=== design 1 ===
File: src/rtl/jupiter_vram_pkg.sv
// Shared constants and types for the CPU-side video RAM port.
// Select encoding and FSM states are used by both the decoder and the port.
package jupiter_vram_pkg;

  localparam logic [4:0] SCR_PAGE_DEFAULT  = 5'b00100;
  localparam logic [4:0] CHR_PAGE_DEFAULT  = 5'b00101;
  localparam logic [4:0] ATTR_PAGE_DEFAULT = 5'b00110;
  localparam int         MAX_WAIT_DEFAULT  = 16;

  typedef enum logic [1:0] {
    SEL_SCR  = 2'd0,
    SEL_CHR  = 2'd1,
    SEL_ATTR = 2'd2
  } vram_sel_e;

  typedef enum logic [2:0] {
    IDLE,
    RD_WAIT,
    RD_ISSUE,
    RD_HOLD,
    WR_STALL
  } port_state_e;

  typedef struct packed {
    logic       valid;
    vram_sel_e  sel;
    logic [9:0] addr;
    logic [7:0] data;
  } wr_buf_t;

endpackage

File: src/rtl/vram_cpu_port_if.sv
// CPU bus plus shared video RAM port signals of the CPU-side VRAM writer/reader.
// slave = the port block, master = CPU/RAM side driving it.
interface vram_cpu_port_if;
  logic [15:0] cpu_addr;
  logic [7:0]  cpu_din;
  logic [7:0]  cpu_dout;
  logic        cpu_mreq_n;
  logic        cpu_rd_n;
  logic        cpu_wr_n;
  logic        cpu_wait_n;
  logic        cpu_sel;
  logic        vid_fetch;
  logic [9:0]  ram_addr;
  logic [7:0]  ram_din;
  logic        scr_we;
  logic        chr_we;
  logic        attr_we;
  logic [7:0]  scr_rd_data;
  logic [7:0]  attr_rd_data;

  modport slave (
    input  cpu_addr, cpu_din, cpu_mreq_n, cpu_rd_n, cpu_wr_n, vid_fetch,
           scr_rd_data, attr_rd_data,
    output cpu_dout, cpu_wait_n, cpu_sel, ram_addr, ram_din, scr_we, chr_we, attr_we
  );

  modport master (
    output cpu_addr, cpu_din, cpu_mreq_n, cpu_rd_n, cpu_wr_n, vid_fetch,
           scr_rd_data, attr_rd_data,
    input  cpu_dout, cpu_wait_n, cpu_sel, ram_addr, ram_din, scr_we, chr_we, attr_we
  );
endinterface

File: src/rtl/vram_addr_decode.sv
// Maps the 2K page field of a Z80 address onto one of the three video RAMs.
// Each RAM is 1K, so it appears twice within its page.
module vram_addr_decode
  import jupiter_vram_pkg::*;
#(
  parameter logic [4:0] SCR_PAGE  = SCR_PAGE_DEFAULT,
  parameter logic [4:0] CHR_PAGE  = CHR_PAGE_DEFAULT,
  parameter logic [4:0] ATTR_PAGE = ATTR_PAGE_DEFAULT
) (
  input  logic [4:0] page,
  output logic       hit,
  output vram_sel_e  sel
);

  always_comb begin
    hit = 1'b1;
    sel = SEL_SCR;
    case (page)
      SCR_PAGE:  sel = SEL_SCR;
      CHR_PAGE:  sel = SEL_CHR;
      ATTR_PAGE: sel = SEL_ATTR;
      default:   hit = 1'b0;
    endcase
  end

endmodule

File: src/rtl/vram_cpu_port.sv
// CPU access port for screen/charset/attribute RAMs: posted one-entry write buffer,
// stalled reads, and arbitration against video fetch with a starvation limit.
//
// state    | meaning
// IDLE     | no CPU op in flight (a posted write may still sit in the buffer)
// RD_WAIT  | read pending, WAIT low, waiting for empty buffer and a RAM slot
// RD_ISSUE | read address on the RAM port, WAIT low
// RD_HOLD  | read data latched, WAIT high until the CPU ends the cycle
// WR_STALL | second write arrived with buffer full, WAIT low until drain
module vram_cpu_port
  import jupiter_vram_pkg::*;
#(
  parameter logic [4:0] SCR_PAGE  = SCR_PAGE_DEFAULT,
  parameter logic [4:0] CHR_PAGE  = CHR_PAGE_DEFAULT,
  parameter logic [4:0] ATTR_PAGE = ATTR_PAGE_DEFAULT,
  parameter int         MAX_WAIT  = MAX_WAIT_DEFAULT
) (
  input logic            clk,
  input logic            reset_n,
  vram_cpu_port_if.slave bus
);

  localparam int CW = $clog2(MAX_WAIT + 1);

  logic        hit, access, access_q, new_req, is_wr, is_rd;
  logic        grant, drain, load, pending;
  logic        rd_cap_q;
  logic        unused_addr_bit;
  vram_sel_e   dec_sel, rd_sel_q;
  port_state_e state_q, state_d;
  wr_buf_t     buf_q;
  logic [CW-1:0] starve_q;
  logic [9:0]  addr_q;
  logic [7:0]  din_q, dout_q;

  vram_addr_decode #(
    .SCR_PAGE  (SCR_PAGE),
    .CHR_PAGE  (CHR_PAGE),
    .ATTR_PAGE (ATTR_PAGE)
  ) u_decode (
    .page (bus.cpu_addr[15:11]),
    .hit  (hit),
    .sel  (dec_sel)
  );

  // Bit 10 only selects the mirror copy of a 1K RAM.
  assign unused_addr_bit = bus.cpu_addr[10];

  assign is_wr   = ~bus.cpu_wr_n;
  assign is_rd   = ~bus.cpu_rd_n & bus.cpu_wr_n;
  assign access  = ~bus.cpu_mreq_n & (~bus.cpu_rd_n | ~bus.cpu_wr_n) & hit;
  assign new_req = access & ~access_q;
  assign grant   = ~bus.vid_fetch | (starve_q == CW'(MAX_WAIT));
  assign drain   = reset_n & buf_q.valid & grant;
  assign pending = buf_q.valid | (state_q == RD_WAIT) | (state_q == WR_STALL);

  always_comb begin
    state_d = state_q;
    load    = 1'b0;
    case (state_q)
      IDLE: begin
        if (new_req && is_wr) begin
          if (!buf_q.valid || drain) load = 1'b1;
          else                       state_d = WR_STALL;
        end else if (new_req && is_rd && dec_sel != SEL_CHR) begin
          state_d = RD_WAIT;
        end
      end
      // Buffer always drains before a read is issued, so reads see posted data.
      RD_WAIT: begin
        if (!access)                     state_d = IDLE;
        else if (!buf_q.valid && grant)  state_d = RD_ISSUE;
      end
      RD_ISSUE: state_d = access ? RD_HOLD : IDLE;
      RD_HOLD:  if (!access) state_d = IDLE;
      WR_STALL: begin
        if (!access) begin
          state_d = IDLE;
        end else if (drain) begin
          load    = 1'b1;
          state_d = IDLE;
        end
      end
      default: state_d = IDLE;
    endcase
  end

  always_ff @(posedge clk) begin
    if (!reset_n) begin
      state_q  <= IDLE;
      access_q <= 1'b0;
      buf_q    <= '0;
      starve_q <= '0;
      addr_q   <= '0;
      din_q    <= '0;
      rd_cap_q <= 1'b0;
      rd_sel_q <= SEL_SCR;
      dout_q   <= 8'hFF;
    end else begin
      state_q  <= state_d;
      access_q <= access;
      addr_q   <= bus.ram_addr;
      din_q    <= bus.ram_din;
      rd_cap_q <= (state_q == RD_ISSUE);

      if (grant)        starve_q <= '0;
      else if (pending) starve_q <= starve_q + CW'(1);

      if (load) begin
        buf_q <= '{valid: 1'b1, sel: dec_sel, addr: bus.cpu_addr[9:0], data: bus.cpu_din};
      end else if (drain) begin
        buf_q.valid <= 1'b0;
      end

      if (state_q == RD_ISSUE) rd_sel_q <= dec_sel;

      // RAM output is registered, so data for the RD_ISSUE address arrives one clk later.
      if (rd_cap_q) begin
        dout_q <= (rd_sel_q == SEL_ATTR) ? bus.attr_rd_data : bus.scr_rd_data;
      end else if (state_q == IDLE && new_req && is_rd && dec_sel == SEL_CHR) begin
        dout_q <= 8'hFF;
      end
    end
  end

  assign bus.cpu_wait_n = ~((state_q == RD_WAIT) | (state_q == RD_ISSUE) | (state_q == WR_STALL));
  assign bus.cpu_sel    = access;
  assign bus.cpu_dout   = dout_q;
  assign bus.scr_we     = drain & (buf_q.sel == SEL_SCR);
  assign bus.chr_we     = drain & (buf_q.sel == SEL_CHR);
  assign bus.attr_we    = drain & (buf_q.sel == SEL_ATTR);
  assign bus.ram_addr   = drain ? buf_q.addr :
                          (state_q == RD_ISSUE) ? bus.cpu_addr[9:0] : addr_q;
  assign bus.ram_din    = drain ? buf_q.data : din_q;

endmodule

File: src/flat_wrapper.sv
// flat-port wrapper written by rule: the top's interface ports become plain ports
module vram_cpu_port_flat import jupiter_vram_pkg::*;
#(
  parameter logic [4:0] SCR_PAGE  = SCR_PAGE_DEFAULT,
  parameter logic [4:0] CHR_PAGE  = CHR_PAGE_DEFAULT,
  parameter logic [4:0] ATTR_PAGE = ATTR_PAGE_DEFAULT,
  parameter int         MAX_WAIT  = MAX_WAIT_DEFAULT
)
  (clk, reset_n, bus_cpu_addr, bus_cpu_din, bus_cpu_mreq_n, bus_cpu_rd_n, bus_cpu_wr_n, bus_vid_fetch, bus_scr_rd_data, bus_attr_rd_data, bus_cpu_dout, bus_cpu_wait_n, bus_cpu_sel, bus_ram_addr, bus_ram_din, bus_scr_we, bus_chr_we, bus_attr_we);
  vram_cpu_port_if bus_i ();
  input logic clk;
  input logic reset_n;
  input wire logic [$bits(bus_i.cpu_addr)-1:0] bus_cpu_addr;
  input wire logic [$bits(bus_i.cpu_din)-1:0] bus_cpu_din;
  input wire logic [$bits(bus_i.cpu_mreq_n)-1:0] bus_cpu_mreq_n;
  input wire logic [$bits(bus_i.cpu_rd_n)-1:0] bus_cpu_rd_n;
  input wire logic [$bits(bus_i.cpu_wr_n)-1:0] bus_cpu_wr_n;
  input wire logic [$bits(bus_i.vid_fetch)-1:0] bus_vid_fetch;
  input wire logic [$bits(bus_i.scr_rd_data)-1:0] bus_scr_rd_data;
  input wire logic [$bits(bus_i.attr_rd_data)-1:0] bus_attr_rd_data;
  output wire logic [$bits(bus_i.cpu_dout)-1:0] bus_cpu_dout;
  output wire logic [$bits(bus_i.cpu_wait_n)-1:0] bus_cpu_wait_n;
  output wire logic [$bits(bus_i.cpu_sel)-1:0] bus_cpu_sel;
  output wire logic [$bits(bus_i.ram_addr)-1:0] bus_ram_addr;
  output wire logic [$bits(bus_i.ram_din)-1:0] bus_ram_din;
  output wire logic [$bits(bus_i.scr_we)-1:0] bus_scr_we;
  output wire logic [$bits(bus_i.chr_we)-1:0] bus_chr_we;
  output wire logic [$bits(bus_i.attr_we)-1:0] bus_attr_we;
  assign bus_i.cpu_addr = bus_cpu_addr;
  assign bus_i.cpu_din = bus_cpu_din;
  assign bus_i.cpu_mreq_n = bus_cpu_mreq_n;
  assign bus_i.cpu_rd_n = bus_cpu_rd_n;
  assign bus_i.cpu_wr_n = bus_cpu_wr_n;
  assign bus_i.vid_fetch = bus_vid_fetch;
  assign bus_i.scr_rd_data = bus_scr_rd_data;
  assign bus_i.attr_rd_data = bus_attr_rd_data;
  assign bus_cpu_dout = bus_i.cpu_dout;
  assign bus_cpu_wait_n = bus_i.cpu_wait_n;
  assign bus_cpu_sel = bus_i.cpu_sel;
  assign bus_ram_addr = bus_i.ram_addr;
  assign bus_ram_din = bus_i.ram_din;
  assign bus_scr_we = bus_i.scr_we;
  assign bus_chr_we = bus_i.chr_we;
  assign bus_attr_we = bus_i.attr_we;
  vram_cpu_port #(.SCR_PAGE(SCR_PAGE), .CHR_PAGE(CHR_PAGE), .ATTR_PAGE(ATTR_PAGE), .MAX_WAIT(MAX_WAIT)) u_core (.clk(clk), .reset_n(reset_n), .bus(bus_i));
endmodule
File: config.mk
export PLATFORM = sky130hd
export DESIGN_NAME = vram_cpu_port_flat
export DESIGN_NICKNAME = d
export VERILOG_FILES = /design/src/rtl/jupiter_vram_pkg.sv /design/src/rtl/vram_cpu_port_if.sv /design/src/rtl/vram_addr_decode.sv /design/src/rtl/vram_cpu_port.sv /design/src/flat_wrapper.sv
export SDC_FILE = /design/constraint.sdc
export NUM_CORES = 1
export LEC_CHECK = 0
export ABC_CLOCK_PERIOD_IN_PS = 4600
export CAP_MARGIN = 20
export CORE_MARGIN = 1
export CORE_UTILIZATION = 52
export DETAILED_ROUTE_END_ITERATION = 16
export PLACE_DENSITY = 0.87
export SLEW_MARGIN = 30
export SYNTH_ARGS = -nofsm -noshare
export SYNTH_HDL_FRONTEND = slang
export SYNTH_SLANG_ARGS = --single-unit
File: constraint.sdc
create_clock -name clk -period 4.6 [get_ports clk]
set_clock_uncertainty 0.15 [all_clocks]
set_input_delay 0.46 -clock clk [delete_from_list [all_inputs] [get_ports clk]]
set_output_delay 0.46 -clock clk [all_outputs]
set_load 0.05 [all_outputs]
=== design 2 ===
File: config.mk
export PLATFORM = sky130hd
export DESIGN_NAME = nibble_serial_adder
export DESIGN_NICKNAME = d
export VERILOG_FILES = /design/src/rtl/nibble_serial_adder.sv
export SDC_FILE = /design/constraint.sdc
export NUM_CORES = 1
export LEC_CHECK = 0
export CORE_UTILIZATION = 46
export CTS_CLUSTER_SIZE = 8
export DETAILED_ROUTE_END_ITERATION = 6
export PLACE_DENSITY_LB_ADDON = 0.1
export REMOVE_ABC_BUFFERS = 1
export SLEW_MARGIN = 10
export SYNTH_ARGS = -nofsm -noshare
export SYNTH_HDL_FRONTEND = slang
export SYNTH_SLANG_ARGS = --single-unit
export TNS_END_PERCENT = 50
File: constraint.sdc
create_clock -name clk -period 2.3 [get_ports clk]
set_input_delay 0.23 -clock clk [delete_from_list [all_inputs] [get_ports clk]]
set_output_delay 0.23 -clock clk [all_outputs]
set_load 0.02 [all_outputs]
File: src/rtl/nibble_serial_adder.sv
// nibble_serial_adder: computes a W-bit sum over NIBBLES clock cycles.
// Each cycle one nibble pair goes through a combinational 4-bit CLA stage,
// and the carry is chained from one cycle to the next.

// 4-bit carry-lookahead stage; purely combinational
module cla4 (
    input  logic [3:0] a,
    input  logic [3:0] b,
    input  logic       ci,
    output logic [3:0] s,
    output logic       co
);
    logic [3:0] g;
    logic [3:0] p;
    logic [4:0] c;

    // generate/propagate terms with carries expanded in lookahead form
    always_comb begin
        g    = a & b;
        p    = a ^ b;
        c[0] = ci;
        c[1] = g[0] | (p[0] & ci);
        c[2] = g[1] | (p[1] & g[0]) | (p[1] & p[0] & ci);
        c[3] = g[2] | (p[2] & g[1]) | (p[2] & p[1] & g[0])
             | (p[2] & p[1] & p[0] & ci);
        c[4] = g[3] | (p[3] & g[2]) | (p[3] & p[2] & g[1])
             | (p[3] & p[2] & p[1] & g[0]) | (p[3] & p[2] & p[1] & p[0] & ci);
        s    = p ^ c[3:0];
        co   = c[4];
    end
endmodule

module nibble_serial_adder #(
    parameter int NIBBLES = 4
) (
    input  logic                   clk,
    input  logic                   rst,
    input  logic                   start,
    input  logic [4*NIBBLES-1:0]   a,
    input  logic [4*NIBBLES-1:0]   b,
    input  logic                   cin,
    output logic                   busy,
    output logic                   done,
    output logic [4*NIBBLES-1:0]   sum,
    output logic                   cout
);
    localparam int W     = 4 * NIBBLES;
    localparam int IDX_W = (NIBBLES > 1) ? $clog2(NIBBLES) : 1;
    localparam logic [IDX_W-1:0] LAST_IDX = IDX_W'(NIBBLES - 1);

    localparam logic [1:0] ST_IDLE = 2'd0;
    localparam logic [1:0] ST_RUN  = 2'd1;
    localparam logic [1:0] ST_DONE = 2'd2;

    logic [1:0]       state_q, state_d;
    logic [W-1:0]     op_a_q, op_a_d;
    logic [W-1:0]     op_b_q, op_b_d;
    logic             carry_q, carry_d;
    logic [IDX_W-1:0] idx_q, idx_d;
    logic [W-1:0]     sum_q, sum_d;
    logic             cout_q, cout_d;

    logic [3:0]       nib_sum;
    logic             nib_c;
    // nib_sum concatenated above sum_q; dropping the low nibble shifts the
    // result right by one nibble, and this works even when W is 4
    logic [W+3:0]     sum_shift;

    cla4 u_cla4 (
        .a  (op_a_q[3:0]),
        .b  (op_b_q[3:0]),
        .ci (carry_q),
        .s  (nib_sum),
        .co (nib_c)
    );

    // next-state and datapath logic: capture, shift/accumulate, finish
    always_comb begin
        state_d   = state_q;
        op_a_d    = op_a_q;
        op_b_d    = op_b_q;
        carry_d   = carry_q;
        idx_d     = idx_q;
        sum_d     = sum_q;
        cout_d    = cout_q;
        sum_shift = {nib_sum, sum_q};
        case (state_q)
            ST_IDLE: begin
                if (start) begin
                    op_a_d  = a;
                    op_b_d  = b;
                    carry_d = cin;
                    idx_d   = '0;
                    state_d = ST_RUN;
                end
            end
            ST_RUN: begin
                sum_d   = sum_shift[W+3:4];
                carry_d = nib_c;
                op_a_d  = op_a_q >> 4;
                op_b_d  = op_b_q >> 4;
                idx_d   = idx_q + IDX_W'(1);
                if (idx_q == LAST_IDX) begin
                    cout_d  = nib_c;
                    idx_d   = '0;
                    state_d = ST_DONE;
                end
            end
            ST_DONE: begin
                state_d = ST_IDLE;
            end
            default: begin
                state_d = ST_IDLE;
            end
        endcase
    end

    // state registers; reset abandons any in-flight operation
    always_ff @(posedge clk or posedge rst) begin
        if (rst) begin
            state_q <= ST_IDLE;
            op_a_q  <= '0;
            op_b_q  <= '0;
            carry_q <= 1'b0;
            idx_q   <= '0;
            sum_q   <= '0;
            cout_q  <= 1'b0;
        end else begin
            state_q <= state_d;
            op_a_q  <= op_a_d;
            op_b_q  <= op_b_d;
            carry_q <= carry_d;
            idx_q   <= idx_d;
            sum_q   <= sum_d;
            cout_q  <= cout_d;
        end
    end

    assign busy = (state_q != ST_IDLE);
    assign done = (state_q == ST_DONE);
    assign sum  = sum_q;
    assign cout = cout_q;
endmodule
=== design 3 ===
## src/rtl/manual_state_executor.sv

```systemverilog
// Sequential back end of manual drive: power sequencing, run-state registers, wheel map, turn LEDs, mileage.
// Latency: state/moving_state 1 cycle after next_* inputs, wheels and LEDs 1 cycle later; no backpressure.
module manual_state_executor #(
  parameter int HOLD_CYCLES = 100_000_000,
  parameter int BLINK_DIV   = 50_000_000,
  parameter int MILE_TICK   = 100_000_000,
  parameter int MILE_W      = 24
) (
  input  logic              clk,
  input  logic              rst,
  input  logic              power_in,
  input  logic              mode_manual,
  input  logic [1:0]        next_state,
  input  logic [3:0]        next_moving_state,
  input  logic              manual_power,
  input  logic              turn_left_req,
  input  logic              turn_right_req,
  output logic              power,
  output logic [1:0]        state,
  output logic [3:0]        moving_state,
  output logic              wheel_l_en,
  output logic              wheel_l_fwd,
  output logic              wheel_r_en,
  output logic              wheel_r_fwd,
  output logic              turn_left_led,
  output logic              turn_right_led,
  output logic              stall_pulse,
  output logic [MILE_W-1:0] mileage
);

  localparam int HOLD_W  = (HOLD_CYCLES > 1) ? $clog2(HOLD_CYCLES) : 1;
  localparam int BLINK_W = (BLINK_DIV > 1) ? $clog2(BLINK_DIV) : 1;
  localparam int TICK_W  = (MILE_TICK > 1) ? $clog2(MILE_TICK) : 1;

  localparam logic [HOLD_W-1:0]  HOLD_LAST  = HOLD_W'(HOLD_CYCLES - 1);
  localparam logic [BLINK_W-1:0] BLINK_LAST = BLINK_W'(BLINK_DIV - 1);
  localparam logic [TICK_W-1:0]  TICK_LAST  = TICK_W'(MILE_TICK - 1);

  localparam logic [1:0] ST_NSTART = 2'b00;
  localparam logic [1:0] ST_MOVING = 2'b10;

  typedef enum logic {PWR_OFF, PWR_ON} pwr_t;

  pwr_t               pwr_q, pwr_d;
  logic [HOLD_W-1:0]  hold_q, hold_d;
  logic               going_off, entering_on, stall_d;
  logic [BLINK_W-1:0] blink_cnt;
  logic               blink_phase;
  logic [TICK_W-1:0]  tick_cnt;
  logic               legal;

  assign power = (pwr_q == PWR_ON);

  always_ff @(posedge clk or posedge rst) begin
    if (rst) begin
      pwr_q  <= PWR_OFF;
      hold_q <= '0;
    end else begin
      pwr_q  <= pwr_d;
      hold_q <= hold_d;
    end
  end

  // Hold counter only runs while OFF with the switch held; any low cycle restarts it.
  always_comb begin
    pwr_d       = pwr_q;
    hold_d      = '0;
    going_off   = 1'b0;
    entering_on = 1'b0;
    stall_d     = 1'b0;
    case (pwr_q)
      PWR_OFF: begin
        if (power_in) begin
          if (hold_q == HOLD_LAST) begin
            pwr_d       = PWR_ON;
            entering_on = 1'b1;
          end else begin
            hold_d = hold_q + 1'b1;
          end
        end
      end
      PWR_ON: begin
        stall_d = mode_manual & ~manual_power;
        if (!power_in || stall_d) begin
          pwr_d     = PWR_OFF;
          going_off = 1'b1;
        end
      end
      default: pwr_d = PWR_OFF;
    endcase
  end

  assign legal = (next_state != 2'b11) &&
                 ((next_moving_state & (next_moving_state - 4'd1)) == 4'd0);

  // Run state drops to NSTART on the same edge that power goes off.
  always_ff @(posedge clk or posedge rst) begin
    if (rst) begin
      state        <= ST_NSTART;
      moving_state <= 4'b0000;
      stall_pulse  <= 1'b0;
    end else begin
      stall_pulse <= stall_d;
      if (pwr_q == PWR_OFF || going_off) begin
        state        <= ST_NSTART;
        moving_state <= 4'b0000;
      end else if (mode_manual) begin
        if (!legal) begin
          state        <= ST_NSTART;
          moving_state <= 4'b0000;
        end else begin
          state        <= next_state;
          moving_state <= (next_state == ST_MOVING) ? next_moving_state : 4'b0000;
        end
      end
    end
  end

  always_ff @(posedge clk or posedge rst) begin
    if (rst) begin
      {wheel_l_en, wheel_l_fwd, wheel_r_en, wheel_r_fwd} <= 4'b0000;
    end else begin
      case (moving_state)
        4'b0001: {wheel_l_en, wheel_l_fwd, wheel_r_en, wheel_r_fwd} <= 4'b1111;
        4'b0010: {wheel_l_en, wheel_l_fwd, wheel_r_en, wheel_r_fwd} <= 4'b1010;
        4'b0100: {wheel_l_en, wheel_l_fwd, wheel_r_en, wheel_r_fwd} <= 4'b0011;
        4'b1000: {wheel_l_en, wheel_l_fwd, wheel_r_en, wheel_r_fwd} <= 4'b1100;
        default: {wheel_l_en, wheel_l_fwd, wheel_r_en, wheel_r_fwd} <= 4'b0000;
      endcase
    end
  end

  always_ff @(posedge clk or posedge rst) begin
    if (rst) begin
      blink_cnt      <= '0;
      blink_phase    <= 1'b0;
      turn_left_led  <= 1'b0;
      turn_right_led <= 1'b0;
    end else begin
      if (entering_on) begin
        blink_cnt   <= '0;
        blink_phase <= 1'b1;
      end else if (pwr_q == PWR_ON) begin
        if (blink_cnt == BLINK_LAST) begin
          blink_cnt   <= '0;
          blink_phase <= ~blink_phase;
        end else begin
          blink_cnt <= blink_cnt + 1'b1;
        end
      end
      turn_left_led  <= power & ~going_off & turn_left_req  & blink_phase;
      turn_right_led <= power & ~going_off & turn_right_req & blink_phase;
    end
  end

  // Mileage survives power-off; only rst clears it.
  always_ff @(posedge clk or posedge rst) begin
    if (rst) begin
      tick_cnt <= '0;
      mileage  <= '0;
    end else if (state == ST_MOVING && moving_state != 4'b0000) begin
      if (tick_cnt == TICK_LAST) begin
        tick_cnt <= '0;
        if (mileage != {MILE_W{1'b1}}) mileage <= mileage + 1'b1;
      end else begin
        tick_cnt <= tick_cnt + 1'b1;
      end
    end
  end

endmodule
```

## config.mk

```make
export PLATFORM = sky130hd
export DESIGN_NAME = manual_state_executor
export DESIGN_NICKNAME = d
export VERILOG_FILES = /design/src/rtl/manual_state_executor.sv
export SDC_FILE = /design/constraint.sdc
export NUM_CORES = 1
export LEC_CHECK = 0
export CAP_MARGIN = 10
export CORE_MARGIN = 2
export CORE_UTILIZATION = 42
export CTS_BUF_LIST = sky130_fd_sc_hd__clkbuf_8 sky130_fd_sc_hd__clkbuf_16
export CTS_CLUSTER_DIAMETER = 200
export DETAILED_ROUTE_END_ITERATION = 10
export GPL_ROUTABILITY_DRIVEN = 0
export SLEW_MARGIN = 20
export SYNTH_ARGS = -nofsm -noshare
export SYNTH_HDL_FRONTEND = slang
export SYNTH_SLANG_ARGS = --single-unit
export TNS_END_PERCENT = 20
```

## constraint.sdc

```tcl
create_clock -name clk -period 5.3 [get_ports clk]
set_input_delay 1.59 -clock clk [delete_from_list [all_inputs] [get_ports clk]]
set_output_delay 1.59 -clock clk [all_outputs]
set_load 0.005 [all_outputs]
```

Fig. 1: design 2, clock routing
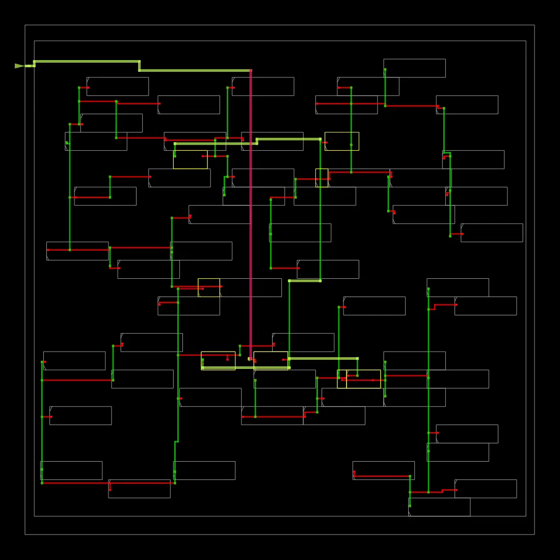
CLK BUF: 6
Clock Skews: 0.0103 ns
Clk power: 0.000525 W
TritonCTS Buffers: 5
clock latency of the later-clocked register in the worst-skew pair: 0.31 ns

==> notes.md, design 2 <==
In the final layout, the fill cell count is 461. Row generation in the floorplan step produced 26 rows. Kind of cell adding the most delay to the critical path: buffers and inverters. The run finished with clean final reports. The critical path is of the flip-flop to output pin type. Derived from the worst setup path, the maximum achievable clock frequency is 508 MHz. Sequential cells were found to cover 53.9% of the synthesized design area. Number of diodes: 0. Per the OpenROAD floorplan log, the area of the core is 0.00517 sq mm.

The most common cell in the synthesized netlist is sky130_fd_sc_hd__nand2_1. The tools report the total instance count after detailed placement as 369. The area fraction of clock buffers and clock inverters is 2.71%. In this run, the synthesized area fraction spent on and/or/nand/nor cells is recorded as 15.0%. The logs give 1.40 nW for the static power due to leakage and 0 for the number of max-slew violations in the final report.

Per report_power, the clock group accounts for 13.3% of the total. In the placement report, post-DP HPWL is listed as 3350 microns. The design draws 0.00395 W. The report lists the cells along the critical path as or2_2 > clkdlybuf4s50_1. The flow reported a cell area power density of 1240 mW/mm^2.

During synthesis, Yosys emitted a total of 0 warnings. The timing endpoint of the critical path was busy. Input and output buffers added on the ports amount to 54. Clock tree synthesis selected as its root buffer the cell sky130_fd_sc_hd__clkbuf_8.

Routed signal wires occupy layers up through met4. Share of the core filled by cells before placement: 48.4%. With the number of logic gates at 176, the wire length the detailed router placed on met1 is 2270 microns. Timing analysis after detailed placement gives a worst setup slack of 0.565 ns.

Clock tree synthesis found a total of 54 sinks. Combinational cells consume a total of 0.00182 W. Per the log, the first TritonRoute iteration ended with a DRC count of 103. The post-synthesis cell type with the largest combined area is sky130_fd_sc_hd__dfrtp_1. The clock passes through at most 2 buffers. Most area-hungry cell class in the final design: flip-flops and latches. The count of tool warnings came out at 25. The transition time of the tightest slew-check pin works out to 0.643 ns. Synthesized area per cell: 9.78 sq um. The number of synthesized flops with an enable pin was 0; the total stage count of the critical path was 2.

Per the post-synthesis report, the number of cells in the design is 256. STA lists the startpoint of the worst register-to-register path as op_a_q[0]. Leading power group: combinational cells. Remaining max-slew budget at the tightest pin: 57.0%. Grouping non-sequential cells by family puts the most area in AND-OR/OR-AND gates.

The run gives 0.68 ns as the flop-to-flop setup slack. Entering global routing, the biggest net connects 55 pins. Number of buffers added to fix hold violations after cts: 0. TritonCTS built the clock tree. The fraction of synthesized cell area taken by the top area cell type was 53.9%; the combined global-route utilization of all metal layers was 19.7%.
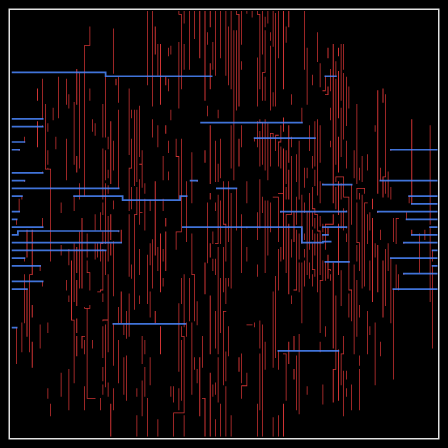
Fig. 2. Metal layers overlaid (design 1).
Only two layers are drawn.
Key: metal 3 = blue [wire length 364 microns]; metal 2 = red [wire length 2,960 microns]
aggregate routed wire length: 5970 microns
GRT Resource Usage Total: 22.9%
Vias: 2,242
Routed wire per std cell: 13.9 microns

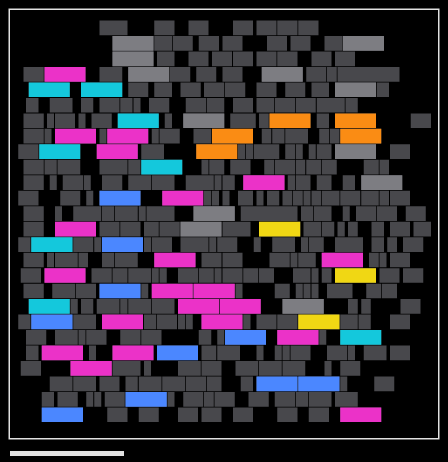
Fig. 3. Sequential cells coloured by netlist name (design 1).
Scale bar: 20 microns.
Key: `u_core.starve_q` = orange [placed flops 5]; `u_core.din_q` = cyan [placed flops 8]; `u_core.addr_q` = blue [placed flops 10]; `u_core.buf_q` = magenta [placed flops 21]; `u_core.state_q` = yellow [placed flops 3]
Another 12 sequential cells are not coloured.

==> notes.md, design 1 <==
The flow ran to the end, and the final reports show no timing, DRC or antenna violations. In the synthesized netlist, the number of instances is 282. The tools report the final number of setup-violating endpoints as 0. For this run, the detailed router reports a per-instance via density of 5.20.

The tool flagged a number of max-cap violations equal to 0. For the number of max-slew violations in the final report, the log shows 0. In this run, the synthesized area fraction spent on xor and xnor cells is recorded as 0.943%. Maximum achievable frequency: 271 MHz. TritonCTS reports the number of clock sinks as 59. The critical path endpoint has a required time of 3.99 ns. The final layout report lists a non-clock inverter count of 10.

Counting flops with an async set or reset pin after synthesis yields a share of 0%. For this run the top cell type by instance count after synthesis was sky130_fd_sc_hd__dfxtp_1. The area added between synthesis and finish came out at 34.2%. OpenSTA lists the critical path startpoint as u_core.state_q[1].

In this run, CTS created clock tree buffers numbering 9. Final critical delay including setup and external delays: 3.68 ns. With the synthesized cell area at 0.00279 sq mm, the critical path arrival is 3.07 ns. The power report lists the sequential group at 0.000514 W. All stages included, the depth of the critical timing path comes to 5.
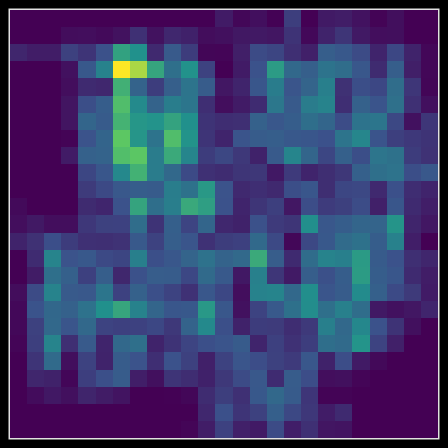
Fig. 4. Wire density map (design 3).
The die is cut into 25 by 25 equal tiles; dark purple is low, yellow is high, scaled to the fullest tile. Values are wire area over tile area, all layers added.
The fullest tile reaches 0.69. The emptiest ninth of the die: south-east. The mean over all tiles is 0.14. 20% of the tiles are nearly empty. 5.1% of the tiles are over half the peak.
Routed wire per std cell: 16.1 microns
aggregate routed wire length: 13,900 microns
GRT Resource Usage Total: 18.2%
Vias: 4,848

==> notes.md, design 3 <==
The run finished with clean final reports. Sequential group share of total power: 44.6%. In this run the tools logged warnings totalling 26.

Die extent in x: 126 microns. CTS reports a maximum clock tree buffer depth of 2. The remaining max-slew budget at the tightest pin came out at 41.3%.

The final design was reported to hold multi-input combinational gates totalling 461. With the met2 track demand over resource in global routing at 28.6%, the post-DP HPWL is 9170 microns. Cell with the most instances after synthesis: sky130_fd_sc_hd__dfrtp_1. The synthesized netlist handed to floorplanning was reported with a cell count of 619. The largest registers in the layout are hold_q x27, tick_cnt x27, blink_cnt x26. The run gives 8.77% for the complex-gate fraction of the synthesized area. After layout, the minimum clock period comes to 3.17 ns. Summing internal, switching and leakage power gives 0.00218 W. Setup repair after global routing left no endpoint under its margin. Capture endpoint of the worst hold path: mileage[22]. The initial utilization of the core area, before any placement, comes to 43.0%. For this run, asynchronously set or reset flops after synthesis account for 100%.

The timing report gives the clock slew at the launch and capture registers of the worst setup and hold paths as 0.06 ns. In this run, the synthesized area fraction spent on xor and xnor cells is recorded as 10.0%. STA reports the tightest min-delay check as being of type flip-flop to flip-flop.

The post-synth count of flops with an enable pin is 0. Highest-count logic cell in the final layout: sky130_fd_sc_hd__dfrtp_1. The worst slack at placement was 1.71 ns. The tree is rooted in a sky130_fd_sc_hd__clkbuf_16. For reference, the mux area share after synthesis is 1.06%. Per the OpenROAD timing report, the critical path contains 5 cells.

The synthesized netlist has a Yosys-reported chip area of 0.00628 sq mm. The biggest area contributor in the post-synthesis netlist is sky130_fd_sc_hd__dfrtp_1. The run gives 0 for the aggregate global routing overflow. TritonCTS built the clock tree.

For the internal power summed over all cells, the log shows 0.00169 W. In this run, the synthesized area fraction spent on adder and majority cells is recorded as 0.956%. In this run the critical path is formed by clkdlybuf4s50_1 > nand4_1 > o31ai_2 > o21ai_0 > a22o_1. The worst setup path is launched from a primary input.

In the layout the commonest cells are sky130_fd_sc_hd__dfrtp_1 (119), sky130_fd_sc_hd__nor2_1 (56), sky130_fd_sc_hd__nand2_1 (50), sky130_fd_sc_hd__clkdlybuf4s50_1 (50), sky130_fd_sc_hd__xnor2_1 (48). The origin of the worst min-delay path is mileage[22]. For the total number of yosys warnings, the log shows 0. Per STA, the endpoint of the critical path is blink_cnt[18]. The timing report attributes the biggest portion of critical-path delay to AND-OR/OR-AND gates.

=== design 4 ===
Fig. 5: design 4, clock routing
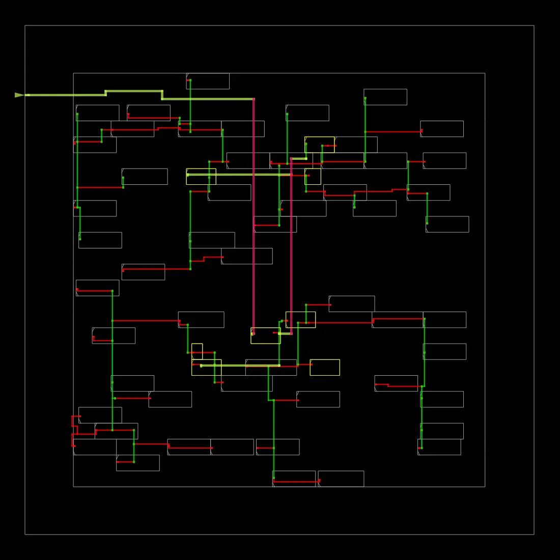

### config.mk
export PLATFORM = sky130hd
export DESIGN_NAME = span_cme_loader
export DESIGN_NICKNAME = d
export VERILOG_FILES = /design/src/rtl/span_cme_loader.sv
export SDC_FILE = /design/constraint.sdc
export NUM_CORES = 1
export LEC_CHECK = 0
export CORE_MARGIN = 8
export CORE_UTILIZATION = 45
export CTS_BUF_LIST = sky130_fd_sc_hd__clkbuf_4 sky130_fd_sc_hd__clkbuf_8
export DETAILED_ROUTE_END_ITERATION = 8
export DONT_BUFFER_PORTS = 1
export GPL_ROUTABILITY_DRIVEN = 0
export SYNTH_ARGS = -nofsm -noshare
export SYNTH_HDL_FRONTEND = slang
export SYNTH_SLANG_ARGS = --single-unit
### constraint.sdc
create_clock -name clk -period 1.7 [get_ports clk]
set_clock_uncertainty 0.1 [all_clocks]
set_input_delay 0.17 -clock clk [delete_from_list [all_inputs] [get_ports clk]]
set_output_delay 0.17 -clock clk [all_outputs]
set_load 0.1 [all_outputs]
### src/rtl/span_cme_loader.sv
// span_cme_loader: streams a SPAN parameter frame into span_cme and returns the result.
// Define SPAN_CME_LOADER_POLL_EN to poll the status register instead of a fixed wait.
module span_cme_loader #(
    parameter int         NUM_REGS      = 29,
    parameter logic [4:0] RESULT_OFFSET = 5'd29,
    parameter logic [4:0] STATUS_OFFSET = 5'd30,
    parameter int         WAIT_CYCLES   = 8,
    parameter int         POLL_LIMIT    = 16
) (
    input  logic        clk,
    input  logic        reset,
    input  logic        in_valid,
    output logic        in_ready,
    input  logic [15:0] in_data,
    output logic [15:0] writeData,
    output logic [4:0]  offset,
    output logic        write,
    output logic        read,
    output logic        chipselect,
    input  logic [15:0] readData,
    output logic        res_valid,
    input  logic        res_ready,
    output logic [15:0] res_data,
    output logic        res_timeout
);

    typedef enum logic [2:0] {
        S_IDLE,
        S_LOAD,
        S_WAIT,
        S_RD,
        S_CAP,
        S_RESP
    } state_t;

    state_t      r_state;
    state_t      w_next;
    logic [4:0]  r_cnt;
    logic        r_write;
    logic [4:0]  r_offset;
    logic [15:0] r_wdata;
    logic [15:0] r_res;
    logic        r_tout;
    logic        w_accept;
    logic        w_last;
    logic        w_stat_rd;
    logic        w_wait_done;
    logic        w_timeout;
    logic        w_unused_cfg;

    assign in_ready = !reset &&
                      ((r_state == S_IDLE) ||
                       ((r_state == S_LOAD) && (r_cnt < 5'(NUM_REGS))));
    assign w_accept = in_valid && in_ready;
    assign w_last   = (r_cnt == 5'(NUM_REGS - 1));

`ifdef SPAN_CME_LOADER_POLL_EN
    logic       r_ph;
    logic [7:0] r_polls;

    // The first WAIT cycle still carries the final write, so no status read then.
    assign w_stat_rd   = (r_state == S_WAIT) && !r_ph && !r_write;
    assign w_wait_done = (r_state == S_WAIT) && r_ph && readData[0];
    assign w_timeout   = (r_state == S_WAIT) && r_ph && !readData[0] &&
                         (r_polls == 8'(POLL_LIMIT));
    assign w_unused_cfg = (WAIT_CYCLES != 0);

    always_ff @(posedge clk) begin
        if (reset || (r_state != S_WAIT)) begin
            r_ph    <= 1'b0;
            r_polls <= 8'd0;
        end else if (w_stat_rd) begin
            r_ph    <= 1'b1;
            r_polls <= r_polls + 8'd1;
        end else if (r_ph) begin
            r_ph    <= 1'b0;
        end
    end

    assign res_timeout = r_tout;
`else
    logic [7:0] r_wcnt;

    assign w_stat_rd    = 1'b0;
    assign w_wait_done  = (r_state == S_WAIT) && (r_wcnt == 8'(WAIT_CYCLES));
    assign w_timeout    = 1'b0;
    assign w_unused_cfg = (POLL_LIMIT != 0) || r_tout;

    always_ff @(posedge clk) begin
        if (reset || (r_state != S_WAIT)) begin
            r_wcnt <= 8'd0;
        end else begin
            r_wcnt <= r_wcnt + 8'd1;
        end
    end

    assign res_timeout = 1'b0;
`endif

    always_comb begin
        w_next = r_state;
        unique case (r_state)
            S_IDLE: begin
                if (w_accept) begin
                    w_next = w_last ? S_WAIT : S_LOAD;
                end
            end
            S_LOAD: begin
                if (w_accept && w_last) begin
                    w_next = S_WAIT;
                end
            end
            S_WAIT: begin
                if (w_timeout) begin
                    w_next = S_RESP;
                end else if (w_wait_done) begin
                    w_next = S_RD;
                end
            end
            S_RD:   w_next = S_CAP;
            S_CAP:  w_next = S_RESP;
            S_RESP: begin
                if (res_ready) begin
                    w_next = S_IDLE;
                end
            end
            default: w_next = S_IDLE;
        endcase
    end

    always_ff @(posedge clk) begin
        if (reset) begin
            r_state  <= S_IDLE;
            r_cnt    <= 5'd0;
            r_write  <= 1'b0;
            r_offset <= 5'd0;
            r_wdata  <= 16'd0;
            r_res    <= 16'd0;
            r_tout   <= 1'b0;
        end else begin
            r_state <= w_next;
            r_write <= w_accept;
            if (w_accept) begin
                r_offset <= r_cnt;
                r_wdata  <= in_data;
                r_cnt    <= r_cnt + 5'd1;
            end else if ((r_state == S_RESP) && res_ready) begin
                r_cnt    <= 5'd0;
            end
            if (r_state == S_CAP) begin
                r_res  <= readData;
                r_tout <= 1'b0;
            end else if (w_timeout) begin
                r_res  <= 16'd0;
                r_tout <= 1'b1;
            end
        end
    end

    // Reads override the held write offset only for their own cycle.
    assign read       = (r_state == S_RD) || w_stat_rd;
    assign offset     = (r_state == S_RD) ? RESULT_OFFSET :
                        (w_stat_rd ? STATUS_OFFSET : r_offset);
    assign write      = r_write;
    assign writeData  = r_wdata;
    assign chipselect = r_write || read;
    assign res_valid  = (r_state == S_RESP);
    assign res_data   = r_res;

endmodule

=== design 5 ===
File: config.mk
export PLATFORM = sky130hd
export DESIGN_NAME = avalon_mm_arbiter_master
export DESIGN_NICKNAME = d
export VERILOG_FILES = /design/src/rtl/avalon_mm_arbiter_master.sv
export SDC_FILE = /design/constraint.sdc
export NUM_CORES = 1
export LEC_CHECK = 0
export CORE_ASPECT_RATIO = 0.7
export CORE_UTILIZATION = 30
export CTS_CLUSTER_DIAMETER = 200
export DETAILED_ROUTE_END_ITERATION = 6
export PLACE_DENSITY = 0.75
export SLEW_MARGIN = 0
export SYNTH_ARGS = -nofsm -noshare
export SYNTH_HDL_FRONTEND = slang
export SYNTH_SLANG_ARGS = --single-unit
export TNS_END_PERCENT = 20
File: constraint.sdc
create_clock -name CLK -period 3.8 [get_ports CLK]
set_input_delay 0.38 -clock CLK [delete_from_list [all_inputs] [get_ports CLK]]
set_output_delay 0.38 -clock CLK [all_outputs]
set_load 0.005 [all_outputs]
File: src/rtl/avalon_mm_arbiter_master.sv
// Purpose : arbitrates NCH requester channels onto one Avalon-MM master port.
// Latency : req_start -> command on bus 2 cycles; acceptance -> req_done 1 cycle.
// Backpres: WAITREQUEST holds all command signals; optional TIMEOUT aborts with req_err.
//
// Ports: CLK/RST_N (async active-low); per-channel req_start/rnw/lock/addr/wdata in,
//        req_done/req_err pulses and shared req_rdata out; Avalon ADDRESS, BEGINTRANSFER,
//        READ, WRITE, WRITEDATA, LOCK out; READDATA, WAITREQUEST in.
// Config : define AVMM_ARB_ROUND_ROBIN_EN for round-robin arbitration
//          (default: fixed priority, channel 0 highest).
module avalon_mm_arbiter_master #(
    parameter int NCH     = 3,
    parameter int AW      = 32,
    parameter int DW      = 32,
    parameter int TIMEOUT = 0
) (
    input  logic              CLK,
    input  logic              RST_N,
    input  logic [NCH-1:0]    req_start,
    input  logic [NCH-1:0]    req_rnw,
    input  logic [NCH-1:0]    req_lock,
    input  logic [NCH*AW-1:0] req_addr,
    input  logic [NCH*DW-1:0] req_wdata,
    output logic [NCH-1:0]    req_done,
    output logic [NCH-1:0]    req_err,
    output logic [DW-1:0]     req_rdata,
    output logic [AW-1:0]     ADDRESS,
    output logic              BEGINTRANSFER,
    output logic              READ,
    output logic              WRITE,
    output logic [DW-1:0]     WRITEDATA,
    output logic              LOCK,
    input  logic [DW-1:0]     READDATA,
    input  logic              WAITREQUEST
);

    localparam int GW = $clog2(NCH);
    // A zero-width counter is illegal, so keep one bit when the timeout is disabled.
    localparam int CW = (TIMEOUT > 0) ? $clog2(TIMEOUT + 1) : 1;

    typedef enum logic {IDLE, BUS} state_t;

    state_t          state, state_nxt;
    logic [NCH-1:0]  pending, pending_nxt, clr;
    logic [GW-1:0]   g, g_nxt;
    logic            lk, lk_nxt;
    logic [CW-1:0]   stall_cnt, cnt_nxt;
    logic            timeout_hit;
    logic            sel_vld;
    logic [GW-1:0]   sel_idx;
    logic [AW-1:0]   addr_nxt;
    logic [DW-1:0]   wdata_nxt, rdata_nxt;
    logic            read_nxt, write_nxt, bt_nxt, lock_nxt;
    logic [NCH-1:0]  done_nxt, err_nxt;
`ifdef AVMM_ARB_ROUND_ROBIN_EN
    logic [GW-1:0]   rr_ptr, rr_ptr_nxt;
    logic [GW:0]     rr_idx;
`endif

    // Grant selection. A held lock restricts the choice to the locked channel.
    always_comb begin
        sel_vld = 1'b0;
        sel_idx = '0;
`ifdef AVMM_ARB_ROUND_ROBIN_EN
        rr_idx  = '0;
`endif
        if (lk) begin
            if (pending[g]) begin
                sel_vld = 1'b1;
                sel_idx = g;
            end
        end else begin
`ifdef AVMM_ARB_ROUND_ROBIN_EN
            // Walk down so the last hit is the one closest to the pointer.
            for (int k = NCH - 1; k >= 0; k--) begin
                rr_idx = {1'b0, rr_ptr} + (GW+1)'(k);
                if (rr_idx >= (GW+1)'(NCH))
                    rr_idx = rr_idx - (GW+1)'(NCH);
                if (pending[rr_idx[GW-1:0]]) begin
                    sel_vld = 1'b1;
                    sel_idx = rr_idx[GW-1:0];
                end
            end
`else
            for (int i = NCH - 1; i >= 0; i--) begin
                if (pending[i]) begin
                    sel_vld = 1'b1;
                    sel_idx = GW'(i);
                end
            end
`endif
        end
    end

    // Next-state and registered-output logic.
    always_comb begin
        state_nxt   = state;
        g_nxt       = g;
        lk_nxt      = lk;
        cnt_nxt     = stall_cnt;
        addr_nxt    = ADDRESS;
        wdata_nxt   = WRITEDATA;
        read_nxt    = READ;
        write_nxt   = WRITE;
        bt_nxt      = BEGINTRANSFER;
        lock_nxt    = LOCK;
        rdata_nxt   = req_rdata;
        done_nxt    = '0;
        err_nxt     = '0;
        clr         = '0;
        timeout_hit = 1'b0;
`ifdef AVMM_ARB_ROUND_ROBIN_EN
        rr_ptr_nxt  = rr_ptr;
`endif
        // The counter value is the number of stalls already seen, so this
        // stall is the TIMEOUT-th one when it equals TIMEOUT-1.
        if (TIMEOUT > 0)
            timeout_hit = WAITREQUEST && (stall_cnt == CW'(TIMEOUT - 1));

        case (state)
            IDLE: begin
                if (sel_vld) begin
                    state_nxt = BUS;
                    g_nxt     = sel_idx;
                    addr_nxt  = req_addr[sel_idx*AW +: AW];
                    wdata_nxt = req_wdata[sel_idx*DW +: DW];
                    read_nxt  = req_rnw[sel_idx];
                    write_nxt = ~req_rnw[sel_idx];
                    bt_nxt    = 1'b1;
                    lock_nxt  = req_lock[sel_idx];
                    lk_nxt    = req_lock[sel_idx];
                    cnt_nxt   = '0;
`ifdef AVMM_ARB_ROUND_ROBIN_EN
                    rr_ptr_nxt = (sel_idx == GW'(NCH - 1)) ? '0 : sel_idx + 1'b1;
`endif
                end
            end
            BUS: begin
                bt_nxt = 1'b0;
                if (!WAITREQUEST || timeout_hit) begin
                    state_nxt   = IDLE;
                    read_nxt    = 1'b0;
                    write_nxt   = 1'b0;
                    lock_nxt    = 1'b0;
                    done_nxt[g] = 1'b1;
                    clr[g]      = 1'b1;
                    // lk keeps the value latched at grant: an unlocked
                    // transfer completing is what releases the lock.
                    if (timeout_hit) begin
                        err_nxt[g] = 1'b1;
                        rdata_nxt  = '0;
                    end else if (READ) begin
                        rdata_nxt  = READDATA;
                    end
                end else if (TIMEOUT > 0) begin
                    cnt_nxt = stall_cnt + 1'b1;
                end
            end
            default: state_nxt = IDLE;
        endcase

        // A new start on a completing channel re-arms it.
        pending_nxt = (pending & ~clr) | req_start;
    end

    always_ff @(posedge CLK or negedge RST_N) begin
        if (!RST_N) begin
            state         <= IDLE;
            pending       <= '0;
            g             <= '0;
            lk            <= 1'b0;
            stall_cnt     <= '0;
            ADDRESS       <= '0;
            WRITEDATA     <= '0;
            READ          <= 1'b0;
            WRITE         <= 1'b0;
            BEGINTRANSFER <= 1'b0;
            LOCK          <= 1'b0;
            req_rdata     <= '0;
            req_done      <= '0;
            req_err       <= '0;
`ifdef AVMM_ARB_ROUND_ROBIN_EN
            rr_ptr        <= '0;
`endif
        end else begin
            state         <= state_nxt;
            pending       <= pending_nxt;
            g             <= g_nxt;
            lk            <= lk_nxt;
            stall_cnt     <= cnt_nxt;
            ADDRESS       <= addr_nxt;
            WRITEDATA     <= wdata_nxt;
            READ          <= read_nxt;
            WRITE         <= write_nxt;
            BEGINTRANSFER <= bt_nxt;
            LOCK          <= lock_nxt;
            req_rdata     <= rdata_nxt;
            req_done      <= done_nxt;
            req_err       <= err_nxt;
`ifdef AVMM_ARB_ROUND_ROBIN_EN
            rr_ptr        <= rr_ptr_nxt;
`endif
        end
    end

endmodule

=== design 6 ===
$ cat src/rtl/enhanced_processor.sv
// Multi-cycle bus processor: T0 fetch, T1 move/operand, T2 ALU, T3 writeback.
// All register, A/G and ALU transfers share one bus; R[] also has a combinational debug read port.
module enhanced_processor #(
    parameter int DATA_W = 9,
    parameter int NREGS  = 8,
    parameter int RSEL_W = $clog2(NREGS)
) (
    input  logic              clock,
    input  logic              resetn,
    input  logic              run,
    input  logic [DATA_W-1:0] DIN,
    input  logic [RSEL_W-1:0] dbg_sel,
    output logic              done,
    output logic [DATA_W-1:0] BusWire,
    output logic [DATA_W-1:0] IR,
    output logic [1:0]        tstep,
    output logic [DATA_W-1:0] G,
    output logic              zero,
    output logic [DATA_W-1:0] dbg_data
);
    typedef enum logic [1:0] {T0 = 2'd0, T1 = 2'd1, T2 = 2'd2, T3 = 2'd3} step_t;

    localparam logic [2:0] OP_MV   = 3'd0;
    localparam logic [2:0] OP_MVI  = 3'd1;
    localparam logic [2:0] OP_ADD  = 3'd2;
    localparam logic [2:0] OP_SUB  = 3'd3;
    localparam logic [2:0] OP_MVNZ = 3'd4;
    localparam logic [2:0] OP_AND  = 3'd5;

    step_t             step_reg;
    logic [DATA_W-1:0] ir_reg;
    logic [DATA_W-1:0] a_reg;
    logic [DATA_W-1:0] g_reg;
    logic              zero_reg;
    logic [DATA_W-1:0] r_reg [NREGS];

    logic [2:0]        opcode;
    logic [RSEL_W-1:0] x_sel;
    logic [RSEL_W-1:0] y_sel;
    logic [DATA_W-1:0] rx_val;
    logic [DATA_W-1:0] ry_val;
    logic [DATA_W-1:0] alu_next;
    logic [DATA_W-1:0] bus_val;
    logic              is_alu;
    logic              wr_en;

    assign opcode = ir_reg[DATA_W-1 -: 3];
    assign x_sel  = ir_reg[DATA_W-4 -: RSEL_W];
    assign y_sel  = ir_reg[DATA_W-4-RSEL_W -: RSEL_W];
    assign rx_val = r_reg[x_sel];
    assign ry_val = r_reg[y_sel];
    assign is_alu = (opcode == OP_ADD) || (opcode == OP_SUB) || (opcode == OP_AND);

    always_comb begin
        alu_next = '0;
        case (opcode)
            OP_ADD:  alu_next = a_reg + ry_val;
            OP_SUB:  alu_next = a_reg - ry_val;
            OP_AND:  alu_next = a_reg & ry_val;
            default: alu_next = '0;
        endcase
    end

    // Single shared bus: whatever is written anywhere this cycle comes from here.
    always_comb begin
        bus_val = DIN;
        case (step_reg)
            T1: begin
                if (opcode == OP_MV || opcode == OP_MVNZ)
                    bus_val = ry_val;
                else if (is_alu)
                    bus_val = rx_val;
                else
                    bus_val = DIN;
            end
            T2:      bus_val = alu_next;
            T3:      bus_val = g_reg;
            default: bus_val = DIN;
        endcase
    end

    assign done  = ((step_reg == T1) && !is_alu) || (step_reg == T3);
    assign wr_en = ((step_reg == T1) &&
                    ((opcode == OP_MV) || (opcode == OP_MVI) ||
                     ((opcode == OP_MVNZ) && !zero_reg))) ||
                   (step_reg == T3);

    // Reset wins over any write so an aborted instruction leaves no trace.
    generate
        for (genvar gi = 0; gi < NREGS; gi++) begin : g_regfile
            always_ff @(posedge clock) begin
                if (!resetn)
                    r_reg[gi] <= '0;
                else if (wr_en && (x_sel == RSEL_W'(gi)))
                    r_reg[gi] <= bus_val;
            end
        end
    endgenerate

    always_ff @(posedge clock) begin
        if (!resetn) begin
            step_reg <= T0;
            ir_reg   <= '0;
            a_reg    <= '0;
            g_reg    <= '0;
            zero_reg <= 1'b1;
        end else begin
            case (step_reg)
                T0: begin
                    if (run) begin
                        ir_reg   <= DIN;
                        step_reg <= T1;
                    end
                end
                T1: begin
                    if (is_alu) begin
                        a_reg    <= bus_val;
                        step_reg <= T2;
                    end else begin
                        step_reg <= T0;
                    end
                end
                T2: begin
                    g_reg    <= alu_next;
                    zero_reg <= (alu_next == '0);
                    step_reg <= T3;
                end
                default: step_reg <= T0;
            endcase
        end
    end

    assign BusWire  = bus_val;
    assign IR       = ir_reg;
    assign tstep    = step_reg;
    assign G        = g_reg;
    assign zero     = zero_reg;
    assign dbg_data = r_reg[dbg_sel];

endmodule
$ cat config.mk
export PLATFORM = sky130hd
export DESIGN_NAME = enhanced_processor
export DESIGN_NICKNAME = d
export VERILOG_FILES = /design/src/rtl/enhanced_processor.sv
export SDC_FILE = /design/constraint.sdc
export NUM_CORES = 1
export LEC_CHECK = 0
export CAP_MARGIN = 20
export CORE_MARGIN = 1.5
export CORE_UTILIZATION = 52
export DETAILED_ROUTE_END_ITERATION = 8
export GPL_TIMING_DRIVEN = 1
export PLACE_DENSITY = 0.83
export SLEW_MARGIN = 5
export SYNTH_ARGS = -nofsm -noshare
export SYNTH_HDL_FRONTEND = slang
export SYNTH_SLANG_ARGS = --single-unit
$ cat constraint.sdc
create_clock -name clock -period 6.4 [get_ports clock]
set_input_delay 1.28 -clock clock [delete_from_list [all_inputs] [get_ports clock]]
set_output_delay 1.28 -clock clock [all_outputs]
set_load 0.005 [all_outputs]
=== design 7 ===
`src/rtl/arm7tdmi_mul_sequencer.sv`:
```
// arm7tdmi_mul_sequencer: decodes ARM multiply instructions, fetches operands,
// drives the multiplier and writes results and N/Z flags back.
module arm7tdmi_mul_sequencer #(
    parameter int TIMEOUT = 64
) (
    input  logic        clk,
    input  logic        rst,
    input  logic        start,
    input  logic [31:0] instr,
    output logic        busy,
    output logic        done,
    output logic        error,
    output logic [3:0]  rf_raddr_a,
    output logic [3:0]  rf_raddr_b,
    input  logic [31:0] rf_rdata_a,
    input  logic [31:0] rf_rdata_b,
    output logic        rf_we,
    output logic [3:0]  rf_waddr,
    output logic [31:0] rf_wdata,
    output logic        mul_en,
    output logic        mul_long,
    output logic        mul_signed,
    output logic        mul_accumulate,
    output logic        mul_set_flags,
    output logic [1:0]  mul_type,
    output logic [31:0] operand_a,
    output logic [31:0] operand_b,
    output logic [31:0] acc_hi,
    output logic [31:0] acc_lo,
    input  logic [31:0] result_hi,
    input  logic [31:0] result_lo,
    input  logic        result_ready,
    input  logic        negative,
    input  logic        zero,
    output logic        flag_we,
    output logic        flag_n,
    output logic        flag_z
);

    typedef enum logic [2:0] {
        S_IDLE,
        S_RD_OPS,
        S_RD_ACC,
        S_EXEC,
        S_WB_LO,
        S_WB_HI,
        S_DONE
    } state_e;

    localparam int CW = (TIMEOUT > 2) ? $clog2(TIMEOUT) : 1;

    state_e        state_q, state_d;
    logic          long_q, long_d;
    logic          sgn_q, sgn_d;
    logic          acc_q, acc_d;
    logic          set_q, set_d;
    logic [3:0]    rd_hi_q, rd_hi_d;
    logic [3:0]    rd_lo_q, rd_lo_d;
    logic [3:0]    rs_q, rs_d;
    logic [3:0]    rm_q, rm_d;
    logic [31:0]   op_a_q, op_a_d;
    logic [31:0]   op_b_q, op_b_d;
    logic [31:0]   acc_hi_q, acc_hi_d;
    logic [31:0]   acc_lo_q, acc_lo_d;
    logic [31:0]   res_hi_q, res_hi_d;
    logic [31:0]   res_lo_q, res_lo_d;
    logic          neg_q, neg_d;
    logic          zero_q, zero_d;
    logic [CW-1:0] cnt_q, cnt_d;
    logic          err_q, err_d;
    logic          wr_sel;

    // Opcode, condition and the fixed 1001 marker are not needed here.
    logic unused_instr_bits;
    assign unused_instr_bits = ^{instr[31:24], instr[7:4]};

    always_ff @(posedge clk) begin
        if (rst) begin
            state_q  <= S_IDLE;
            long_q   <= 1'b0;
            sgn_q    <= 1'b0;
            acc_q    <= 1'b0;
            set_q    <= 1'b0;
            rd_hi_q  <= '0;
            rd_lo_q  <= '0;
            rs_q     <= '0;
            rm_q     <= '0;
            op_a_q   <= '0;
            op_b_q   <= '0;
            acc_hi_q <= '0;
            acc_lo_q <= '0;
            res_hi_q <= '0;
            res_lo_q <= '0;
            neg_q    <= 1'b0;
            zero_q   <= 1'b0;
            cnt_q    <= '0;
            err_q    <= 1'b0;
        end else begin
            state_q  <= state_d;
            long_q   <= long_d;
            sgn_q    <= sgn_d;
            acc_q    <= acc_d;
            set_q    <= set_d;
            rd_hi_q  <= rd_hi_d;
            rd_lo_q  <= rd_lo_d;
            rs_q     <= rs_d;
            rm_q     <= rm_d;
            op_a_q   <= op_a_d;
            op_b_q   <= op_b_d;
            acc_hi_q <= acc_hi_d;
            acc_lo_q <= acc_lo_d;
            res_hi_q <= res_hi_d;
            res_lo_q <= res_lo_d;
            neg_q    <= neg_d;
            zero_q   <= zero_d;
            cnt_q    <= cnt_d;
            err_q    <= err_d;
        end
    end

    always_comb begin
        state_d    = state_q;
        long_d     = long_q;
        sgn_d      = sgn_q;
        acc_d      = acc_q;
        set_d      = set_q;
        rd_hi_d    = rd_hi_q;
        rd_lo_d    = rd_lo_q;
        rs_d       = rs_q;
        rm_d       = rm_q;
        op_a_d     = op_a_q;
        op_b_d     = op_b_q;
        acc_hi_d   = acc_hi_q;
        acc_lo_d   = acc_lo_q;
        res_hi_d   = res_hi_q;
        res_lo_d   = res_lo_q;
        neg_d      = neg_q;
        zero_d     = zero_q;
        cnt_d      = cnt_q;
        err_d      = 1'b0;
        rf_raddr_a = 4'd0;
        rf_raddr_b = 4'd0;
        wr_sel     = 1'b0;
        rf_waddr   = 4'd0;
        rf_wdata   = 32'd0;
        flag_we    = 1'b0;
        done       = 1'b0;
        mul_en     = 1'b0;

        unique case (state_q)
            S_IDLE: begin
                if (start) begin
                    long_d  = instr[23];
                    sgn_d   = instr[22] & instr[23];
                    acc_d   = instr[21];
                    set_d   = instr[20];
                    rd_hi_d = instr[19:16];
                    rd_lo_d = instr[15:12];
                    rs_d    = instr[11:8];
                    rm_d    = instr[3:0];
                    state_d = S_RD_OPS;
                end
            end
            S_RD_OPS: begin
                rf_raddr_a = rm_q;
                rf_raddr_b = rs_q;
                op_a_d     = rf_rdata_a;
                op_b_d     = rf_rdata_b;
                cnt_d      = '0;
                if (acc_q) begin
                    state_d = S_RD_ACC;
                end else begin
                    acc_hi_d = '0;
                    acc_lo_d = '0;
                    state_d  = S_EXEC;
                end
            end
            S_RD_ACC: begin
                // Short forms keep Rn in the same field as RdLo.
                rf_raddr_a = rd_lo_q;
                rf_raddr_b = long_q ? rd_hi_q : 4'd0;
                acc_lo_d   = rf_rdata_a;
                acc_hi_d   = long_q ? rf_rdata_b : 32'd0;
                cnt_d      = '0;
                state_d    = S_EXEC;
            end
            S_EXEC: begin
                mul_en = 1'b1;
                if (result_ready) begin
                    res_hi_d = result_hi;
                    res_lo_d = result_lo;
                    neg_d    = negative;
                    zero_d   = zero;
                    state_d  = S_WB_LO;
                end else if (cnt_q == CW'(TIMEOUT - 1)) begin
                    err_d   = 1'b1;
                    state_d = S_IDLE;
                end else begin
                    cnt_d = cnt_q + CW'(1);
                end
            end
            S_WB_LO: begin
                wr_sel   = 1'b1;
                rf_waddr = long_q ? rd_lo_q : rd_hi_q;
                rf_wdata = res_lo_q;
                flag_we  = set_q & ~long_q;
                state_d  = long_q ? S_WB_HI : S_DONE;
            end
            S_WB_HI: begin
                wr_sel   = 1'b1;
                rf_waddr = rd_hi_q;
                rf_wdata = res_hi_q;
                flag_we  = set_q;
                state_d  = S_DONE;
            end
            S_DONE: begin
                done    = 1'b1;
                state_d = S_IDLE;
            end
            default: begin
                state_d = S_IDLE;
            end
        endcase

        // R15 is never a legal multiply destination; drop the write only.
        rf_we = wr_sel & ~(&rf_waddr);
    end

    assign busy           = (state_q != S_IDLE);
    assign error          = err_q;
    assign flag_n         = flag_we & neg_q;
    assign flag_z         = flag_we & zero_q;
    assign mul_long       = long_q;
    assign mul_signed     = sgn_q;
    assign mul_accumulate = acc_q;
    assign mul_set_flags  = set_q;
    assign mul_type       = {long_q, acc_q};
    assign operand_a      = op_a_q;
    assign operand_b      = op_b_q;
    assign acc_hi         = acc_hi_q;
    assign acc_lo         = acc_lo_q;

endmodule

```
`config.mk`:
```
export PLATFORM = sky130hd
export DESIGN_NAME = arm7tdmi_mul_sequencer
export DESIGN_NICKNAME = d
export VERILOG_FILES = /design/src/rtl/arm7tdmi_mul_sequencer.sv
export SDC_FILE = /design/constraint.sdc
export NUM_CORES = 1
export LEC_CHECK = 0
export CORE_UTILIZATION = 46
export CTS_CLUSTER_SIZE = 25
export DETAILED_ROUTE_END_ITERATION = 6
export PLACE_DENSITY_LB_ADDON = 0.1
export SLEW_MARGIN = 5
export SYNTH_ARGS = -nofsm -noshare
export SYNTH_HDL_FRONTEND = slang
export SYNTH_SLANG_ARGS = --single-unit
export TNS_END_PERCENT = 1
```
`constraint.sdc`:
```
create_clock -name clk -period 2.4 [get_ports clk]
set_input_delay 0.48 -clock clk [delete_from_list [all_inputs] [get_ports clk]]
set_output_delay 0.48 -clock clk [all_outputs]
set_load 0.05 [all_outputs]
```

==> notes/layouts.md <==
Pictures saved along the way, in no particular order.

Cell density map.
shot_01.png
Scale bar: 20 microns. The die is cut into 9 by 9 equal tiles; dark purple is low, yellow is high, 0 to 100% covered.
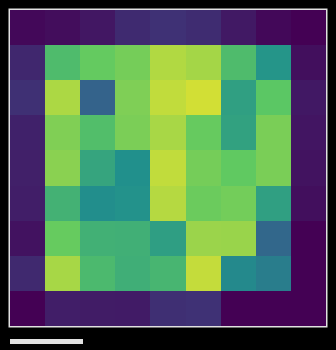
shot_02.png
Scale bar: 50 microns. The die is cut into 14 by 14 equal tiles; dark purple is low, yellow is high, 0 to 100% covered.
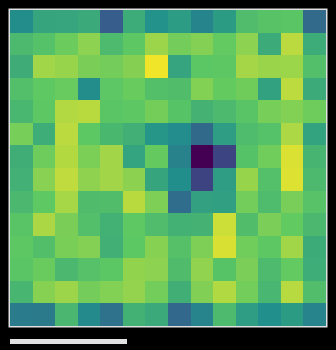
shot_03.png
Scale bar: 50 microns. The die is cut into 17 by 12 equal tiles; dark purple is low, yellow is high, 0 to 100% covered.
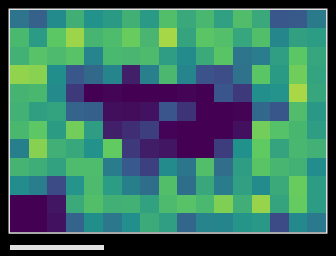
shot_04.png
Scale bar: 20 microns. The die is cut into 12 by 12 equal tiles; dark purple is low, yellow is high, 0 to 100% covered.
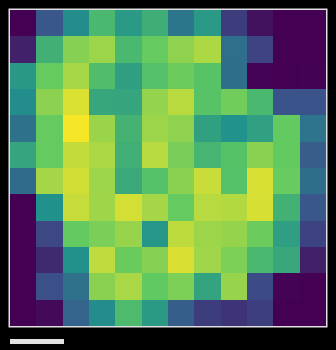
shot_01.png -> design 4
shot_03.png -> design 5
shot_04.png -> design 6
shot_02.png -> design 7

Key to shot_03.png:
7.8% of the tiles are over 75% full. 9.8% of the tiles are nearly empty. The fullest tile reaches 87%. The mean over all tiles is 47%.

Fig. 6: design 7, metal layers overlaid
Only two layers are drawn.
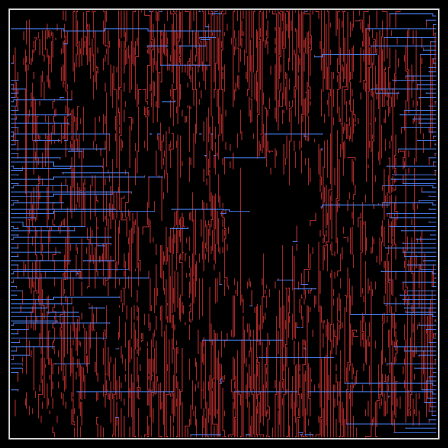
Key: metal 2 = red [wire length 12,300 microns]; metal 3 = blue [wire length 2,160 microns]

==> notes.md, design 7 <==
Of the total standard cell area in the layout, the multi-input combinational portion is 25.9%. The logs give 29.6% for the remaining max-slew budget at the tightest pin and 0 for the number of routed nets with antenna violations. For this run, the detailed router reports a per-instance via density of 5.22. The report shows a maximum critical-path fanout of 32. For this design, the sink count on the clock tree is 224. Sequential power for this build is 0.00410 W. The synthesized instance count came out at 947. The run gives 7,440 for the number of global-route vias before repair. The run gives 0.257 ns as the worst slack at placement. The first global-routing pass estimated 37,800 microns of wire. The sequential cell area share came out at 34.2%.

For the clock latency reported for the late side of the worst-skew pair, the log shows 0.51 ns. Timing endpoint of the critical path: rf_wdata[30]. The flow inserted 225 tap cells.

For the number of fill cells, the log shows 1,254. The wire length per cell is 16.6 microns. Met2 track demand over resource in global routing: 45.7%.

The gate-level netlist out of Yosys references 38 unique cell types. In the layout the commonest cells are sky130_fd_sc_hd__nand2_1 (303), sky130_fd_sc_hd__clkdlybuf4s50_1 (287), sky130_fd_sc_hd__dfxtp_1 (221). Based on the critical path, the design can be clocked at up to 423 MHz. Post-synthesis cell type with the largest combined area: sky130_fd_sc_hd__dfxtp_1. The static power due to leakage was 4.82 nW. STA lists the startpoint of the worst hold path as operand_a[4]. The endpoint identified for the worst register-to-register timing path is acc_lo[29]. The logs give 0.0184 sq mm for the full die area and 224 for the number of flip-flops and latches. The synthesis run identifies the leading combinational cell family as AND-OR/OR-AND gates.

The highest-count logic cell in the final layout was sky130_fd_sc_hd__nand2_1. Per the synth stats, the proportion of register bits with asynchronous set or reset is 0%. After detailed routing, the number of remaining DRC violations is 0.

The maximum level of the CTS H-tree was 1; the number of max-slew violations in the final report was 0. The flow ran to the end, and the final reports show no timing, DRC or antenna violations. The count of clock buffers in the final design is 35.

Per the breakdown, switching nets consume 30.1% of all power. For the final-layout worst hold slack, the log shows 0.452 ns.
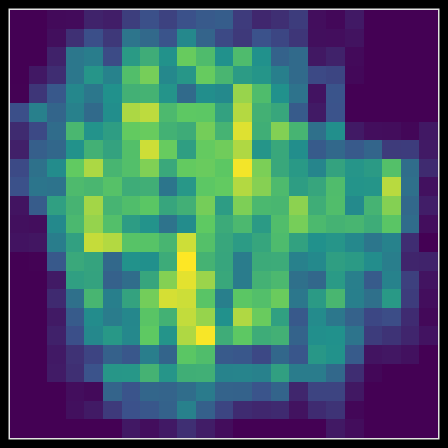
Fig. 7. Wire density map (design 6).
The die is cut into 23 by 23 equal tiles; dark purple is low, yellow is high, scaled to the fullest tile. Values are wire area over tile area, all layers added.
The emptiest ninth of the die: north-east. The mean over all tiles is 0.26. 38% of the tiles are over half the peak.

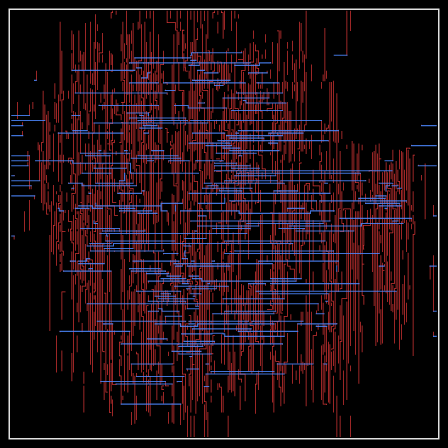
Fig. 8. Metal layers overlaid (design 6).
Only two layers are drawn.
Key: metal 3 = blue [wire length 2,540 microns]; metal 2 = red [wire length 9,660 microns]
aggregate routed wire length: 20,600 microns
GRT Resource Usage Total: 32.3%

==> notes.md, design 6 <==
With the detailed-router iteration count before antenna repair at 7, the area added between synthesis and finish is 16.4%. Hold repair after CTS inserted 0 buffers. The run finished with clean final reports. The post-route clock skew was 0.0100 ns; the sum of buffers and inverters on the critical path was 2. The met2 track demand over resource in global routing is 50.9%, and the number of synthesized register bits is 108. Recorded from the global router log, the overflow total was 0.

The number of buffers inserted by port buffering works out to 54. The fraction of synthesized cell area taken by the top area cell type is 32.6%, and the sequential power is 0.000814 W. The total stage count of the critical path works out to 15. After synthesis, the largest family of logic cells by area is multiplexers. Entering global routing, the biggest net connects 29 pins. The origin of the worst min-delay path was G[5]. The area share of buffers outside the clock network works out to 9.18%.

Critical path arrival: 4.88 ns. The fraction of final cell area spent on clock buffers and inverters in this run is 4.00%. The run gives 604 for the synthesized instance count. The gate-level netlist out of Yosys references 68 unique cell types. The final-layout worst hold slack is 0.518 ns, and the via-per-instance ratio is 6.67. The logs give 0.428 ns for the worst slack at placement and 5,527 for the number of global-route vias before repair. Dividing the final minimum period by the clock period gives 96.3%. In this build the clock could be raised as far as 162 MHz. Once detail routing completed, the nets flagged for antenna violations numbered 0. The count of clock buffers in the final design is 11. The peak fanout along the critical path came out at 9. The synthesized design contains 72 enable-type register cells.

The final report lists the setup-violating endpoint count as 0. The initial antenna violation count was 0. The clock input transition at the sequential cells of the worst setup and hold paths was 0.08 ns; the routing usage on met3 was 8.58%. The number of logic gates came out at 443. Capture instance of the worst register-to-register path: r_reg[3][8]. Looking at the area split, the leading class of cells is logic gates.

The kind of cell with the highest combined delay along the critical path is AND-OR/OR-AND gates. The tools report the critical path launch point type as a flip-flop. Ranked by instance count, the synthesized netlist is headed by sky130_fd_sc_hd__nor2_1 (116), sky130_fd_sc_hd__edfxtp_1 (72), sky130_fd_sc_hd__nand2_1 (53), sky130_fd_sc_hd__mux4_2 (51), sky130_fd_sc_hd__a21oi_1 (40).

The placeable core area came out at 0.0125 sq mm. Routed signal wires occupy layers up through met4. Yosys reports a chip area of 0.00664 sq mm. With the instance count along the most critical hold path at 2, the final net count is 682.

In this run, the synthesized area fraction spent on AND-OR/OR-AND gates is recorded as 12.1%. Registers take 0.00289 sq mm. The run gives 1,013 for the number of fill cells. According to the I/O placement log, the pin count is 55.
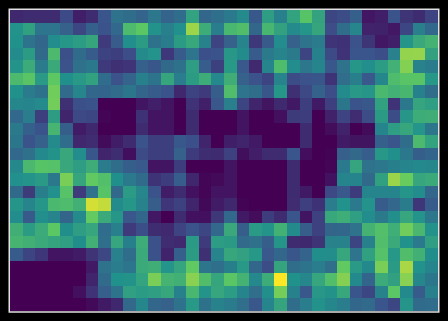
Fig. 9. Wire density map (design 5).
The die is cut into 34 by 24 equal tiles; dark purple is low, yellow is high, scaled to the fullest tile. Values are wire area over tile area, all layers added.
11% of the tiles are nearly empty. 27% of the tiles are over half the peak. The emptiest ninth of the die: centre.
Routed wire per std cell: 18.4 microns
GRT Resource Usage Total: 20.1%

==> notes.md, design 5 <==
The flow ran to the end, and the final reports show no timing, DRC or antenna violations. Per Yosys stat, the portion of area used by sequential elements is 47.3%. The tools report the internal power summed over all cells as 0.00416 W.

The top cell types in the final layout, fill and taps aside, are sky130_fd_sc_hd__clkdlybuf4s50_1 (337), sky130_fd_sc_hd__dfrtp_1 (109), sky130_fd_sc_hd__inv_1 (67), sky130_fd_sc_hd__o21ai_0 (67), sky130_fd_sc_hd__mux2i_1 (64). The signal on the critical path passes through or4b_1 > nand2_4 > buf_12 > mux2i_1 > o221ai_2. The root buffer cell chosen for the clock tree is sky130_fd_sc_hd__clkbuf_16. For the largest net degree at the start of global routing, the log shows 78. The synthesis run identifies the leading combinational cell family as AND-OR/OR-AND gates.

The run gives 375 as the violation tally from detailed-route iteration zero. In this run, the synthesized area fraction spent on xor and xnor cells is recorded as 0%. For this run, the chip area from Yosys synthesis comes to 0.00582 sq mm.

The floorplan step defined a core boundary enclosing 0.0190 sq mm. The registers reported with the highest flop counts are ADDRESS x32, WRITEDATA x32, req_rdata x32. The synthesis run shows the most used standard cells to be sky130_fd_sc_hd__dfrtp_1 (110), sky130_fd_sc_hd__inv_1 (67), sky130_fd_sc_hd__o21ai_0 (67), sky130_fd_sc_hd__mux2i_1 (64), sky130_fd_sc_hd__o221ai_2 (50). Of all nets on the critical path, the largest fanout is 36. With the number of buffers inserted by port buffering at 338, the synthesized cell area is 0.00582 sq mm. The final net count came out at 1,044.

The most area-hungry cell class in the final design is buffers. The number of maximum-capacitance violations recorded for the run is 0. Yosys reported that registers with async set or reset make up 100%. The number of top-level design ports was 342. The cell count after synthesis came out at 491.

The tools report the worst slack at placement as 1.30 ns. Summing all multiplexer cells gives an area fraction of 17.4%. From synthesis to final layout, the design area changed by 66.9%.

Looking at the cell usage after synthesis, the top flip-flop cell is sky130_fd_sc_hd__dfrtp_1. Sequential power for this build is 0.00205 W. The path class of the tightest hold or removal check is primary input to asynchronous set/reset pin. For the final database, setup skew stands at 0.00788 ns. TritonCTS built the clock tree.

Sequential cells burn 32.8% of the power. Walking the critical path from launch to capture passes 5 cell instances. Post-synthesis cell type with the largest combined area: sky130_fd_sc_hd__dfrtp_1. The critical path arrival was 2.70 ns.
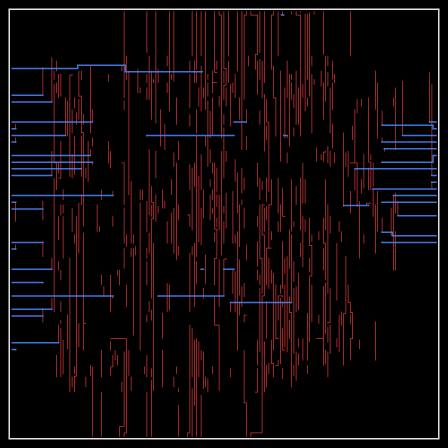
Fig. 10. Metal layers overlaid (design 4).
Only two layers are drawn.
Key: metal 2 = red [wire length 3,170 microns]; metal 3 = blue [wire length 420 microns]

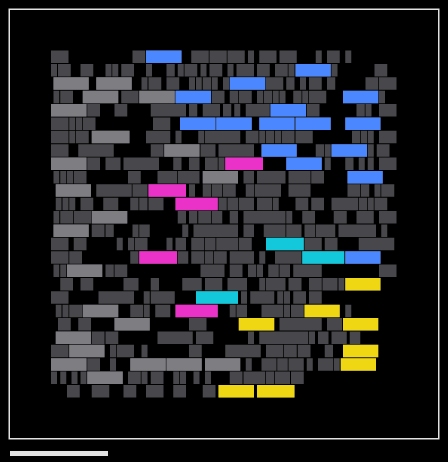
Fig. 11. Sequential cells coloured by netlist name (design 4).
Scale bar: 20 microns.
Key: `res_data` = blue [placed flops 16]; `r_cnt` = magenta [placed flops 5, where centre]; `r_wcnt` = yellow [placed flops 8, where south-east]; `r_state` = cyan [placed flops 3]
Another 22 sequential cells are not coloured.

## Picture notes: Fig. 5
seq_cells: 54
Clk power: 0.000735 W
clock latency of the later-clocked register in the worst-skew pair: 0.30 ns

==> notes.md, design 4 <==
The multi-input combinational cells in the finished layout cover a total of 0.00121 sq mm. Of all the cell area in the finished design, the clock network holds 2.70%. For reference, the most critical setup path is categorized as flip-flop to output pin. The sum of buffers and inverters on the critical path works out to 1.

The area recorded from the Yosys report for this design is 0.00227 sq mm. For reference, the clock transition at the flip-flops on the worst setup and hold paths is 0.09 ns. The biggest slice of the total power is consumed by sequential cells.

The tools report the beginning of the worst register-to-register path as r_cnt[1]. The commonest cells after synthesis are sky130_fd_sc_hd__nand2_1 (77), sky130_fd_sc_hd__dfxtp_1 (54), sky130_fd_sc_hd__nand3b_1 (21), sky130_fd_sc_hd__a21oi_1 (20), sky130_fd_sc_hd__nor2_1 (10). The logs give 47.6% for the sequential group share of total power and 0.00353 sq mm for the final standard cell area without fillers. VDD sags by at most 0.000507 V. During I/O placement, the number of pins put on the boundary was 79. The timing report gives the worst reg2reg path a setup slack of 0.05 ns. The flow ran to the end, and the final reports show no timing, DRC or antenna violations. The worst setup path is launched from a flip-flop.

The highest layer touched by signal routing is met4. Fraction of synthesis flops using an asynchronous set or reset pin: 0%. The post-synthesis cell type with the largest combined area was sky130_fd_sc_hd__dfxtp_1. After the last flow step, the layout net total stands at 404.


==> notes/layouts.md <==
Pictures saved along the way, in no particular order.

Sequential cells coloured by netlist name.
(a)
Scale bar: 20 microns.
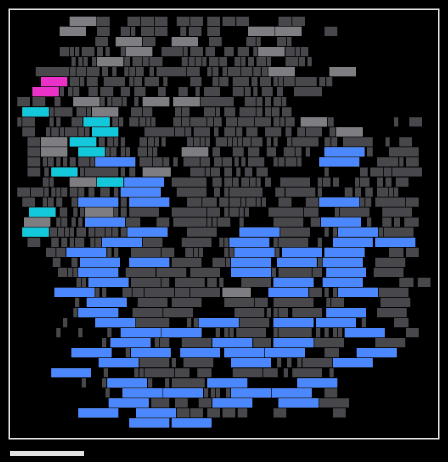
(b)
Scale bar: 50 microns.
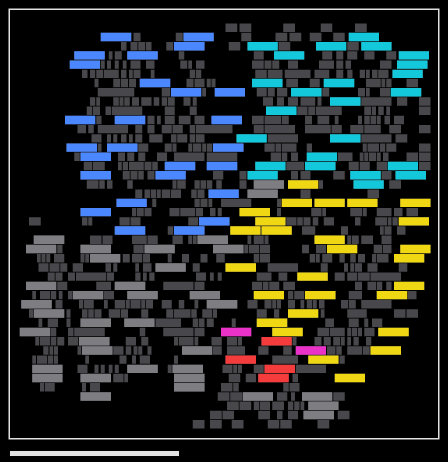
(c)
Scale bar: 20 microns.
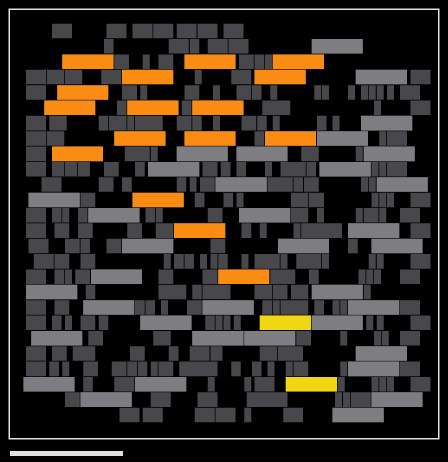
(d)
Scale bar: 50 microns.
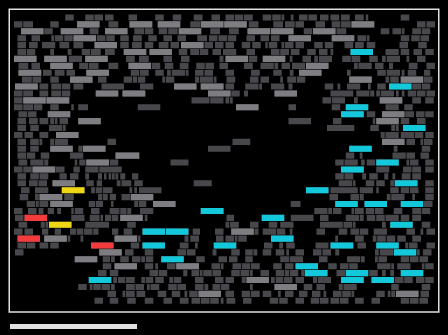
(a) comes from design 6.
(c) comes from design 2.
(d) comes from design 5.
(b) comes from design 3.

Key to (c):
Key: `op_b_q` = orange [placed flops 16]; `idx_q` = yellow [placed flops 2]
Another 36 sequential cells are not coloured.


==> notes/layouts.md <==
Pictures saved along the way, in no particular order.

Cell density map.
picture 1
Scale bar: 20 microns. The die is cut into 8 by 8 equal tiles; dark purple is low, yellow is high, 0 to 100% covered.
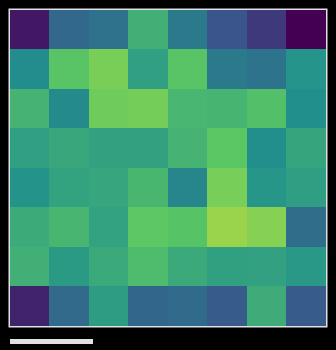
picture 2
Scale bar: 50 microns. The die is cut into 13 by 13 equal tiles; dark purple is low, yellow is high, 0 to 100% covered.
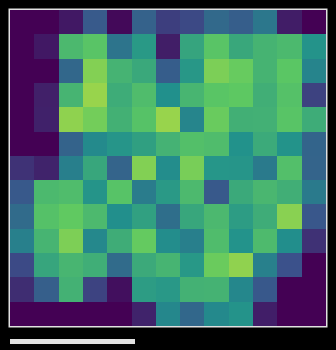
picture 3
Scale bar: 20 microns. The die is cut into 8 by 8 equal tiles; dark purple is low, yellow is high, 0 to 100% covered.
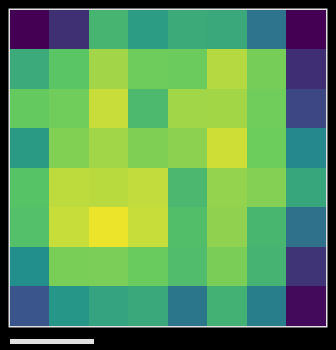
picture 2: design 3
picture 1: design 2
picture 3: design 1
Of these, largest die: picture 2
Of these, lowest utilization: picture 2

Power is estimated from default activity; no workload was simulated.
